=== uart_tx_arbiter ===
### src/rtl/uart_tx_arbiter.sv
// uart_tx_arbiter: round-robin sharing of one uart_send transmitter among 4 byte sources.
// Optional macro UART_ARB_PRIO0_EN: requester 0 wins outright, 1..3 rotate among themselves.
module uart_tx_arbiter #(
  parameter int unsigned CLK_FREQ     = 50000000,
  parameter int unsigned UART_BPS     = 9600,
  parameter int unsigned START_HOLD   = 4,
  parameter int unsigned GUARD_CYCLES = 16
) (
  input  logic        clk,
  input  logic        rst_n,
  input  logic [3:0]  req_valid,
  input  logic [31:0] req_data,
  output logic [3:0]  req_ready,
  output logic [7:0]  tx_data,
  output logic        tx_start,
  output logic        busy,
  output logic [1:0]  grant_id
);

  localparam int unsigned NUM_REQ      = 4;
  localparam int unsigned BPS_CNT      = CLK_FREQ / UART_BPS;
  localparam int unsigned FRAME_CYCLES = 10 * BPS_CNT + GUARD_CYCLES;
  localparam int unsigned FRAME_W_MIN  = $clog2(FRAME_CYCLES + 1);
  localparam int unsigned FRAME_W      = (FRAME_W_MIN > 20) ? FRAME_W_MIN : 20;
  localparam int unsigned HOLD_W       = $clog2(START_HOLD + 1);

  typedef enum logic [1:0] {
    ST_IDLE  = 2'd0,
    ST_START = 2'd1,
    ST_WAIT  = 2'd2
  } state_e;

  state_e             state_q, state_d;
  logic [7:0]         tx_data_q, tx_data_d;
  logic               tx_start_q, tx_start_d;
  logic               busy_q, busy_d;
  logic [1:0]         grant_id_q, grant_id_d;
  logic [1:0]         rr_ptr_q, rr_ptr_d;
  logic [HOLD_W-1:0]  hold_cnt_q, hold_cnt_d;
  logic [FRAME_W-1:0] frame_cnt_q, frame_cnt_d;

  logic [1:0] win_c;
  logic       win_vld_c;
  logic       hold_done_c;
  logic       frame_done_c;

  function automatic logic [1:0] rr_idx(input logic [1:0] base, input int k);
    return base + 2'(k);
  endfunction

  // Winner search starting at rr_ptr, wrapping modulo 4.
  always_comb begin
    win_c     = 2'd0;
    win_vld_c = 1'b0;
`ifdef UART_ARB_PRIO0_EN
    if (req_valid[0]) begin
      win_vld_c = 1'b1;
    end else begin
      for (int k = 0; k < NUM_REQ; k++) begin
        if (!win_vld_c && (rr_idx(rr_ptr_q, k) != 2'd0) && req_valid[rr_idx(rr_ptr_q, k)]) begin
          win_c     = rr_idx(rr_ptr_q, k);
          win_vld_c = 1'b1;
        end
      end
    end
`else
    for (int k = 0; k < NUM_REQ; k++) begin
      if (!win_vld_c && req_valid[rr_idx(rr_ptr_q, k)]) begin
        win_c     = rr_idx(rr_ptr_q, k);
        win_vld_c = 1'b1;
      end
    end
`endif
  end

  assign hold_done_c  = (hold_cnt_q == HOLD_W'(START_HOLD - 1));
  assign frame_done_c = (frame_cnt_q == FRAME_W'(FRAME_CYCLES - 1));

  // State register.
  always_ff @(posedge clk or negedge rst_n) begin
    if (!rst_n) begin
      state_q <= ST_IDLE;
    end else begin
      state_q <= state_d;
    end
  end

  // Next-state logic.
  always_comb begin
    state_d = state_q;
    case (state_q)
      ST_IDLE:  if (win_vld_c)    state_d = ST_START;
      ST_START: if (hold_done_c)  state_d = ST_WAIT;
      ST_WAIT:  if (frame_done_c) state_d = ST_IDLE;
      default:                    state_d = ST_IDLE;
    endcase
  end

  // Output and datapath logic; req_ready is the only combinational output.
  always_comb begin
    req_ready   = 4'b0000;
    tx_data_d   = tx_data_q;
    grant_id_d  = grant_id_q;
    rr_ptr_d    = rr_ptr_q;
    hold_cnt_d  = hold_cnt_q;
    frame_cnt_d = frame_cnt_q;
    case (state_q)
      ST_IDLE: begin
        if (win_vld_c) begin
          req_ready  = rst_n ? (4'b0001 << win_c) : 4'b0000;
          tx_data_d  = req_data[{win_c, 3'b000} +: 8];
          grant_id_d = win_c;
          hold_cnt_d = '0;
`ifdef UART_ARB_PRIO0_EN
          if (win_c != 2'd0) rr_ptr_d = win_c + 2'd1;
`else
          rr_ptr_d = win_c + 2'd1;
`endif
        end
      end
      ST_START: begin
        hold_cnt_d = hold_cnt_q + HOLD_W'(1);
        if (hold_done_c) frame_cnt_d = '0;
      end
      ST_WAIT: begin
        frame_cnt_d = frame_cnt_q + FRAME_W'(1);
      end
      default: ;
    endcase
    tx_start_d = (state_d == ST_START);
    busy_d     = (state_d != ST_IDLE);
  end

  always_ff @(posedge clk or negedge rst_n) begin
    if (!rst_n) begin
      tx_data_q   <= 8'h00;
      tx_start_q  <= 1'b0;
      busy_q      <= 1'b0;
      grant_id_q  <= 2'd0;
      rr_ptr_q    <= 2'd0;
      hold_cnt_q  <= '0;
      frame_cnt_q <= '0;
    end else begin
      tx_data_q   <= tx_data_d;
      tx_start_q  <= tx_start_d;
      busy_q      <= busy_d;
      grant_id_q  <= grant_id_d;
      rr_ptr_q    <= rr_ptr_d;
      hold_cnt_q  <= hold_cnt_d;
      frame_cnt_q <= frame_cnt_d;
    end
  end

  assign tx_data  = tx_data_q;
  assign tx_start = tx_start_q;
  assign busy     = busy_q;
  assign grant_id = grant_id_q;

endmodule

### config.mk
export PLATFORM = sky130hd
export DESIGN_NAME = uart_tx_arbiter
export DESIGN_NICKNAME = d
export VERILOG_FILES = /design/src/rtl/uart_tx_arbiter.sv
export SDC_FILE = /design/constraint.sdc
export NUM_CORES = 1
export LEC_CHECK = 0
export CORE_ASPECT_RATIO = 1.1
export CORE_MARGIN = 3
export CORE_UTILIZATION = 40
export CTS_CLUSTER_SIZE = 24
export DETAILED_ROUTE_END_ITERATION = 10
export PLACE_DENSITY = 0.79
export SLEW_MARGIN = 20
export SYNTH_ARGS = -nofsm -noshare
export SYNTH_HDL_FRONTEND = slang
export SYNTH_SLANG_ARGS = --single-unit
### constraint.sdc
create_clock -name clk -period 3.1 [get_ports clk]
set_input_delay 0.465 -clock clk [delete_from_list [all_inputs] [get_ports clk]]
set_output_delay 0.465 -clock clk [all_outputs]
set_load 0.02 [all_outputs]
=== conv_ctrl ===
$ cat src/rtl/conv_ctrl.sv
// conv_ctrl - control unit for a 1-D convolution layer (P=1 MAC).
//
// Loads an N-sample vector over a valid/ready input stream into the input
// memory, then, for each output index k = 0 .. N-M, walks the M filter taps
// through the input memory and filter ROM (both 1-cycle synchronous reads)
// while driving the accumulator clear/enable strobes.  Each finished sum is
// offered on a valid/ready output stream.  After the last output of a vector
// the controller returns to loading.
//
// Ports:
//   clk        clock
//   reset      synchronous, active-high reset
//   x_valid    input sample valid
//   x_ready    controller can accept a sample (LOAD only, low during reset)
//   wr_en_x    input memory write strobe (x_valid & x_ready)
//   addr_x     input memory address: write pointer in LOAD, k+m in COMPUTE
//   addr_f     filter ROM read address (tap index m)
//   clear_acc  accumulator is cleared at this clock edge
//   en_acc     acc += mem_x_data * rom_f_data at this clock edge
//   y_valid    accumulator holds a finished output
//   y_ready    downstream accepts the output
//   vec_done   1-cycle pulse after the last output handshake of a vector
//
// state   | meaning
// --------+-----------------------------------------------------------
// LOAD    | accept N samples, write them to the input memory
// COMPUTE | issue M tap reads (addr_x = k+m, addr_f = m)
// DRAIN   | one extra cycle so the last tap's read data is accumulated
// OUT     | hold y_valid until downstream accepts the output

module conv_ctrl #(
  parameter  int N  = 64,
  parameter  int M  = 8,
  localparam int AW = $clog2(N),
  localparam int FW = $clog2(M)
) (
  input  logic          clk,
  input  logic          reset,
  input  logic          x_valid,
  output logic          x_ready,
  output logic          wr_en_x,
  output logic [AW-1:0] addr_x,
  output logic [FW-1:0] addr_f,
  output logic          clear_acc,
  output logic          en_acc,
  output logic          y_valid,
  input  logic          y_ready,
  output logic          vec_done
);

  typedef enum logic [1:0] {
    S_LOAD    = 2'd0,
    S_COMPUTE = 2'd1,
    S_DRAIN   = 2'd2,
    S_OUT     = 2'd3
  } state_t;

  localparam logic [AW-1:0] W_LAST = AW'(N - 1);
  localparam logic [AW-1:0] K_LAST = AW'(N - M);
  localparam logic [FW-1:0] M_LAST = FW'(M - 1);

  state_t        state;
  state_t        state_nx;
  logic [AW-1:0] wcnt;
  logic [AW-1:0] k;
  logic [FW-1:0] m;
  logic          en_acc_q;
  logic          vec_done_q;

  logic          load_hs;
  logic          out_hs;
  logic          w_last;
  logic          k_last;
  logic          m_last;

  assign w_last  = (wcnt == W_LAST);
  assign k_last  = (k == K_LAST);
  assign m_last  = (m == M_LAST);
  assign load_hs = wr_en_x;
  assign out_hs  = (state == S_OUT) && y_ready;

  // State register
  always_ff @(posedge clk) begin
    if (reset) begin
      state <= S_LOAD;
    end else begin
      state <= state_nx;
    end
  end

  // Next-state logic
  always_comb begin
    state_nx = state;
    case (state)
      S_LOAD: begin
        if (load_hs && w_last) state_nx = S_COMPUTE;
      end
      S_COMPUTE: begin
        if (m_last) state_nx = S_DRAIN;
      end
      S_DRAIN: begin
        state_nx = S_OUT;
      end
      S_OUT: begin
        if (out_hs) state_nx = k_last ? S_LOAD : S_COMPUTE;
      end
      default: state_nx = S_LOAD;
    endcase
  end

  // Output logic
  always_comb begin
    x_ready   = 1'b0;
    addr_x    = '0;
    addr_f    = '0;
    clear_acc = 1'b0;
    y_valid   = 1'b0;
    case (state)
      S_LOAD: begin
        x_ready = ~reset;
        addr_x  = wcnt;
      end
      S_COMPUTE: begin
        addr_x    = k + AW'(m);
        addr_f    = m;
        clear_acc = (m == '0);
      end
      S_DRAIN, S_OUT: begin
        // Keep presenting the last tap's addresses; the memories' outputs
        // are not consumed after DRAIN, so this only avoids needless toggling.
        addr_x  = k + AW'(M_LAST);
        addr_f  = M_LAST;
        y_valid = (state == S_OUT);
      end
      default: begin
        x_ready = 1'b0;
      end
    endcase
    wr_en_x = x_valid & x_ready;
  end

  // en_acc lags COMPUTE by one cycle to line up with the memory read latency,
  // which makes it cover taps 0..M-1 in COMPUTE(m=1..M-1) plus DRAIN.
  // clear_acc wins if both would ever be asserted together.
  assign en_acc   = en_acc_q & ~clear_acc;
  assign vec_done = vec_done_q;

  // Counters and registered strobes
  always_ff @(posedge clk) begin
    if (reset) begin
      wcnt       <= '0;
      k          <= '0;
      m          <= '0;
      en_acc_q   <= 1'b0;
      vec_done_q <= 1'b0;
    end else begin
      en_acc_q   <= (state == S_COMPUTE);
      vec_done_q <= out_hs && k_last;

      if (load_hs) begin
        if (w_last) begin
          wcnt <= '0;
          k    <= '0;
          m    <= '0;
        end else begin
          wcnt <= wcnt + AW'(1);
        end
      end

      if (state == S_COMPUTE) begin
        m <= m_last ? '0 : m + FW'(1);
      end

      if (out_hs) begin
        if (k_last) begin
          wcnt <= '0;
        end else begin
          k <= k + AW'(1);
        end
      end
    end
  end

endmodule
$ cat config.mk
export PLATFORM = sky130hd
export DESIGN_NAME = conv_ctrl
export DESIGN_NICKNAME = d
export VERILOG_FILES = /design/src/rtl/conv_ctrl.sv
export SDC_FILE = /design/constraint.sdc
export NUM_CORES = 1
export LEC_CHECK = 0
export CORE_MARGIN = 4
export CORE_UTILIZATION = 47
export DETAILED_ROUTE_END_ITERATION = 10
export PLACE_DENSITY_LB_ADDON = 0.2
export SYNTH_ARGS = -nofsm -noshare
export SYNTH_HDL_FRONTEND = slang
export SYNTH_SLANG_ARGS = --single-unit
$ cat constraint.sdc
create_clock -name clk -period 2.5 [get_ports clk]
set_clock_uncertainty 0.05 [all_clocks]
set_input_delay 0.5 -clock clk [delete_from_list [all_inputs] [get_ports clk]]
set_output_delay 0.5 -clock clk [all_outputs]
set_load 0.005 [all_outputs]
=== msg_reader ===
<file path="src/rtl/msg_reader_pkg.sv">
// msg_reader shared types: FSM state encoding and ROM width constants.
package msg_reader_pkg;

  localparam int ADDR_W = 8;
  localparam int DATA_W = 8;

  typedef enum logic [2:0] {
    IDLE,
    ADDR,
    DATA,
    PRESENT,
    FIN
  } state_t;

endpackage

</file>
<file path="src/rtl/msg_reader.sv">
// Reads a TERM-terminated message from an external sync ROM, one byte per handshake.
// Optional MSG_READER_CHECKSUM_EN adds chk, the XOR of all emitted bytes.
module msg_reader
  import msg_reader_pkg::*;
#(
  parameter int          MAX_LEN = 32,
  parameter logic [7:0]  TERM    = 8'h00
) (
  input  logic              clk,
  input  logic              rst_n,
  input  logic              start,
  input  logic [ADDR_W-1:0] base_addr,
  output logic [ADDR_W-1:0] rom_addr,
  input  logic [DATA_W-1:0] rom_data,
  output logic [DATA_W-1:0] out_data,
  output logic              out_valid,
  input  logic              out_ready,
  output logic              busy,
  output logic              done
`ifdef MSG_READER_CHECKSUM_EN
  ,
  output logic [DATA_W-1:0] chk
`endif
);

  localparam logic [7:0] MAX_C = 8'(MAX_LEN);

  state_t            state, state_n;
  logic [ADDR_W-1:0] addr_n;
  logic [7:0]        count, count_n;
  logic [DATA_W-1:0] data_n;
  logic [DATA_W-1:0] sum, sum_n;

  always_comb begin
    state_n = state;
    addr_n  = rom_addr;
    count_n = count;
    data_n  = out_data;
    sum_n   = sum;
    unique case (state)
      IDLE: begin
        if (start) begin
          addr_n  = base_addr;
          count_n = '0;
          sum_n   = '0;
          state_n = ADDR;
        end
      end
      ADDR: state_n = DATA;
      DATA: begin
        if (rom_data == TERM || count == MAX_C) begin
          state_n = FIN;
        end else begin
          data_n  = rom_data;
          sum_n   = sum ^ rom_data;
          state_n = PRESENT;
        end
      end
      PRESENT: begin
        // Address wraps naturally at 8 bits.
        if (out_ready) begin
          addr_n  = rom_addr + 1'b1;
          count_n = count + 1'b1;
          state_n = ADDR;
        end
      end
      FIN:     state_n = IDLE;
      default: state_n = IDLE;
    endcase
  end

  always_ff @(posedge clk or negedge rst_n) begin
    if (!rst_n) begin
      state    <= IDLE;
      rom_addr <= '0;
      count    <= '0;
      out_data <= '0;
      sum      <= '0;
    end else begin
      state    <= state_n;
      rom_addr <= addr_n;
      count    <= count_n;
      out_data <= data_n;
      sum      <= sum_n;
    end
  end

  assign out_valid = (state == PRESENT);
  assign busy      = (state != IDLE);
  assign done      = (state == FIN);

`ifdef MSG_READER_CHECKSUM_EN
  assign chk = sum;
`else
  logic unused_sum;
  assign unused_sum = ^sum;
`endif

endmodule

</file>
<file path="config.mk">
export PLATFORM = sky130hd
export DESIGN_NAME = msg_reader
export DESIGN_NICKNAME = d
export VERILOG_FILES = /design/src/rtl/msg_reader_pkg.sv /design/src/rtl/msg_reader.sv
export SDC_FILE = /design/constraint.sdc
export NUM_CORES = 1
export LEC_CHECK = 0
export ABC_AREA = 1
export CORE_MARGIN = 2
export CORE_UTILIZATION = 51
export CTS_BUF_LIST = sky130_fd_sc_hd__clkbuf_8
export DETAILED_ROUTE_END_ITERATION = 8
export GPL_ROUTABILITY_DRIVEN = 0
export PLACE_DENSITY = 0.82
export RECOVER_POWER = 100
export SYNTH_ARGS = -nofsm -noshare
export SYNTH_HDL_FRONTEND = slang
export SYNTH_SLANG_ARGS = --single-unit
export TNS_END_PERCENT = 1
</file>
<file path="constraint.sdc">
create_clock -name clk -period 1.9 [get_ports clk]
set_clock_uncertainty 0.15 [all_clocks]
set_input_delay 0.57 -clock clk [delete_from_list [all_inputs] [get_ports clk]]
set_output_delay 0.57 -clock clk [all_outputs]
set_load 0.1 [all_outputs]
</file>
=== ext_r_responder_ipa ===
`src/rtl/ext_r_responder_ipa.sv`:
```
// AXI4 read responder for SRAM-style memories: one burst in flight, credit-limited memory reads, 2-entry R FIFO.
// Optional EXT_R_RESP_4K_CHECK_EN: INCR bursts crossing a 4 KB boundary return SLVERR on every beat.
module ext_r_responder_ipa #(
  parameter int ID_WIDTH   = 4,
  parameter int ADDR_WIDTH = 32,
  parameter int USER_WIDTH = 6,
  parameter int DATA_WIDTH = 64
) (
  input  logic                  clk_i,
  input  logic                  rst_i,
  input  logic                  ar_valid_i,
  input  logic [ADDR_WIDTH-1:0] ar_addr_i,
  input  logic [7:0]            ar_len_i,
  input  logic [2:0]            ar_size_i,
  input  logic [1:0]            ar_burst_i,
  input  logic [ID_WIDTH-1:0]   ar_id_i,
  input  logic [USER_WIDTH-1:0] ar_user_i,
  output logic                  ar_ready_o,
  output logic                  r_valid_o,
  output logic [DATA_WIDTH-1:0] r_data_o,
  output logic [1:0]            r_resp_o,
  output logic                  r_last_o,
  output logic [ID_WIDTH-1:0]   r_id_o,
  output logic [USER_WIDTH-1:0] r_user_o,
  input  logic                  r_ready_i,
  output logic                  mem_req_o,
  output logic [ADDR_WIDTH-1:0] mem_addr_o,
  input  logic                  mem_gnt_i,
  input  logic                  mem_rvalid_i,
  input  logic [DATA_WIDTH-1:0] mem_rdata_i
);
  localparam logic [2:0] MAX_SIZE = 3'($clog2(DATA_WIDTH/8));

  typedef enum logic {S_IDLE, S_BURST} state_t;
  state_t r_state, w_state_nxt;

  logic                  r_ar_ready;
  logic [ADDR_WIDTH-1:0] r_addr;
  logic [7:0]            r_len;
  logic [2:0]            r_size;
  logic [1:0]            r_burst;
  logic                  r_err;
  logic [ID_WIDTH-1:0]   r_id;
  logic [USER_WIDTH-1:0] r_user;
  logic [8:0]            r_req_left;
  logic [7:0]            r_beat_idx;
  logic [1:0]            r_outst;
  logic [DATA_WIDTH-1:0] r_fdata [2];
  logic [1:0]            r_fresp [2];
  logic [1:0]            r_flast;
  logic                  r_wp, r_rp;
  logic [1:0]            r_cnt;

  logic                  w_ar_hs, w_wrap_len_ok, w_4k_err, w_ar_err;
  logic [ADDR_WIDTH-1:0] w_ar_aligned, w_step, w_incr, w_wrap_mask, w_next_addr;
  logic                  w_credit, w_gnt, w_rd_push, w_err_push, w_push, w_pop;

  assign w_ar_hs       = ar_valid_i & r_ar_ready;
  assign w_ar_aligned  = ar_addr_i & ~((ADDR_WIDTH'(1) << ar_size_i) - ADDR_WIDTH'(1));
  assign w_wrap_len_ok = (ar_len_i == 8'd1) | (ar_len_i == 8'd3) | (ar_len_i == 8'd7) | (ar_len_i == 8'd15);

`ifdef EXT_R_RESP_4K_CHECK_EN
  // One extra bit so a burst running off the top of the address space also counts as a crossing.
  logic [ADDR_WIDTH:0] w_ar_end;
  assign w_ar_end = {1'b0, w_ar_aligned}
                  + (((ADDR_WIDTH+1)'(ar_len_i) + (ADDR_WIDTH+1)'(1)) << ar_size_i) - (ADDR_WIDTH+1)'(1);
  assign w_4k_err = (ar_burst_i == 2'b01) && (w_ar_end[ADDR_WIDTH:12] != {1'b0, w_ar_aligned[ADDR_WIDTH-1:12]});
`else
  assign w_4k_err = 1'b0;
`endif

  assign w_ar_err = (ar_burst_i == 2'b11) | (ar_size_i > MAX_SIZE)
                  | ((ar_burst_i == 2'b10) & ~w_wrap_len_ok) | w_4k_err;

  assign w_step      = ADDR_WIDTH'(1) << r_size;
  assign w_incr      = r_addr + w_step;
  assign w_wrap_mask = ((ADDR_WIDTH'(r_len) + ADDR_WIDTH'(1)) << r_size) - ADDR_WIDTH'(1);

  always_comb begin
    w_next_addr = w_incr;
    case (r_burst)
      2'b00:   w_next_addr = r_addr;
      2'b10:   w_next_addr = (r_addr & ~w_wrap_mask) | (w_incr & w_wrap_mask);
      default: w_next_addr = w_incr;
    endcase
  end

  // Every slot either in flight or in the FIFO is a reserved FIFO entry, so the FIFO can never overflow.
  assign w_credit   = (r_state == S_BURST) && (r_req_left != 9'd0)
                    && ((3'(r_outst) + 3'(r_cnt)) < 3'd2);
  assign mem_req_o  = w_credit & ~r_err;
  assign mem_addr_o = r_addr;
  assign w_gnt      = mem_req_o & mem_gnt_i;
  assign w_err_push = w_credit & r_err;
  assign w_rd_push  = mem_rvalid_i & (r_outst != 2'd0);
  assign w_push     = w_rd_push | w_err_push;
  assign w_pop      = r_valid_o & r_ready_i;

  assign ar_ready_o = r_ar_ready;
  assign r_valid_o  = (r_cnt != 2'd0);
  assign r_data_o   = r_fdata[r_rp];
  assign r_resp_o   = r_fresp[r_rp];
  assign r_last_o   = r_flast[r_rp];
  assign r_id_o     = r_id;
  assign r_user_o   = r_user;

  always_comb begin
    w_state_nxt = r_state;
    case (r_state)
      S_IDLE:  if (w_ar_hs) w_state_nxt = S_BURST;
      S_BURST: if (w_pop && r_last_o) w_state_nxt = S_IDLE;
      default: w_state_nxt = S_IDLE;
    endcase
  end

  always_ff @(posedge clk_i or posedge rst_i) begin
    if (rst_i) begin
      r_state    <= S_IDLE;
      r_ar_ready <= 1'b0;
      r_addr     <= '0;
      r_len      <= '0;
      r_size     <= '0;
      r_burst    <= '0;
      r_err      <= 1'b0;
      r_id       <= '0;
      r_user     <= '0;
      r_req_left <= '0;
      r_beat_idx <= '0;
      r_outst    <= '0;
      r_flast    <= '0;
      r_wp       <= 1'b0;
      r_rp       <= 1'b0;
      r_cnt      <= '0;
      for (int i = 0; i < 2; i++) begin
        r_fdata[i] <= '0;
        r_fresp[i] <= '0;
      end
    end else begin
      r_state    <= w_state_nxt;
      r_ar_ready <= (w_state_nxt == S_IDLE);
      if (w_ar_hs) begin
        r_addr     <= w_ar_aligned;
        r_len      <= ar_len_i;
        r_size     <= ar_size_i;
        r_burst    <= ar_burst_i;
        r_err      <= w_ar_err;
        r_id       <= ar_id_i;
        r_user     <= ar_user_i;
        r_req_left <= {1'b0, ar_len_i} + 9'd1;
        r_beat_idx <= '0;
      end else begin
        if (w_gnt || w_err_push) r_req_left <= r_req_left - 9'd1;
        if (w_gnt)               r_addr     <= w_next_addr;
        if (w_push)              r_beat_idx <= r_beat_idx + 8'd1;
      end
      case ({w_gnt, w_rd_push})
        2'b10:   r_outst <= r_outst + 2'd1;
        2'b01:   r_outst <= r_outst - 2'd1;
        default: r_outst <= r_outst;
      endcase
      // Push into the head slot while it is being popped is safe: the pop moves the read pointer off it.
      if (w_push) begin
        r_fdata[r_wp] <= w_err_push ? '0 : mem_rdata_i;
        r_fresp[r_wp] <= r_err ? 2'b10 : 2'b00;
        r_flast[r_wp] <= (r_beat_idx == r_len);
        r_wp          <= ~r_wp;
      end
      if (w_pop) r_rp <= ~r_rp;
      r_cnt <= r_cnt + 2'(w_push) - 2'(w_pop);
    end
  end

  a_no_overflow: assert property (@(posedge clk_i) disable iff (rst_i)
    !(w_push && !w_pop && r_cnt == 2'd2));

endmodule

```
`config.mk`:
```
export PLATFORM = sky130hd
export DESIGN_NAME = ext_r_responder_ipa
export DESIGN_NICKNAME = d
export VERILOG_FILES = /design/src/rtl/ext_r_responder_ipa.sv
export SDC_FILE = /design/constraint.sdc
export NUM_CORES = 1
export LEC_CHECK = 0
export CAP_MARGIN = 20
export CORE_MARGIN = 4
export CORE_UTILIZATION = 44
export DETAILED_ROUTE_END_ITERATION = 6
export GPL_TIMING_DRIVEN = 0
export PLACE_DENSITY = 0.67
export RECOVER_POWER = 50
export SYNTH_ARGS = -nofsm -noshare
export SYNTH_HDL_FRONTEND = slang
export SYNTH_SLANG_ARGS = --single-unit
```
`constraint.sdc`:
```
create_clock -name clk_i -period 9.5 [get_ports clk_i]
set_input_delay 1.9 -clock clk_i [delete_from_list [all_inputs] [get_ports clk_i]]
set_output_delay 1.9 -clock clk_i [all_outputs]
set_load 0.02 [all_outputs]
```
=== ex_stage_8085_pipeline ===
==> src/rtl/ex_stage_8085_pipeline.sv <==
// rtl/ex_stage_8085_pipeline.sv - 8085 execute stage: ALU, S/Z/AC/P/CY flag register, EX/MEM pipeline register
// Optional EX-to-EX operand forwarding is enabled by defining EX_FWD_EN.
module ex_stage_8085_pipeline #(
   parameter int DW = 8,
   parameter int RW = 3
) (
   input  logic          clk,
   input  logic          rst_n,
   input  logic          valid_in,
   input  logic [2:0]    op,
   input  logic [DW-1:0] a_in,
   input  logic [DW-1:0] b_in,
   input  logic [RW-1:0] src_a_in,
   input  logic [RW-1:0] src_b_in,
   input  logic          use_cy_in,
   input  logic [RW-1:0] rd_in,
   input  logic          wr_en_in,
   input  logic          flag_we_in,
   input  logic          stall,
   input  logic          flush,
   output logic          valid_out,
   output logic [DW-1:0] result_out,
   output logic [RW-1:0] rd_out,
   output logic          wr_en_out,
   output logic [4:0]    flags_out,
   output logic          err_out
);

   logic          r_valid;
   logic [DW-1:0] r_result;
   logic [RW-1:0] r_rd;
   logic          r_wr_en;
   logic [4:0]    r_flags;
   logic          r_err;

   logic [DW-1:0] w_a;
   logic [DW-1:0] w_b;
   logic          w_cin;
   logic [DW:0]   w_wide;
   logic [4:0]    w_nib;
   logic [DW-1:0] w_res;
   logic          w_cy;
   logic          w_ac;
   logic          w_op_ok;
   logic [4:0]    w_new_flags;

`ifdef EX_FWD_EN
   logic w_fwd_ok;
   assign w_fwd_ok = r_valid && r_wr_en;
   assign w_a = (w_fwd_ok && (r_rd == src_a_in)) ? r_result : a_in;
   assign w_b = (w_fwd_ok && (r_rd == src_b_in)) ? r_result : b_in;
`else
   logic w_unused_src;
   assign w_unused_src = ^{src_a_in, src_b_in};
   assign w_a = a_in;
   assign w_b = b_in;
`endif

   // CY register feeds the carry-in of ADC/SBB directly; flags update at the same edge
   assign w_cin = use_cy_in & r_flags[0];

   always_comb begin
      w_wide  = '0;
      w_nib   = '0;
      w_res   = '0;
      w_cy    = 1'b0;
      w_ac    = 1'b0;
      w_op_ok = 1'b1;
      case (op)
         3'b000: begin
            w_wide = {1'b0, w_a} + {1'b0, w_b} + {{DW{1'b0}}, w_cin};
            w_nib  = {1'b0, w_a[3:0]} + {1'b0, w_b[3:0]} + {4'b0000, w_cin};
            w_res  = w_wide[DW-1:0];
            w_cy   = w_wide[DW];
            w_ac   = w_nib[4];
         end
         3'b001: begin
            w_wide = {1'b0, w_a} - {1'b0, w_b} - {{DW{1'b0}}, w_cin};
            w_nib  = {1'b0, w_a[3:0]} - {1'b0, w_b[3:0]} - {4'b0000, w_cin};
            w_res  = w_wide[DW-1:0];
            w_cy   = w_wide[DW];
            w_ac   = w_nib[4];
         end
         3'b010: begin
            w_res = w_a & w_b;
            w_ac  = 1'b1;
         end
         3'b011: w_res = w_a | w_b;
         3'b100: w_res = w_a ^ w_b;
         default: w_op_ok = 1'b0;
      endcase
   end

   assign w_new_flags = {w_res[DW-1], (w_res == '0), w_ac, ~^w_res, w_cy};

   always_ff @(posedge clk) begin
      if (!rst_n) begin
         r_valid  <= 1'b0;
         r_result <= '0;
         r_rd     <= '0;
         r_wr_en  <= 1'b0;
         r_flags  <= '0;
         r_err    <= 1'b0;
      end else if (flush) begin
         r_valid <= 1'b0;
         r_wr_en <= 1'b0;
         r_err   <= 1'b0;
      end else if (stall) begin
         r_err <= 1'b0;
      end else if (valid_in) begin
         r_valid <= 1'b1;
         r_rd    <= rd_in;
         if (w_op_ok) begin
            r_result <= w_res;
            r_wr_en  <= wr_en_in;
            r_err    <= 1'b0;
            if (flag_we_in)
               r_flags <= w_new_flags;
         end else begin
            r_result <= '0;
            r_wr_en  <= 1'b0;
            r_err    <= 1'b1;
         end
      end else begin
         r_valid <= 1'b0;
         r_wr_en <= 1'b0;
         r_err   <= 1'b0;
      end
   end

   assign valid_out  = r_valid;
   assign result_out = r_result;
   assign rd_out     = r_rd;
   assign wr_en_out  = r_wr_en;
   assign flags_out  = r_flags;
   assign err_out    = r_err;

endmodule

==> config.mk <==
export PLATFORM = sky130hd
export DESIGN_NAME = ex_stage_8085_pipeline
export DESIGN_NICKNAME = d
export VERILOG_FILES = /design/src/rtl/ex_stage_8085_pipeline.sv
export SDC_FILE = /design/constraint.sdc
export NUM_CORES = 1
export LEC_CHECK = 0
export CAP_MARGIN = 25
export CELL_PAD_IN_SITES_DETAIL_PLACEMENT = 0
export CELL_PAD_IN_SITES_GLOBAL_PLACEMENT = 1
export CORE_UTILIZATION = 30
export CTS_CLUSTER_SIZE = 30
export DETAILED_ROUTE_END_ITERATION = 7
export HOLD_SLACK_MARGIN = 0.12
export PLACE_DENSITY = 0.73
export SLEW_MARGIN = 20
export SYNTH_ARGS = -nofsm -noshare
export SYNTH_HDL_FRONTEND = slang
export SYNTH_SLANG_ARGS = --single-unit
==> constraint.sdc <==
create_clock -name clk -period 2.9 [get_ports clk]
set_input_delay 0.58 -clock clk [delete_from_list [all_inputs] [get_ports clk]]
set_output_delay 0.58 -clock clk [all_outputs]
set_load 0.01 [all_outputs]

## Gallery

Clock distribution.
shot_01.png
Scale: 3 px per um.
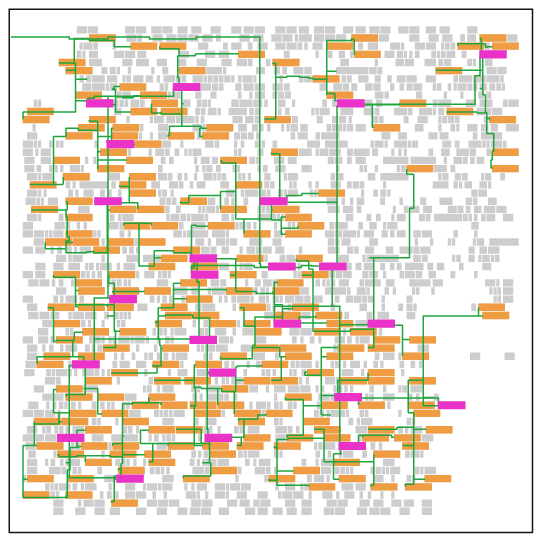
shot_02.png
Scale: 6 px per um.
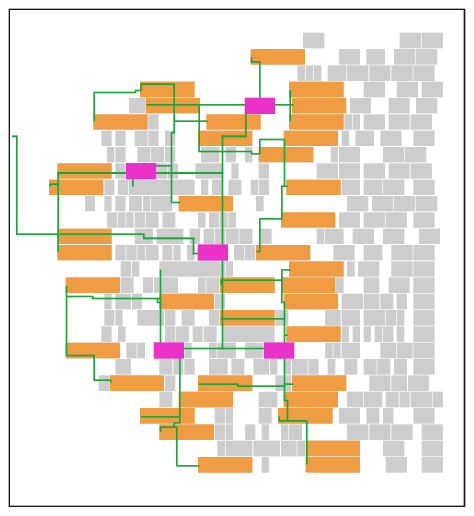
shot_03.png
Scale: 10 px per um.
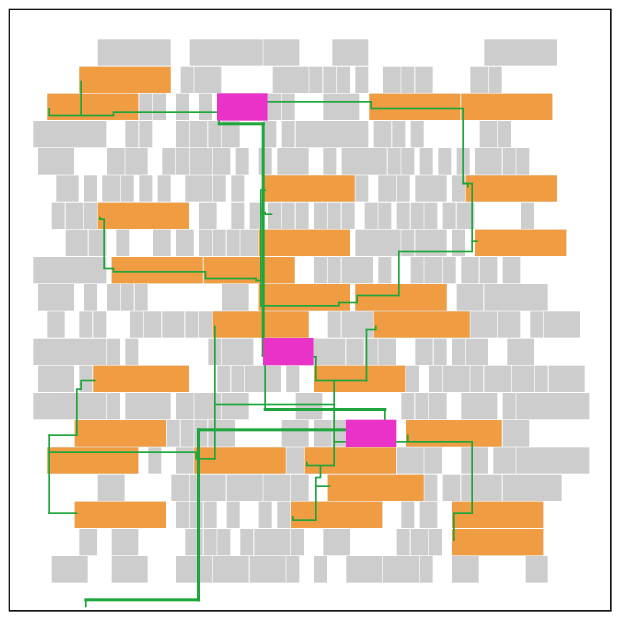
shot_04.png
Scale: 10 px per um.
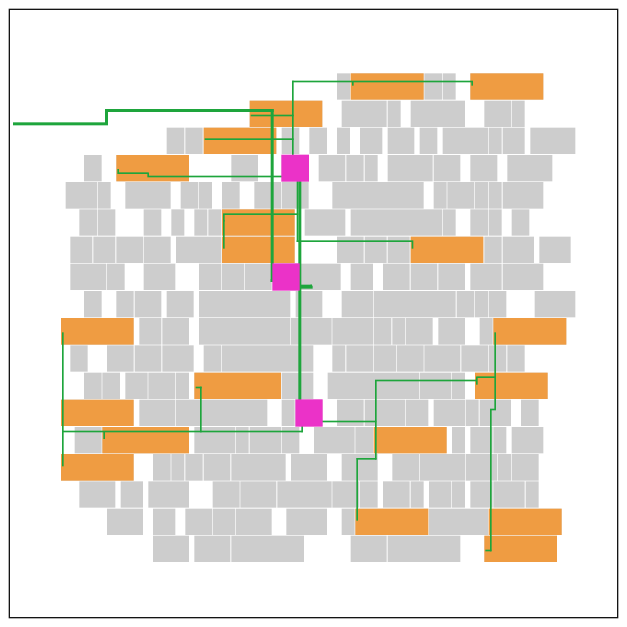
shot_05.png
Scale: 6 px per um.
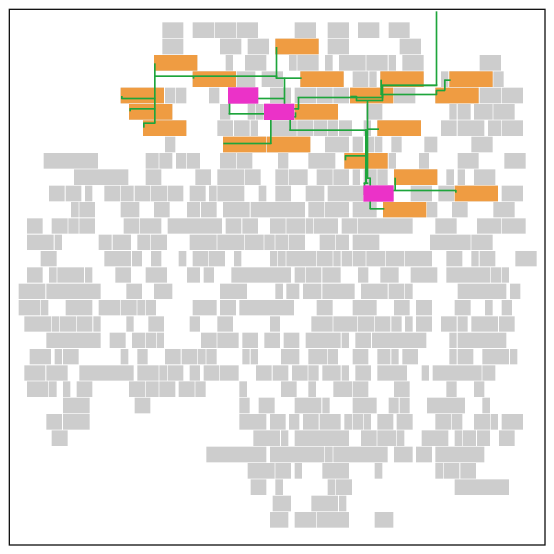
ext_r_responder_ipa -> shot_01.png
msg_reader -> shot_03.png
conv_ctrl -> shot_04.png
uart_tx_arbiter -> shot_02.png
ex_stage_8085_pipeline -> shot_05.png
Of these, most sequential cells: shot_01.png
Of these, largest die: shot_01.png

Key to shot_05.png:
- clock wires: green (length 233 um)
- flip-flops: orange (count 19)
- clock drivers: magenta (count 3)
- routed clock nets: 4

**ext_r_responder_ipa: cell classes on the final placement**

Scale: 3 px per um. Fill, decap, tap and diode cells in gray.
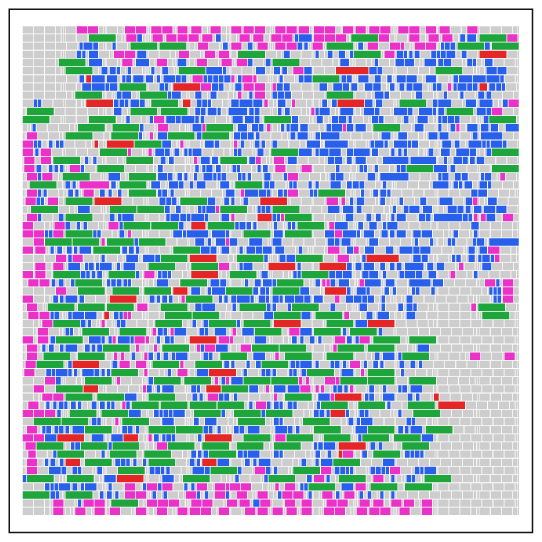
- clock drivers and dummy loads: red (cells 42)
- flops: green (cells 213)
- other buffers and delay cells: magenta (cells 323)
- combinational and other logic: blue (cells 1044)
fin util: 58.2%
fraction of area in registers: 33.9%
final instance area: 15700 um2
Core ar.: 27000 um2
row count: 60

**ext_r_responder_ipa: track usage over the die**

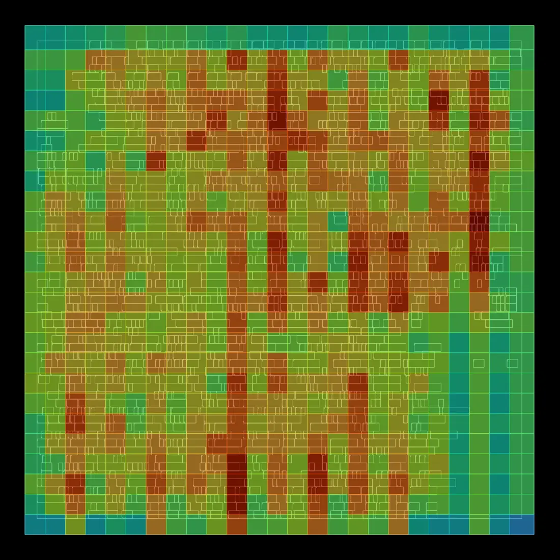
GR Util met3: 4.31%
post-DR wirelength/cell: 19.8 um
GRT Total Usage: 25.0%
met2 Use GR: 41.6%
GRT busiest layer: met2

==> ci_impl_report.md, ext_r_responder_ipa <==
### Yosys + OpenROAD results

| Metric | Value |
|---|---|
| WP buf/inv | 2 |
| Net count, final | 1752 |
| Hold Vio Cnt, Final | 0 |
| Post-synth seq share | 44.0% |
| Multi-input logic portion of the cell area | 40.1% |
| Worst slew pin tran | 5250 ps |
| Max Cap Viol | 1 |
| Routed wl met3 | 2180 um |
| Yosys adder share | 2.40% |
| Failing checks | max-capacitance violations, max-slew violations |
| Status | finished with violations |
| Worst hold start | r_id_o[3]$_DFFE_PP0P_ |
| Fin. max-slew vios | 113 |
| Registers | 213 |
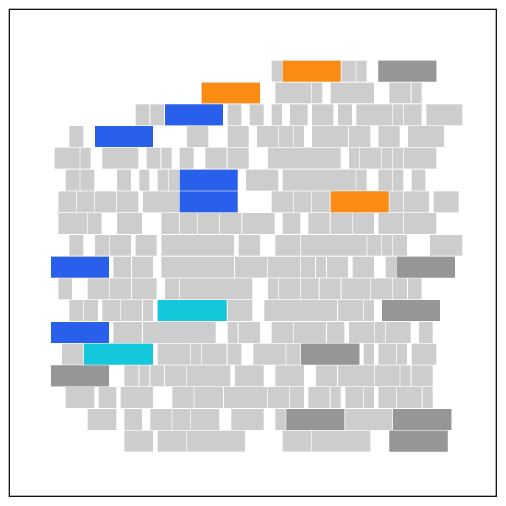
**Above:** conv_ctrl (sequential cells grouped by signal name).
Scale: 8 px per um. Other sequential cells in the stronger gray, the rest of the logic in the fainter gray.
- `k`: blue (flops 6)
- `state`: cyan (flops 2)
- `m`: orange (flops 3)
fraction of area in registers: 20.1%
Reg area: 388 um2
fin util: 75.1%

==> ci_impl_report.md, conv_ctrl <==
### Yosys + OpenROAD results

| Metric | Value |
|---|---|
| Status | finished with violations |
| Failing checks | negative setup slack |
| Max Cap Viol | 0 |
| Final worst setup slack | -412 ps |
| Final setup viols | 5 |
| Clock buffer count | 3 |
| TritonRoute pass-1 iters | 5 |
| Worst slew margin | 81.6% |
| Worst slew pin tran | 273 ps |
| Met2 Use GR | 36.6% |
| Post-Syn Area per Cell | 8.21 um2 |
| Die Span X | 60.7 um |
| Worst setup path category | reg -> out |
| Aoi share | 14.8% |
| Hold slack final | 494 ps |
| Top class by area | multi-input combinational cells |
| Registers | 19 |
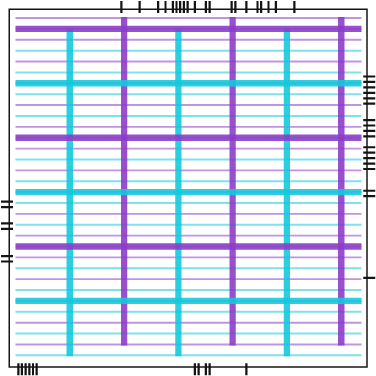
**Above:** ex_stage_8085_pipeline (supply network).
Scale: 4 px per um. Pins as bars on the die edge.
- VDD: purple
- VSS: cyan
- met4 straps: 6
- rows: 31
Die H: 89.1 um
Core ar.: 7290 um2

==> ci_impl_report.md, ex_stage_8085_pipeline <==
### Yosys + OpenROAD results

| Metric | Value |
|---|---|
| Status | finished with violations |
| Failing checks | negative setup slack |
| Routability cong. | 0.854 |
| Setup WS pre-CTS | -908 ps |
| XORs/XNORs by Area | 4.24% |
| # resized after CTS | 43 |
| RSZ-0062 raised after global routing | true |
| P&R area growth vs syn | 70.5% |
| Crit path launch type | primary input |
| Crit path largest cell delay | 510 ps |
| Placed inst area | 3450 um2 |
| Aoi share | 26.4% |
| Final worst setup slack | -222 ps |
| Net count, final | 494 |
| DRC | 0 |
| Worst hold start | flags_out[1]$_SDFFE_PN0P_ |
| Final instance area | 3880 um2 |
| Final setup viols | 2 |
| Multi-input logic portion of the cell area | 50.7% |
| Min-Delay Path Class | reg -> reg |
| Met2 Use GR | 33.2% |
**uart_tx_arbiter: cell classes on the final placement**

Scale: 6 px per um. Fill, decap, tap and diode cells in gray.
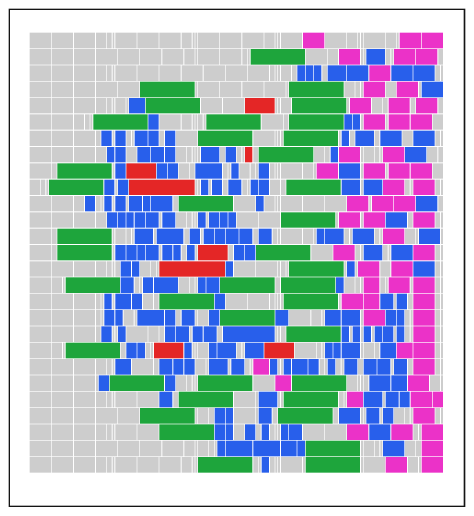
- other buffers and delay cells: magenta (cells 59)
- flops: green (cells 39)
- clock drivers and dummy loads: red (cells 8)
- combinational and other logic: blue (cells 184)
Core ar.: 5070 um2
fin util: 56.9%
fraction of area in registers: 33.9%

**uart_tx_arbiter: sequential cells grouped by signal name**

Scale: 6 px per um. Other sequential cells in the stronger gray, the rest of the logic in the fainter gray.
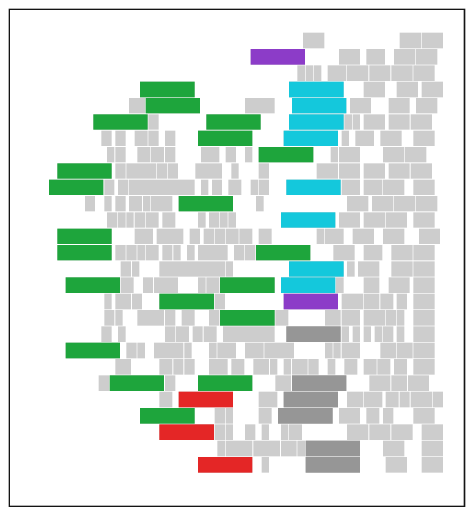
- `hold_cnt_q`: red (flops 3)
- `frame_cnt_q`: green (flops 20)
- `grant_id`: purple (flops 2)
- `tx_data`: cyan (flops 8)
- not colored: 6
Reg area: 976 um2

==> ci_impl_report.md, uart_tx_arbiter <==
### Yosys + OpenROAD results

| Metric | Value |
|---|---|
| Status | finished clean |
| Registers | 39 |
| Log Warnings | 26 |
| R2R Path Start | hold_cnt_q[0]$_DFFE_PN0P_ |
| # Post-CTS Setup Buffers | 0 |
| Worst slew margin | 56.5% |
| Met2 Use GR | 28.5% |
| Worst path most repeated cell | clkdlybuf4s50_1 |
| WP buf/inv | 2 |
| Total I/O pin count | 54 |
| Synth Warn # | 0 |
| P&R area growth vs syn | 35.1% |
| XORs/XNORs by Area | 0.411% |
| FFs w/ async S/R, synth | 100% |
| Antenna cells | 0 |
| Initial antenna violation count | 0 |
| CTS tree | yes |
| Post-Syn Area per Cell | 9.24 um2 |
**msg_reader: track usage over the die**

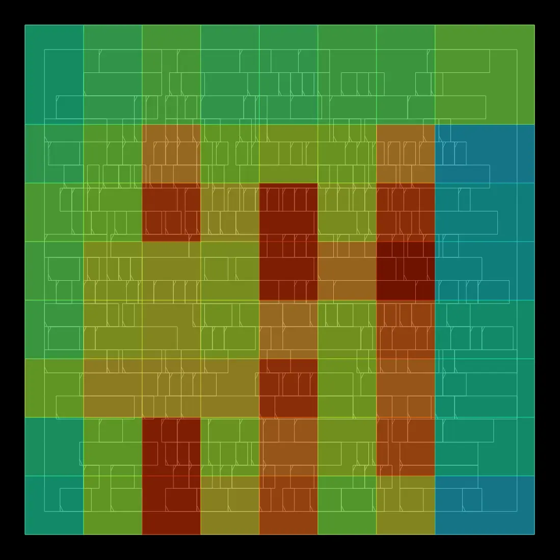
GR Util met3: 3.68%
met1 GRT Util: 30.0%

==> ci_impl_report.md, msg_reader <==
### Yosys + OpenROAD results

| Metric | Value |
|---|---|
| Log Warnings | 30 |
| GRT Total Usage | 23.6% |
| # resized after CTS | 2 |
| Mapped Nets | 241 |
| Total wire length | 3750 um |
| GRT busiest layer | met2 |
| Number of global-route vias before repair | 1476 |
| Reg-to-reg endpoint | rom_addr[5]$_DFFE_PN0P_ |
| Top-area cell share | 42.2% |
| Total CTS buffers | 3 |
| DR iter-0 viols | 67 |
| Final setup viols | 0 |
| Fin. max-slew vios | 0 |
| Comb_multi_in | 157 |
| Worst setup EP type | output port |
| Synth Warn # | 0 |
| Routed wl met3 | 133 um |
| Post-Syn Area | 1600 um2 |
| Status | finished clean |
| Initial antenna violation count | 0 |
| Core ar. | 3030 um2 |
| Most common cell in the synthesized netlist | nand2_1 |
| Antenna cells | 0 |
| Largest net degree at the start of global routing | 28 |

=== alu_issue_ctrl ===
**alu_issue_ctrl: track usage over the die**

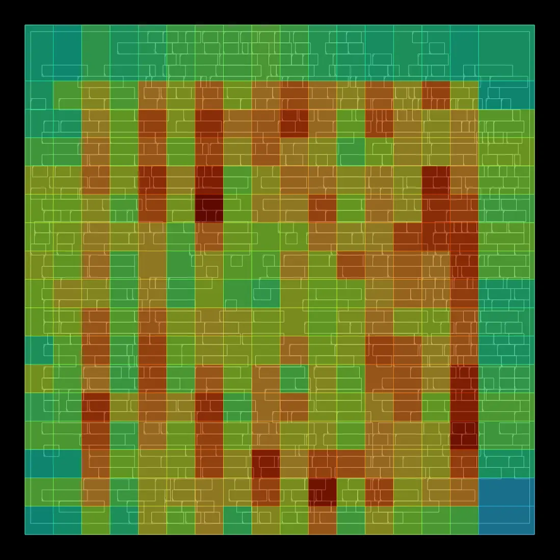

File: src/rtl/alu_issue_ctrl.sv
// Issue stage for the 16-bit four-op ALU: buffers commands, drives the ALU,
// captures results into an accumulator and a valid/ready result register.
module alu_issue_ctrl #(
    parameter int WIDTH = 16,
    parameter int DEPTH = 4
) (
    input  logic             clk,
    input  logic             rst,
    input  logic             cmd_valid,
    output logic             cmd_ready,
    input  logic [1:0]       cmd_op,
    input  logic             cmd_a_acc,
    input  logic             cmd_b_acc,
    input  logic [WIDTH-1:0] cmd_a,
    input  logic [WIDTH-1:0] cmd_b,
    output logic [WIDTH-1:0] alu_a,
    output logic [WIDTH-1:0] alu_b,
    output logic [1:0]       alu_s,
    input  logic [WIDTH-1:0] alu_out,
    output logic             res_valid,
    input  logic             res_ready,
    output logic [WIDTH-1:0] res_data,
    output logic [WIDTH-1:0] acc,
    output logic [15:0]      op_count
);

    localparam int AW = $clog2(DEPTH);
    localparam logic [AW:0] FULL_CNT = (AW + 1)'(DEPTH);

    typedef struct packed {
        logic [1:0]       op;
        logic             a_acc;
        logic             b_acc;
        logic [WIDTH-1:0] a;
        logic [WIDTH-1:0] b;
    } entry_t;

    typedef enum logic [1:0] {
        IDLE  = 2'd0,
        RUN   = 2'd1,
        STALL = 2'd2
    } state_t;

    state_t state, state_nxt;

    entry_t        mem [DEPTH];
    entry_t        head;
    logic [AW-1:0] wptr, rptr;
    logic [AW:0]   count;
    logic          empty, full;
    logic          push, pop, fire;

    assign empty     = (count == '0);
    assign full      = (count == FULL_CNT);
    assign cmd_ready = !full;
    assign push      = cmd_valid && cmd_ready;
    assign pop       = fire;
    assign head      = mem[rptr];

    always_ff @(posedge clk) begin
        if (push) begin
            mem[wptr] <= '{op: cmd_op, a_acc: cmd_a_acc, b_acc: cmd_b_acc,
                           a: cmd_a, b: cmd_b};
        end
    end

    always_ff @(posedge clk or posedge rst) begin
        if (rst) begin
            wptr  <= '0;
            rptr  <= '0;
            count <= '0;
        end else begin
            if (push) wptr <= wptr + 1'b1;
            if (pop)  rptr <= rptr + 1'b1;
            unique case ({push, pop})
                2'b10:   count <= count + 1'b1;
                2'b01:   count <= count - 1'b1;
                default: count <= count;
            endcase
        end
    end

    // Operand muxing reads the live accumulator, so a dependent command
    // sees the previous result without a bubble.
    always_comb begin
        alu_a = '0;
        alu_b = '0;
        alu_s = '0;
        if (!empty) begin
            alu_a = head.a_acc ? acc : head.a;
            alu_b = head.b_acc ? acc : head.b;
            alu_s = head.op;
        end
    end

    always_ff @(posedge clk or posedge rst) begin
        if (rst) state <= IDLE;
        else     state <= state_nxt;
    end

    always_comb begin
        state_nxt = state;
        unique case (state)
            IDLE: begin
                if (push || !empty) state_nxt = RUN;
            end
            RUN: begin
                if (res_valid && !res_ready && !empty)
                    state_nxt = STALL;
                else if (empty && !push && (!res_valid || res_ready))
                    state_nxt = IDLE;
            end
            STALL: begin
                if (res_ready) state_nxt = RUN;
            end
            default: state_nxt = IDLE;
        endcase
    end

    // The stalled condition blocks fire on its own; a ready arriving while
    // in STALL lets the queued head issue in that same cycle.
    always_comb begin
        fire = 1'b0;
        if (state != IDLE)
            fire = !empty && (!res_valid || res_ready);
    end

    always_ff @(posedge clk or posedge rst) begin
        if (rst) begin
            res_valid <= 1'b0;
            res_data  <= '0;
            acc       <= '0;
            op_count  <= '0;
        end else begin
            if (fire) begin
                res_data  <= alu_out;
                acc       <= alu_out;
                res_valid <= 1'b1;
                op_count  <= op_count + 16'd1;
            end else if (res_valid && res_ready) begin
                res_valid <= 1'b0;
            end
        end
    end

endmodule

File: config.mk
export PLATFORM = sky130hd
export DESIGN_NAME = alu_issue_ctrl
export DESIGN_NICKNAME = d
export VERILOG_FILES = /design/src/rtl/alu_issue_ctrl.sv
export SDC_FILE = /design/constraint.sdc
export NUM_CORES = 1
export LEC_CHECK = 0
export CORE_UTILIZATION = 52
export CTS_CLUSTER_DIAMETER = 30
export DETAILED_ROUTE_END_ITERATION = 8
export GPL_TIMING_DRIVEN = 0
export PLACE_DENSITY = 0.84
export REMOVE_ABC_BUFFERS = 1
export SLEW_MARGIN = 20
export SYNTH_ARGS = -nofsm -noshare
export SYNTH_HDL_FRONTEND = slang
export SYNTH_SLANG_ARGS = --single-unit
File: constraint.sdc
create_clock -name clk -period 2.7 [get_ports clk]
set_input_delay 0.54 -clock clk [delete_from_list [all_inputs] [get_ports clk]]
set_output_delay 0.54 -clock clk [all_outputs]
set_load 0.05 [all_outputs]
=== dmem_arbiter_flat ===
`config.mk`:
```
export PLATFORM = sky130hd
export DESIGN_NAME = dmem_arbiter_flat
export DESIGN_NICKNAME = d
export VERILOG_FILES = /design/src/rtl/dmem_arbiter_pkg.sv /design/src/rtl/dmem_arbiter_if.sv /design/src/rtl/dmem_arbiter_burst_ctr.sv /design/src/rtl/dmem_arbiter.sv /design/src/flat_wrapper.sv
export SDC_FILE = /design/constraint.sdc
export NUM_CORES = 1
export LEC_CHECK = 0
export CORE_ASPECT_RATIO = 1.1
export CORE_UTILIZATION = 47
export CTS_BUF_LIST = sky130_fd_sc_hd__clkbuf_4 sky130_fd_sc_hd__clkbuf_8
export DETAILED_ROUTE_END_ITERATION = 7
export PLACE_DENSITY = 0.94
export SLEW_MARGIN = 5
export SYNTH_ARGS = -nofsm -noshare
export SYNTH_HDL_FRONTEND = slang
export SYNTH_SLANG_ARGS = --single-unit
```
`constraint.sdc`:
```
create_clock -name clk -period 4.42 [get_ports clk]
set_clock_uncertainty 0.1 [all_clocks]
set_input_delay 0.884 -clock clk [delete_from_list [all_inputs] [get_ports clk]]
set_output_delay 0.884 -clock clk [all_outputs]
set_load 0.05 [all_outputs]
```
`src/rtl/dmem_arbiter_pkg.sv`:
```
// Shared types and defaults for the two-requester data-memory arbiter.
package dmem_arb_pkg;

    typedef enum logic {
        IDLE    = 1'b0,
        B_BURST = 1'b1
    } arb_state_t;

    typedef enum logic {
        OWN_A = 1'b0,
        OWN_B = 1'b1
    } owner_t;

    localparam int DMEM_AW               = 16;
    localparam int DMEM_DW               = 16;
    localparam int DMEM_LEN_W            = 2;
    localparam int STARVE_LIMIT_DEFAULT  = 8;

endpackage

```
`src/rtl/dmem_arbiter_if.sv`:
```
// Bundles requester A, requester B and the data-memory port of the arbiter.
interface dmem_arbiter_if
    import dmem_arb_pkg::*;
#(
    parameter int AW    = DMEM_AW,
    parameter int DW    = DMEM_DW,
    parameter int LEN_W = DMEM_LEN_W
);

    logic             a_req;
    logic             a_we;
    logic [AW-1:0]    a_addr;
    logic [DW-1:0]    a_wdata;
    logic             a_gnt;
    logic             a_rvalid;
    logic [DW-1:0]    a_rdata;

    logic             b_req;
    logic             b_we;
    logic [AW-1:0]    b_addr;
    logic [LEN_W-1:0] b_len;
    logic [DW-1:0]    b_wdata;
    logic             b_gnt;
    logic             b_rvalid;
    logic [DW-1:0]    b_rdata;
    logic             b_done;

    logic             mem_read_enable;
    logic             mem_write_enable;
    logic [AW-1:0]    mem_read_addr;
    logic [AW-1:0]    mem_write_addr;
    logic [DW-1:0]    mem_write_data;
    logic [DW-1:0]    mem_read_data;

    logic             busy;

    // Arbiter side
    modport slave (
        input  a_req, a_we, a_addr, a_wdata,
        output a_gnt, a_rvalid, a_rdata,
        input  b_req, b_we, b_addr, b_len, b_wdata,
        output b_gnt, b_rvalid, b_rdata, b_done,
        output mem_read_enable, mem_write_enable, mem_read_addr, mem_write_addr, mem_write_data,
        input  mem_read_data,
        output busy
    );

    // Requesters plus memory side
    modport master (
        output a_req, a_we, a_addr, a_wdata,
        input  a_gnt, a_rvalid, a_rdata,
        output b_req, b_we, b_addr, b_len, b_wdata,
        input  b_gnt, b_rvalid, b_rdata, b_done,
        input  mem_read_enable, mem_write_enable, mem_read_addr, mem_write_addr, mem_write_data,
        output mem_read_data,
        input  busy
    );

endinterface

```
`src/rtl/dmem_arbiter_burst_ctr.sv`:
```
// Burst beat address generator: holds the next beat address (wrapping) and the
// number of beats still to issue, flagging when the next beat is the last one.
module dmem_burst_ctr
    import dmem_arb_pkg::*;
#(
    parameter int AW    = DMEM_AW,
    parameter int LEN_W = DMEM_LEN_W
) (
    input  logic             clk,
    input  logic             rst,
    input  logic             i_load,
    input  logic [AW-1:0]    i_base,
    input  logic [LEN_W-1:0] i_len,
    input  logic             i_step,
    output logic [AW-1:0]    o_addr,
    output logic             o_last
);

    logic [AW-1:0]    r_addr;
    logic [LEN_W-1:0] r_rem;

    // Beat 0 goes out directly from the request, so loading starts at base+1
    always_ff @(posedge clk) begin
        if (!rst) begin
            r_addr <= '0;
            r_rem  <= '0;
        end else if (i_load) begin
            r_addr <= i_base + AW'(1);
            r_rem  <= i_len;
        end else if (i_step) begin
            r_addr <= r_addr + AW'(1);
            r_rem  <= r_rem - LEN_W'(1);
        end
    end

    assign o_addr = r_addr;
    assign o_last = (r_rem == LEN_W'(1));

endmodule

```
`src/rtl/dmem_arbiter.sv`:
```
// Fixed-priority data-memory arbiter: A wins ties unless B has starved,
// B bursts lock the memory until their last beat is issued.
module dmem_arbiter
    import dmem_arb_pkg::*;
#(
    parameter int AW           = DMEM_AW,
    parameter int DW           = DMEM_DW,
    parameter int LEN_W        = DMEM_LEN_W,
    parameter int STARVE_LIMIT = STARVE_LIMIT_DEFAULT
) (
    input  logic           clk,
    input  logic           rst,
    dmem_arbiter_if.slave  bus
);

    localparam int CNT_W = $clog2(STARVE_LIMIT + 1);

    arb_state_t        r_state;
    arb_state_t        w_state_nxt;
    logic [CNT_W-1:0]  r_starve_cnt;
    logic              r_burst_we;

    logic              w_starved;
    logic              w_a_gnt;
    logic              w_b_gnt;
    logic              w_acc;
    logic              w_we;
    logic [AW-1:0]     w_addr;
    logic [DW-1:0]     w_wdata;
    owner_t            w_owner;
    logic              w_last;
    logic              w_load;
    logic              w_step;
    logic [AW-1:0]     w_ctr_addr;
    logic              w_ctr_last;

    logic              r_mem_re;
    logic              r_mem_we;
    logic [AW-1:0]     r_mem_raddr;
    logic [AW-1:0]     r_mem_waddr;
    logic [DW-1:0]     r_mem_wdata;
    owner_t            r_owner;
    logic              r_cmd_last;

    logic              r_a_rvalid;
    logic [DW-1:0]     r_a_rdata;
    logic              r_b_rvalid;
    logic [DW-1:0]     r_b_rdata;
    logic              r_b_done;

    dmem_burst_ctr #(
        .AW    (AW),
        .LEN_W (LEN_W)
    ) u_burst_ctr (
        .clk    (clk),
        .rst    (rst),
        .i_load (w_load),
        .i_base (bus.b_addr),
        .i_len  (bus.b_len),
        .i_step (w_step),
        .o_addr (w_ctr_addr),
        .o_last (w_ctr_last)
    );

    assign w_starved = (r_starve_cnt == CNT_W'(STARVE_LIMIT));

    always_comb begin
        w_state_nxt = r_state;
        w_a_gnt     = 1'b0;
        w_b_gnt     = 1'b0;
        w_acc       = 1'b0;
        w_we        = 1'b0;
        w_addr      = '0;
        w_wdata     = '0;
        w_owner     = OWN_A;
        w_last      = 1'b0;
        w_load      = 1'b0;
        w_step      = 1'b0;
        case (r_state)
            IDLE: begin
                w_a_gnt = bus.a_req && !(bus.b_req && w_starved);
                w_b_gnt = bus.b_req && !w_a_gnt;
                if (w_a_gnt) begin
                    w_acc   = 1'b1;
                    w_we    = bus.a_we;
                    w_addr  = bus.a_addr;
                    w_wdata = bus.a_wdata;
                    w_owner = OWN_A;
                end else if (w_b_gnt) begin
                    w_acc   = 1'b1;
                    w_we    = bus.b_we;
                    w_addr  = bus.b_addr;
                    w_wdata = bus.b_wdata;
                    w_owner = OWN_B;
                    if (bus.b_len != '0) begin
                        w_load      = 1'b1;
                        w_state_nxt = B_BURST;
                    end else begin
                        w_last = 1'b1;
                    end
                end
            end
            B_BURST: begin
                w_b_gnt = 1'b1;
                w_acc   = 1'b1;
                w_we    = r_burst_we;
                w_addr  = w_ctr_addr;
                w_wdata = bus.b_wdata;
                w_owner = OWN_B;
                w_step  = 1'b1;
                if (w_ctr_last) begin
                    w_last      = 1'b1;
                    w_state_nxt = IDLE;
                end
            end
        endcase
    end

    // Starvation counter only tracks IDLE cycles where B is waiting behind A
    always_ff @(posedge clk) begin
        if (!rst) begin
            r_state      <= IDLE;
            r_starve_cnt <= '0;
            r_burst_we   <= 1'b0;
        end else begin
            r_state <= w_state_nxt;
            if (w_load) begin
                r_burst_we <= bus.b_we;
            end
            if (!bus.b_req || (r_state == IDLE && w_b_gnt)) begin
                r_starve_cnt <= '0;
            end else if (r_state == IDLE && w_a_gnt && !w_starved) begin
                r_starve_cnt <= r_starve_cnt + CNT_W'(1);
            end
        end
    end

    always_ff @(posedge clk) begin
        if (!rst) begin
            r_mem_re    <= 1'b0;
            r_mem_we    <= 1'b0;
            r_mem_raddr <= '0;
            r_mem_waddr <= '0;
            r_mem_wdata <= '0;
            r_owner     <= OWN_A;
            r_cmd_last  <= 1'b0;
        end else begin
            r_mem_re   <= w_acc && !w_we;
            r_mem_we   <= w_acc && w_we;
            r_cmd_last <= w_last;
            if (w_acc && !w_we) begin
                r_mem_raddr <= w_addr;
                r_owner     <= w_owner;
            end
            if (w_acc && w_we) begin
                r_mem_waddr <= w_addr;
                r_mem_wdata <= w_wdata;
            end
        end
    end

    // Read data is steered purely by the owner tag captured with the command
    always_ff @(posedge clk) begin
        if (!rst) begin
            r_a_rvalid <= 1'b0;
            r_a_rdata  <= '0;
            r_b_rvalid <= 1'b0;
            r_b_rdata  <= '0;
            r_b_done   <= 1'b0;
        end else begin
            r_a_rvalid <= r_mem_re && (r_owner == OWN_A);
            r_b_rvalid <= r_mem_re && (r_owner == OWN_B);
            r_b_done   <= r_cmd_last;
            if (r_mem_re && r_owner == OWN_A) begin
                r_a_rdata <= bus.mem_read_data;
            end
            if (r_mem_re && r_owner == OWN_B) begin
                r_b_rdata <= bus.mem_read_data;
            end
        end
    end

    assign bus.a_gnt            = w_a_gnt;
    assign bus.b_gnt            = w_b_gnt;
    assign bus.a_rvalid         = r_a_rvalid;
    assign bus.a_rdata          = r_a_rdata;
    assign bus.b_rvalid         = r_b_rvalid;
    assign bus.b_rdata          = r_b_rdata;
    assign bus.b_done           = r_b_done;
    assign bus.mem_read_enable  = r_mem_re;
    assign bus.mem_write_enable = r_mem_we;
    assign bus.mem_read_addr    = r_mem_raddr;
    assign bus.mem_write_addr   = r_mem_waddr;
    assign bus.mem_write_data   = r_mem_wdata;
    assign bus.busy             = (r_state == B_BURST);

endmodule

```
`src/flat_wrapper.sv`:
```
// flat-port wrapper written by rule: the top's interface ports become plain ports
module dmem_arbiter_flat import dmem_arb_pkg::*;
#(
    parameter int AW           = DMEM_AW,
    parameter int DW           = DMEM_DW,
    parameter int LEN_W        = DMEM_LEN_W,
    parameter int STARVE_LIMIT = STARVE_LIMIT_DEFAULT
)
  (clk, rst, bus_a_req, bus_a_we, bus_a_addr, bus_a_wdata, bus_a_gnt, bus_a_rvalid, bus_a_rdata, bus_b_req, bus_b_we, bus_b_addr, bus_b_len, bus_b_wdata, bus_b_gnt, bus_b_rvalid, bus_b_rdata, bus_b_done, bus_mem_read_enable, bus_mem_write_enable, bus_mem_read_addr, bus_mem_write_addr, bus_mem_write_data, bus_mem_read_data, bus_busy);
  dmem_arbiter_if #(.AW(AW), .DW(DW), .LEN_W(LEN_W)) bus_i ();
  input  logic clk;
  input  logic rst;
  input wire logic [$bits(bus_i.a_req)-1:0] bus_a_req;
  input wire logic [$bits(bus_i.a_we)-1:0] bus_a_we;
  input wire logic [$bits(bus_i.a_addr)-1:0] bus_a_addr;
  input wire logic [$bits(bus_i.a_wdata)-1:0] bus_a_wdata;
  output wire logic [$bits(bus_i.a_gnt)-1:0] bus_a_gnt;
  output wire logic [$bits(bus_i.a_rvalid)-1:0] bus_a_rvalid;
  output wire logic [$bits(bus_i.a_rdata)-1:0] bus_a_rdata;
  input wire logic [$bits(bus_i.b_req)-1:0] bus_b_req;
  input wire logic [$bits(bus_i.b_we)-1:0] bus_b_we;
  input wire logic [$bits(bus_i.b_addr)-1:0] bus_b_addr;
  input wire logic [$bits(bus_i.b_len)-1:0] bus_b_len;
  input wire logic [$bits(bus_i.b_wdata)-1:0] bus_b_wdata;
  output wire logic [$bits(bus_i.b_gnt)-1:0] bus_b_gnt;
  output wire logic [$bits(bus_i.b_rvalid)-1:0] bus_b_rvalid;
  output wire logic [$bits(bus_i.b_rdata)-1:0] bus_b_rdata;
  output wire logic [$bits(bus_i.b_done)-1:0] bus_b_done;
  output wire logic [$bits(bus_i.mem_read_enable)-1:0] bus_mem_read_enable;
  output wire logic [$bits(bus_i.mem_write_enable)-1:0] bus_mem_write_enable;
  output wire logic [$bits(bus_i.mem_read_addr)-1:0] bus_mem_read_addr;
  output wire logic [$bits(bus_i.mem_write_addr)-1:0] bus_mem_write_addr;
  output wire logic [$bits(bus_i.mem_write_data)-1:0] bus_mem_write_data;
  input wire logic [$bits(bus_i.mem_read_data)-1:0] bus_mem_read_data;
  output wire logic [$bits(bus_i.busy)-1:0] bus_busy;
  assign bus_i.a_req = bus_a_req;
  assign bus_i.a_we = bus_a_we;
  assign bus_i.a_addr = bus_a_addr;
  assign bus_i.a_wdata = bus_a_wdata;
  assign bus_a_gnt = bus_i.a_gnt;
  assign bus_a_rvalid = bus_i.a_rvalid;
  assign bus_a_rdata = bus_i.a_rdata;
  assign bus_i.b_req = bus_b_req;
  assign bus_i.b_we = bus_b_we;
  assign bus_i.b_addr = bus_b_addr;
  assign bus_i.b_len = bus_b_len;
  assign bus_i.b_wdata = bus_b_wdata;
  assign bus_b_gnt = bus_i.b_gnt;
  assign bus_b_rvalid = bus_i.b_rvalid;
  assign bus_b_rdata = bus_i.b_rdata;
  assign bus_b_done = bus_i.b_done;
  assign bus_mem_read_enable = bus_i.mem_read_enable;
  assign bus_mem_write_enable = bus_i.mem_write_enable;
  assign bus_mem_read_addr = bus_i.mem_read_addr;
  assign bus_mem_write_addr = bus_i.mem_write_addr;
  assign bus_mem_write_data = bus_i.mem_write_data;
  assign bus_i.mem_read_data = bus_mem_read_data;
  assign bus_busy = bus_i.busy;
  dmem_arbiter #(.AW(AW), .DW(DW), .LEN_W(LEN_W), .STARVE_LIMIT(STARVE_LIMIT)) u_core (.clk(clk), .rst(rst), .bus(bus_i));
endmodule
```
=== mel_frame_sequencer_flat ===
## config.mk

```make
export PLATFORM = sky130hd
export DESIGN_NAME = mel_frame_sequencer_flat
export DESIGN_NICKNAME = d
export VERILOG_FILES = /design/src/rtl/mel_frame_sequencer_if.sv /design/src/rtl/mel_frame_sequencer.sv /design/src/flat_wrapper.sv
export SDC_FILE = /design/constraint.sdc
export NUM_CORES = 1
export LEC_CHECK = 0
export CELL_PAD_IN_SITES_DETAIL_PLACEMENT = 0
export CELL_PAD_IN_SITES_GLOBAL_PLACEMENT = 2
export CORE_MARGIN = 3
export CORE_UTILIZATION = 32
export CTS_BUF_LIST = sky130_fd_sc_hd__clkbuf_2
export DETAILED_ROUTE_END_ITERATION = 10
export PLACE_DENSITY = 0.85
export SLEW_MARGIN = 20
export SYNTH_ARGS = -nofsm -noshare
export SYNTH_HDL_FRONTEND = slang
export SYNTH_SLANG_ARGS = --single-unit
```

## constraint.sdc

```tcl
create_clock -name clk -period 9.35 [get_ports clk]
set_clock_uncertainty 0.05 [all_clocks]
set_input_delay 1.4025 -clock clk [delete_from_list [all_inputs] [get_ports clk]]
set_output_delay 1.4025 -clock clk [all_outputs]
set_load 0.02 [all_outputs]
```

## src/rtl/mel_frame_sequencer_if.sv

```systemverilog
// mel_frame_sequencer_if
// Groups every handshake and bus signal of the mel frame sequencer.
//   Bin input stream   : in_valid, in_data[15:0], in_last, in_ready
//   Filterbank link    : fb_bins[255:0], fb_load, fb_feat[207:0]
//   Feature out stream : out_valid, out_data[15:0], out_index[3:0], out_last, out_ready
//   Status             : frame_err (pulse), frame_cnt[7:0]
// Modport slave is the sequencer side; master is the environment side.
interface mel_frame_sequencer_if;
  logic         in_valid;
  logic [15:0]  in_data;
  logic         in_last;
  logic         in_ready;
  logic [255:0] fb_bins;
  logic         fb_load;
  logic [207:0] fb_feat;
  logic         out_valid;
  logic [15:0]  out_data;
  logic [3:0]   out_index;
  logic         out_last;
  logic         out_ready;
  logic         frame_err;
  logic [7:0]   frame_cnt;

  modport slave (
    input  in_valid, in_data, in_last, fb_feat, out_ready,
    output in_ready, fb_bins, fb_load, out_valid, out_data, out_index,
           out_last, frame_err, frame_cnt
  );

  modport master (
    output in_valid, in_data, in_last, fb_feat, out_ready,
    input  in_ready, fb_bins, fb_load, out_valid, out_data, out_index,
           out_last, frame_err, frame_cnt
  );
endinterface

```

## src/rtl/mel_frame_sequencer.sv

```systemverilog
// mel_frame_sequencer
// Collects up to 16 FFT magnitude bins into a bin register, kicks the mel
// filterbank with a one-cycle fb_load, captures its 13 features after
// MEL_LATENCY cycles and streams them out one per handshake.
// Ports:
//   clk  - single clock, rising edge
//   rst  - synchronous active-high reset
//   bus  - mel_frame_sequencer_if.slave (bin input, filterbank link,
//          feature output, frame_err / frame_cnt status)
module mel_frame_sequencer #(
  parameter int unsigned MEL_LATENCY = 2
) (
  input  logic                   clk,
  input  logic                   rst,
  mel_frame_sequencer_if.slave   bus
);

  typedef enum logic [1:0] {
    FILL  = 2'd0,
    LOAD  = 2'd1,
    WAIT  = 2'd2,
    DRAIN = 2'd3
  } state_t;

  localparam logic [3:0] LAST_BIN  = 4'd15;
  localparam logic [3:0] LAST_FEAT = 4'd12;
  localparam logic [3:0] WAIT_INIT = 4'(MEL_LATENCY - 1);

  state_t       state_r;
  state_t       state_nxt_s;
  logic [3:0]   cnt_r;
  logic [15:0]  bins_r [0:15];
  logic [15:0]  feat_r [0:12];
  logic [3:0]   wait_cnt_r;
  logic [3:0]   out_index_r;
  logic [7:0]   frame_cnt_r;
  logic         frame_err_r;

  logic         accept_s;
  logic         frame_end_s;
  logic         sample_s;
  logic         out_hs_s;
  logic         drain_done_s;

  logic         in_ready_s;
  logic         fb_load_s;
  logic         out_valid_s;
  logic         out_last_s;
  logic [15:0]  out_data_s;

  assign accept_s     = (state_r == FILL) && bus.in_valid;
  assign frame_end_s  = accept_s && ((cnt_r == LAST_BIN) || bus.in_last);
  assign sample_s     = (state_r == WAIT) && (wait_cnt_r == 4'd0);
  assign out_hs_s     = (state_r == DRAIN) && bus.out_ready;
  assign drain_done_s = out_hs_s && (out_index_r == LAST_FEAT);

  // State register
  always_ff @(posedge clk) begin
    if (rst) begin
      state_r <= FILL;
    end else begin
      state_r <= state_nxt_s;
    end
  end

  // Next-state logic
  always_comb begin
    state_nxt_s = state_r;
    case (state_r)
      FILL: begin
        if (frame_end_s) begin
          state_nxt_s = LOAD;
        end else begin
          state_nxt_s = FILL;
        end
      end
      LOAD: begin
        state_nxt_s = WAIT;
      end
      WAIT: begin
        if (sample_s) begin
          state_nxt_s = DRAIN;
        end else begin
          state_nxt_s = WAIT;
        end
      end
      DRAIN: begin
        if (drain_done_s) begin
          state_nxt_s = FILL;
        end else begin
          state_nxt_s = DRAIN;
        end
      end
      default: begin
        state_nxt_s = FILL;
      end
    endcase
  end

  // Output decode from the state register
  always_comb begin
    in_ready_s  = 1'b0;
    fb_load_s   = 1'b0;
    out_valid_s = 1'b0;
    out_last_s  = 1'b0;
    out_data_s  = 16'd0;
    case (state_r)
      FILL:    in_ready_s  = 1'b1;
      LOAD:    fb_load_s   = 1'b1;
      WAIT:    out_valid_s = 1'b0;
      DRAIN: begin
        out_valid_s = 1'b1;
        out_last_s  = (out_index_r == LAST_FEAT);
      end
      default: in_ready_s  = 1'b0;
    endcase
    // Index never leaves 0..12; the guard keeps the mux in range.
    if (out_index_r <= LAST_FEAT) begin
      out_data_s = feat_r[out_index_r];
    end else begin
      out_data_s = 16'd0;
    end
  end

  // Bin register and fill counter; cleared when a frame completes so the
  // next frame starts from all-zero bins (unfilled bins of a short frame read 0).
  always_ff @(posedge clk) begin
    if (rst) begin
      cnt_r <= 4'd0;
      for (int i = 0; i < 16; i++) begin
        bins_r[i] <= 16'd0;
      end
    end else if (drain_done_s) begin
      cnt_r <= 4'd0;
      for (int i = 0; i < 16; i++) begin
        bins_r[i] <= 16'd0;
      end
    end else if (accept_s) begin
      bins_r[cnt_r] <= bus.in_data;
      cnt_r         <= frame_end_s ? 4'd0 : (cnt_r + 4'd1);
    end
  end

  // Malformed-frame pulse: last flag disagrees with bin position 15.
  always_ff @(posedge clk) begin
    if (rst) begin
      frame_err_r <= 1'b0;
    end else begin
      frame_err_r <= accept_s && (bus.in_last ^ (cnt_r == LAST_BIN));
    end
  end

  // Latency down-counter; loaded during LOAD so it reaches 0 in cycle T+MEL_LATENCY.
  always_ff @(posedge clk) begin
    if (rst) begin
      wait_cnt_r <= 4'd0;
    end else if (state_r == LOAD) begin
      wait_cnt_r <= WAIT_INIT;
    end else if ((state_r == WAIT) && (wait_cnt_r != 4'd0)) begin
      wait_cnt_r <= wait_cnt_r - 4'd1;
    end
  end

  // Feature register: fb_feat is captured on the single sample edge only.
  always_ff @(posedge clk) begin
    if (rst) begin
      for (int m = 0; m < 13; m++) begin
        feat_r[m] <= 16'd0;
      end
    end else if (sample_s) begin
      for (int m = 0; m < 13; m++) begin
        feat_r[m] <= bus.fb_feat[16*m +: 16];
      end
    end
  end

  // Output index and completed-frame counter.
  always_ff @(posedge clk) begin
    if (rst) begin
      out_index_r <= 4'd0;
      frame_cnt_r <= 8'd0;
    end else if (drain_done_s) begin
      out_index_r <= 4'd0;
      frame_cnt_r <= frame_cnt_r + 8'd1;
    end else if (out_hs_s) begin
      out_index_r <= out_index_r + 4'd1;
    end
  end

  for (genvar k = 0; k < 16; k++) begin : g_fb_bins
    assign bus.fb_bins[16*k +: 16] = bins_r[k];
  end

  assign bus.in_ready  = in_ready_s;
  assign bus.fb_load   = fb_load_s;
  assign bus.out_valid = out_valid_s;
  assign bus.out_data  = out_data_s;
  assign bus.out_index = out_index_r;
  assign bus.out_last  = out_last_s;
  assign bus.frame_err = frame_err_r;
  assign bus.frame_cnt = frame_cnt_r;

endmodule

```

## src/flat_wrapper.sv

```systemverilog
// flat-port wrapper written by rule: the top's interface ports become plain ports
module mel_frame_sequencer_flat 
#(
  parameter int unsigned MEL_LATENCY = 2
)
  (clk, rst, bus_in_valid, bus_in_data, bus_in_last, bus_fb_feat, bus_out_ready, bus_in_ready, bus_fb_bins, bus_fb_load, bus_out_valid, bus_out_data, bus_out_index, bus_out_last, bus_frame_err, bus_frame_cnt);
  mel_frame_sequencer_if bus_i ();
  input  logic clk;
  input  logic rst;
  input wire logic [$bits(bus_i.in_valid)-1:0] bus_in_valid;
  input wire logic [$bits(bus_i.in_data)-1:0] bus_in_data;
  input wire logic [$bits(bus_i.in_last)-1:0] bus_in_last;
  input wire logic [$bits(bus_i.fb_feat)-1:0] bus_fb_feat;
  input wire logic [$bits(bus_i.out_ready)-1:0] bus_out_ready;
  output wire logic [$bits(bus_i.in_ready)-1:0] bus_in_ready;
  output wire logic [$bits(bus_i.fb_bins)-1:0] bus_fb_bins;
  output wire logic [$bits(bus_i.fb_load)-1:0] bus_fb_load;
  output wire logic [$bits(bus_i.out_valid)-1:0] bus_out_valid;
  output wire logic [$bits(bus_i.out_data)-1:0] bus_out_data;
  output wire logic [$bits(bus_i.out_index)-1:0] bus_out_index;
  output wire logic [$bits(bus_i.out_last)-1:0] bus_out_last;
  output wire logic [$bits(bus_i.frame_err)-1:0] bus_frame_err;
  output wire logic [$bits(bus_i.frame_cnt)-1:0] bus_frame_cnt;
  assign bus_i.in_valid = bus_in_valid;
  assign bus_i.in_data = bus_in_data;
  assign bus_i.in_last = bus_in_last;
  assign bus_i.fb_feat = bus_fb_feat;
  assign bus_i.out_ready = bus_out_ready;
  assign bus_in_ready = bus_i.in_ready;
  assign bus_fb_bins = bus_i.fb_bins;
  assign bus_fb_load = bus_i.fb_load;
  assign bus_out_valid = bus_i.out_valid;
  assign bus_out_data = bus_i.out_data;
  assign bus_out_index = bus_i.out_index;
  assign bus_out_last = bus_i.out_last;
  assign bus_frame_err = bus_i.frame_err;
  assign bus_frame_cnt = bus_i.frame_cnt;
  mel_frame_sequencer #(.MEL_LATENCY(MEL_LATENCY)) u_core (.clk(clk), .rst(rst), .bus(bus_i));
endmodule
```

=== pc_sequencer ===
`config.mk`:
```
export PLATFORM = sky130hd
export DESIGN_NAME = pc_sequencer
export DESIGN_NICKNAME = d
export VERILOG_FILES = /design/src/rtl/pc_sequencer.sv
export SDC_FILE = /design/constraint.sdc
export NUM_CORES = 1
export LEC_CHECK = 0
export CORE_MARGIN = 2
export CORE_UTILIZATION = 39
export CTS_CLUSTER_SIZE = 30
export DETAILED_ROUTE_END_ITERATION = 10
export PLACE_DENSITY = 0.89
export RECOVER_POWER = 25
export SYNTH_ARGS = -nofsm -noshare
export SYNTH_HDL_FRONTEND = slang
export SYNTH_SLANG_ARGS = --single-unit
```
`constraint.sdc`:
```
create_clock -name clk -period 2.5 [get_ports clk]
set_clock_uncertainty 0.15 [all_clocks]
set_input_delay 0.625 -clock clk [delete_from_list [all_inputs] [get_ports clk]]
set_output_delay 0.625 -clock clk [all_outputs]
set_load 0.005 [all_outputs]
```
`src/rtl/pc_sequencer.sv`:
```
// Next-PC sequencer: fetches the word at PCout, waits for the execute resolution, then strobes updatePC.
// Defining PC_ALIGN_CHECK_EN halts the sequencer on misaligned taken targets.
module pc_sequencer #(
  parameter logic [31:0] PC_STEP  = 32'd4,
  parameter logic [31:0] RESET_PC = 32'd0
) (
  input  logic        clk,
  input  logic        reset,
  input  logic [31:0] PCout,
  output logic [31:0] PCin,
  output logic        updatePC,
  output logic        imem_req,
  output logic [31:0] imem_addr,
  input  logic        imem_ready,
  input  logic [31:0] imem_rdata,
  output logic [31:0] instr,
  output logic        instr_valid,
  input  logic        br_valid,
  input  logic        br_taken,
  input  logic [31:0] br_target,
  input  logic        halt,
  output logic        halted,
  output logic        misalign,
  output logic [31:0] retired
);

  typedef enum logic [1:0] {
    S_FETCH   = 2'd0,
    S_RESOLVE = 2'd1,
    S_UPDATE  = 2'd2,
    S_HALTED  = 2'd3
  } state_t;

  state_t      r_state;
  logic [31:0] r_pcin;
  logic [31:0] r_instr;
  logic [31:0] r_retired;
  logic        r_upd;
  logic        r_req;
  logic        r_ivld;
  logic        r_halted;
  logic        r_misalign;

  logic [31:0] w_seq_pc;
  logic [31:0] w_next_pc;
  logic        w_bad_target;
  logic        w_fetch_done;

  // Sequential successor; plain 32-bit addition wraps modulo 2^32.
  function automatic logic [31:0] seq_pc(input logic [31:0] pc);
    return pc + PC_STEP;
  endfunction

`ifdef PC_ALIGN_CHECK_EN
  // PC_STEP is a power of two, so the low bits below it must be clear.
  function automatic logic is_misaligned(input logic [31:0] tgt);
    return |(tgt & (PC_STEP - 32'd1));
  endfunction

  assign w_bad_target = br_taken & is_misaligned(br_target);
`else
  assign w_bad_target = 1'b0;
`endif

  assign w_seq_pc     = seq_pc(PCout);
  assign w_next_pc    = br_taken ? br_target : w_seq_pc;
  assign w_fetch_done = r_req & imem_ready;

  always_ff @(posedge clk) begin
    if (reset) begin
      r_state    <= S_FETCH;
      r_pcin     <= RESET_PC;
      r_instr    <= '0;
      r_retired  <= '0;
      r_upd      <= 1'b0;
      r_req      <= 1'b0;
      r_ivld     <= 1'b0;
      r_halted   <= 1'b0;
      r_misalign <= 1'b0;
    end else begin
      r_upd  <= 1'b0;
      r_ivld <= 1'b0;
      case (r_state)
        // A request is only live once r_req is up, so the first cycle after reset never accepts data.
        S_FETCH: begin
          r_req <= 1'b1;
          if (w_fetch_done) begin
            r_instr <= imem_rdata;
            r_ivld  <= 1'b1;
            r_req   <= 1'b0;
            r_state <= S_RESOLVE;
          end
        end
        S_RESOLVE: begin
          r_req <= 1'b0;
          if (halt) begin
            r_halted <= 1'b1;
            r_state  <= S_HALTED;
          end else if (br_valid) begin
            if (w_bad_target) begin
              r_halted   <= 1'b1;
              r_misalign <= 1'b1;
              r_state    <= S_HALTED;
            end else begin
              r_pcin  <= w_next_pc;
              r_upd   <= 1'b1;
              r_state <= S_UPDATE;
            end
          end
        end
        // The request is raised together with the return to FETCH so the loop stays at three cycles.
        S_UPDATE: begin
          r_retired <= r_retired + 32'd1;
          r_req     <= 1'b1;
          r_state   <= S_FETCH;
        end
        S_HALTED: begin
          r_req    <= 1'b0;
          r_halted <= 1'b1;
        end
        default: begin
          r_req   <= 1'b0;
          r_state <= S_FETCH;
        end
      endcase
    end
  end

  // Reset in the UPDATE cycle must keep the PC register from loading.
  assign updatePC    = r_upd & ~reset;
  assign PCin        = r_pcin;
  assign imem_req    = r_req;
  assign imem_addr   = PCout;
  assign instr       = r_instr;
  assign instr_valid = r_ivld;
  assign halted      = r_halted;
  assign misalign    = r_misalign;
  assign retired     = r_retired;

endmodule

```

==> gallery <==
Clock distribution.
image #1
Scale: 4 px per um.
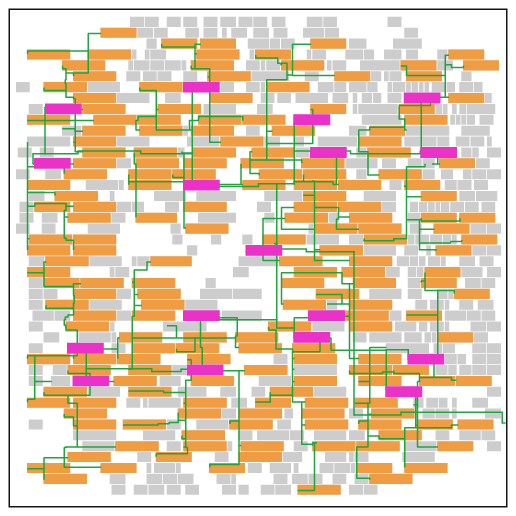
image #2
Scale: 2 px per um.
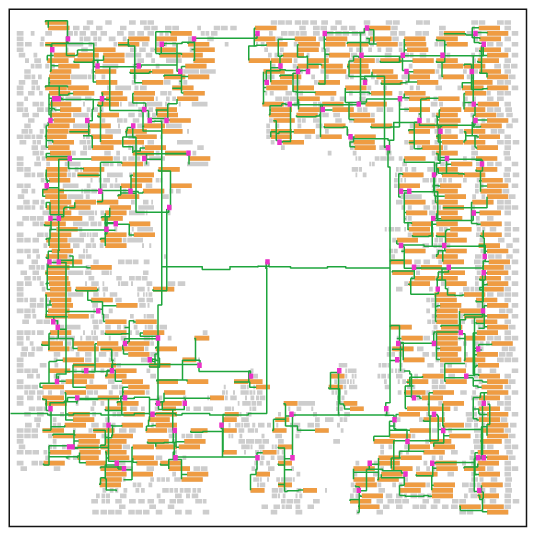
image #3
Scale: 4 px per um.
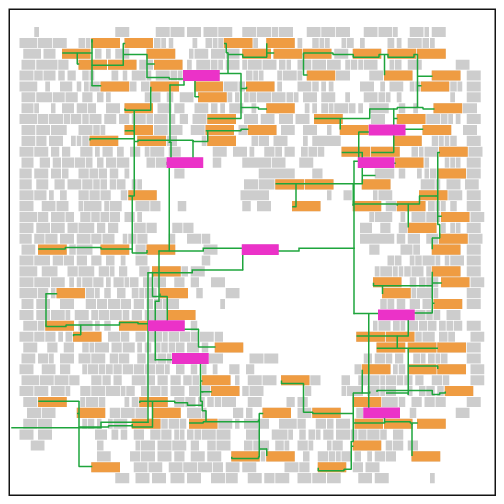
image #4
Scale: 4 px per um.
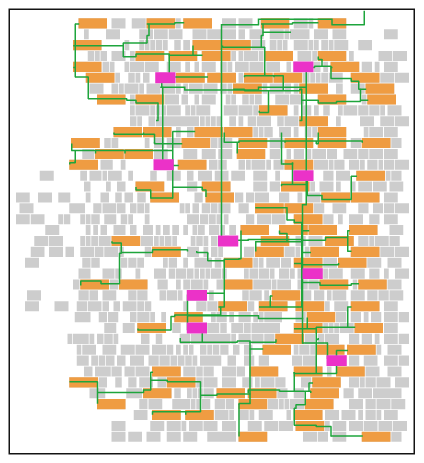
Image #4 is dmem_arbiter_flat.
Image #3 is pc_sequencer.
Image #2 is mel_frame_sequencer_flat.
Image #1 is alu_issue_ctrl.
- largest die: image #2
- most sequential cells: image #2

**alu_issue_ctrl: sequential cells grouped by signal name**

Scale: 4 px per um. Other sequential cells in the stronger gray, the rest of the logic in the fainter gray.
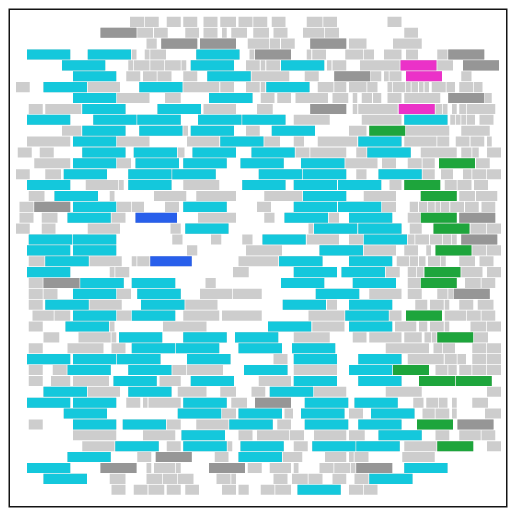
- `mem`: cyan (flops 144)
- `count`: magenta (flops 3)
- `op_count`: green (flops 16)
- `rptr`: blue (flops 2)
- not colored: 21
Reg area: 5380 um2
fin util: 70.3%
fraction of area in registers: 52.6%

## Picture notes: 'track usage over the die' of alu_issue_ctrl
met2 Use GR: 40.0%
GRT Total Usage: 22.5%
met1 GRT Util: 26.8%

==> ci_impl_report.md, alu_issue_ctrl <==
### Yosys + OpenROAD results

| Metric | Value |
|---|---|
| Status | finished with violations |
| Failing checks | negative setup slack |
| Final setup viols | 26 |
| Post-Syn Area per Cell | 18.3 um2 |
| Comb_multi_in | 193 |
| Clk_skew | 9.47 ps |
| Sink Count | 186 |
| First-pass GRT wire length | 24400 um |
| Worst R2R Setup Slack | 380 ps |
| Final worst setup slack | -75.9 ps |
| Register bit total from synthesis | 186 |
| Ratio of cells with drive above 1 in the final layout | 26.2% |
| Core ar. | 14500 um2 |
| Synth Instances | 422 |
| DR iter-0 viols | 305 |
| Distinct lib cells | 33 |
| Top-area cell share | 55.9% |
| Routed wl met3 | 931 um |
| Post-DR wirelength/cell | 21.1 um |
| Most frequent cells after synthesis | edfxtp_1 (144), dfrtp_1 (42), nor2_1 (36) |
| Die Span X | 124 um |
| Crit path DRT | 2160 ps |
| Via/cell ratio | 5.62 |
| Worst setup path category | reg -> out |
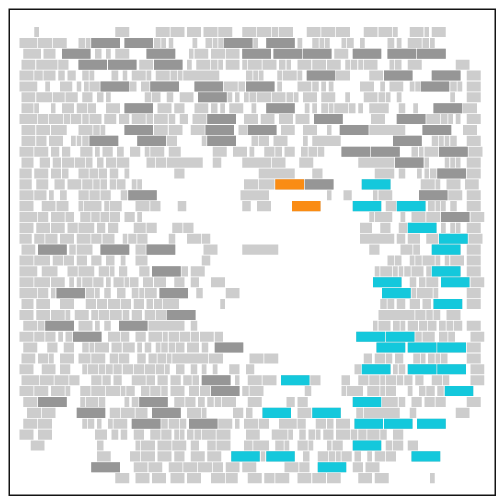
**Above:** pc_sequencer (sequential cells grouped by signal name).
Scale: 4 px per um. Other sequential cells in the stronger gray, the rest of the logic in the fainter gray.
- `retired`: cyan (flops 32)
- `r_state`: orange (flops 2)
- not colored: 68
Reg area: 2040 um2
fraction of area in registers: 24.2%
fin util: 63.5%

**pc_sequencer: cell classes on the final placement**

Scale: 4 px per um. Fill, decap, tap and diode cells in gray.
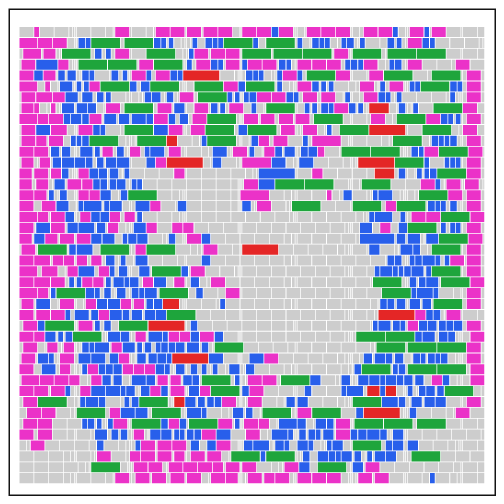
- other buffers and delay cells: magenta (cells 321)
- combinational and other logic: blue (cells 491)
- flops: green (cells 102)
- clock drivers and dummy loads: red (cells 16)
Core ar.: 13300 um2
row count: 42
final instance area: 8440 um2

==> ci_impl_report.md, pc_sequencer <==
### Yosys + OpenROAD results

| Metric | Value |
|---|---|
| Post-Layout Cell Count | 1106 |
| Period utilization | 99.3% |
| Reg-to-reg endpoint | retired[31]$_SDFFE_PP0P_ |
| Clock buffer count | 11 |
| Antenna cells | 0 |
| # placed instances | 1086 |
| DIE AREA | 14700 um2 |
| Total CTS buffers | 9 |
| Top class by area | buffers |
| Buffers on Ports | 233 |
| R2R Path Start | retired[2]$_SDFFE_PP0P_ |
| Status | finished clean |
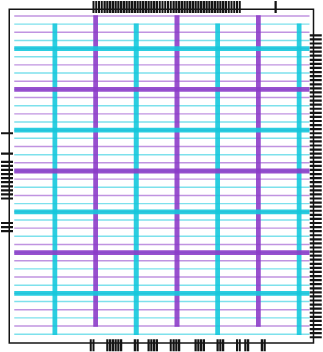
**Above:** dmem_arbiter_flat (supply network).
Scale: 3 px per um. Pins as bars on the die edge.
- VDD: purple
- VSS: cyan
- rows: 39
- signal pins: 176
- met4 straps: 7
- met5 straps: 7
Die Span X: 101 um
Core ar.: 10400 um2

==> ci_impl_report.md, dmem_arbiter_flat <==
### Yosys + OpenROAD results

| Metric | Value |
|---|---|
| Comb_multi_in | 450 |
| Post-Layout Cell Count | 920 |
| Worst path most repeated cell | buf_4 |
| RSZ-0062 raised after global routing | false |
| Mapped Nets | 711 |
| Met2 Use GR | 49.7% |
| CP arrival | 2840 ps |
| CTS tree | yes |
| FFs w/ async S/R, synth | 0% |
| Most common cell in the synthesized netlist | dfxtp_1 |
| Min-Delay Path Class | reg -> reg |
| TritonRoute pass-1 iters | 6 |
| Status | finished clean |
| Synth logic family | AND-OR/OR-AND gates |
| Clk latency of the worst-skew pair | 390 ps |
| Clk tree area frac | 2.88% |
| Yosys Instances | 619 |
| Clk root buf | clkbuf_8 |
| Worst path depth | 7 |
| Crit path largest cell delay | 610 ps |
| Hold slack final | 359 ps |
| # placed instances | 904 |
| Core Util at FP | 48.4% |
| Post-DR wirelength/cell | 17.8 um |
| Post-synth seq share | 43.9% |
| Aoi share | 25.3% |
**mel_frame_sequencer_flat: sequential cells grouped by signal name**

Scale: 2 px per um. Other sequential cells in the stronger gray, the rest of the logic in the fainter gray.
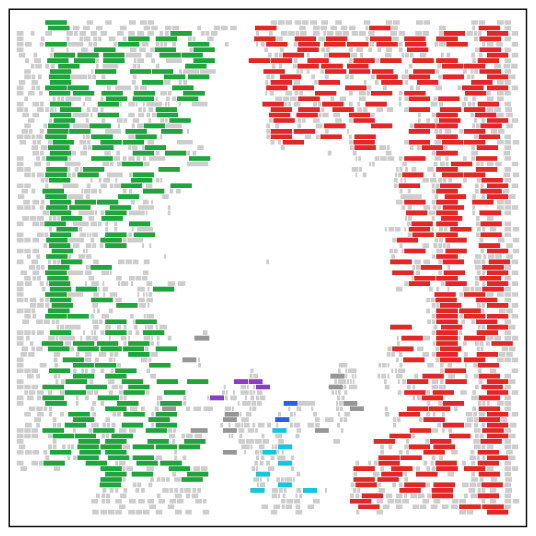
- `u_core.feat_r`: green (flops 208; where a vertical strip on the left)
- `u_core.state_r`: blue (flops 2)
- `u_core.wait_cnt_r`: purple (flops 4; where bottom center)
- `u_core.bins_r`: red (flops 256)
- `u_core.bus.frame_cnt`: cyan (flops 8; where bottom center)
- not colored: 13
fin util: 44.2%
Reg area: 14500 um2
fraction of area in registers: 52.6%

==> ci_impl_report.md, mel_frame_sequencer_flat <==
### Yosys + OpenROAD results

| Metric | Value |
|---|---|
| Status | finished clean |
| # resized after CTS | 0 |
| DR WL met2 | 30300 um |
| CP arrival | 3980 ps |
| Clk root buf | clkbuf_2 |
| Post-synth seq share | 71.3% |
| Clock period minus worst slack | 5430 ps |
| Net count, final | 2174 |
| Well Taps | 837 |
| Met1 GRT Util | 20.1% |
| Crit-path slowest cell | clkdlybuf4s50_1 |
| Synth Instances | 1361 |
| Synth Warn # | 0 |
| Fillers | 5671 |
| Core Util at FP | 32.6% |
| Routability cong. | 0.866 |
| Reg-to-reg endpoint | u_core.feat_r[5][10]$_SDFFCE_PN0P_ |
| Registers | 491 |
| WP buf/inv | 2 |
| DIE AREA | 66500 um2 |
| Number of global-route vias before repair | 13600 |


==> layout pictures side by side <==
Sequential cells grouped by signal name.
picture 1
Scale: 3 px per um. Other sequential cells in the stronger gray, the rest of the logic in the fainter gray.
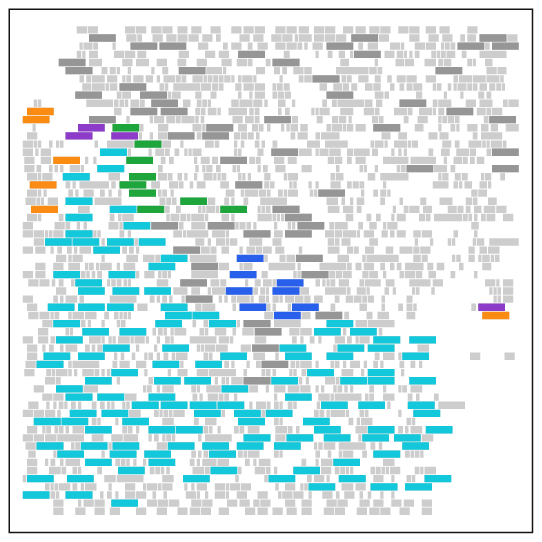
picture 2
Scale: 6 px per um. Other sequential cells in the stronger gray, the rest of the logic in the fainter gray.
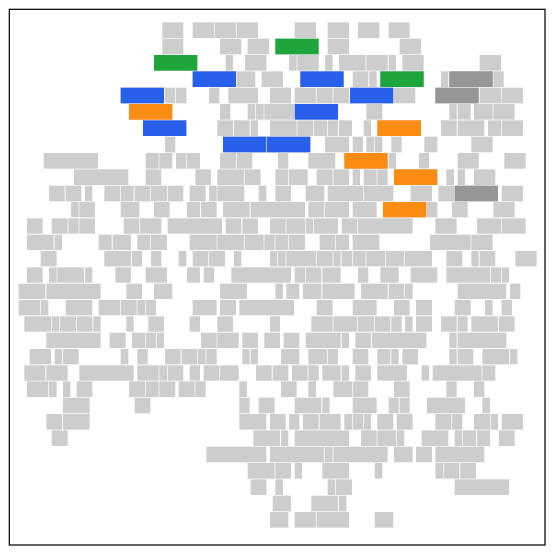
picture 3
Scale: 8 px per um. Other sequential cells in the stronger gray, the rest of the logic in the fainter gray.
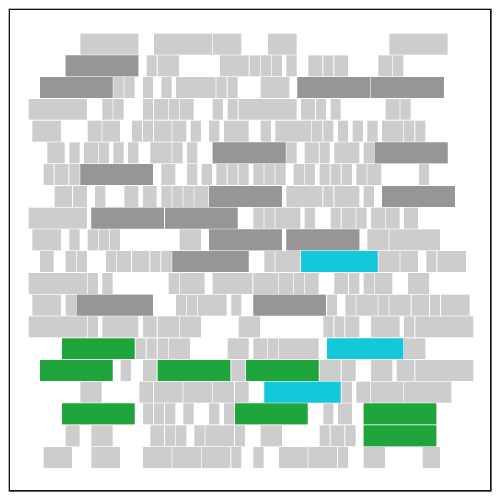
- picture 3 = msg_reader
- picture 1 = ext_r_responder_ipa
- picture 2 = ex_stage_8085_pipeline
Of these, smallest die: picture 3

Key to picture 1:
- `r_fdata`: cyan (flops 128)
- `r_id_o`: purple (flops 4)
- `r_req_left`: green (flops 9)
- `r_user_o`: orange (flops 6)
- `r_beat_idx`: blue (flops 8; where center)


==> gallery <==
Cell classes on the final placement.
Plate I
Scale: 4 px per um. Fill, decap, tap and diode cells in gray.
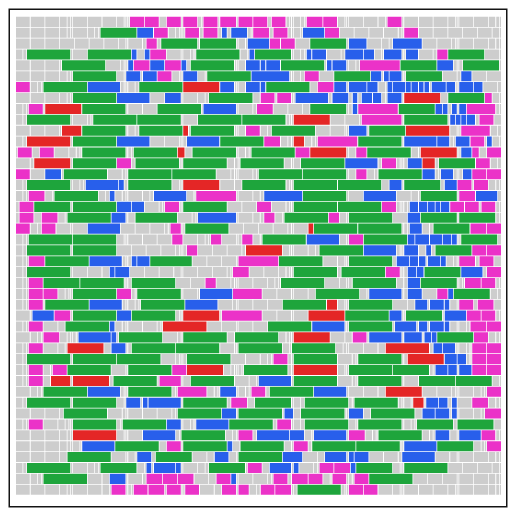
Plate II
Scale: 2 px per um. Fill, decap, tap and diode cells in gray.
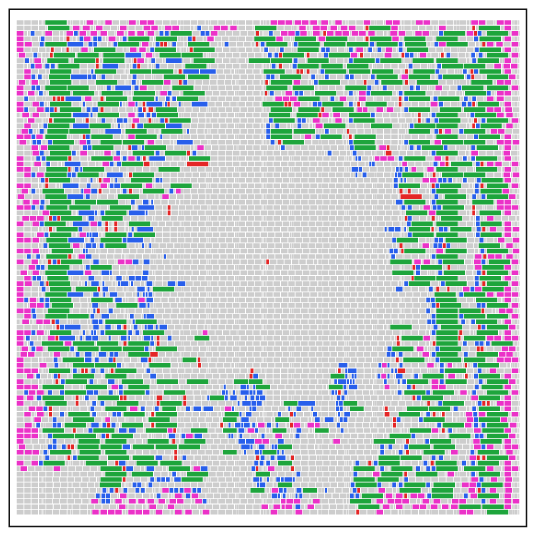
Plate III
Scale: 4 px per um. Fill, decap, tap and diode cells in gray.
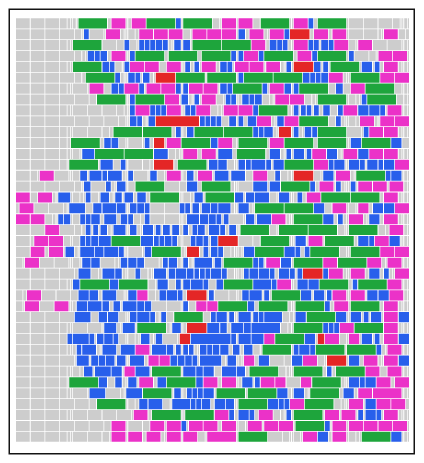
Plate IV
Scale: 8 px per um. Fill, decap, tap and diode cells in gray.
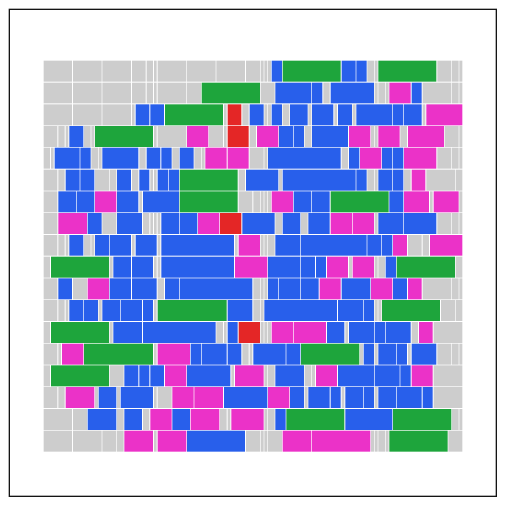
Plate V
Scale: 8 px per um. Fill, decap, tap and diode cells in gray.
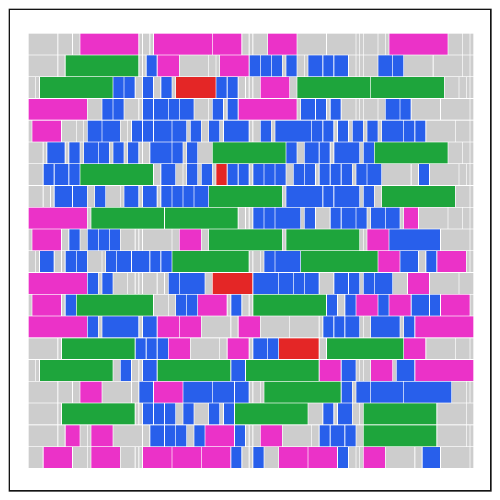
Plate VI
Scale: 6 px per um. Fill, decap, tap and diode cells in gray.
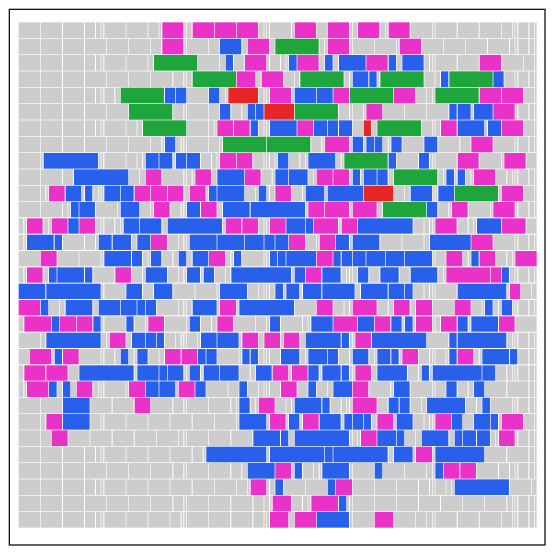
| picture | from |
|---|---|
| Plate V | msg_reader |
| Plate IV | conv_ctrl |
| Plate VI | ex_stage_8085_pipeline |
| Plate II | mel_frame_sequencer_flat |
| Plate III | dmem_arbiter_flat |
| Plate I | alu_issue_ctrl |
- fewest cells: Plate IV

Key to Plate I:
- other buffers and delay cells: magenta (cells 165)
- flops: green (cells 186)
- clock drivers and dummy loads: red (cells 32)
- combinational and other logic: blue (cells 201)

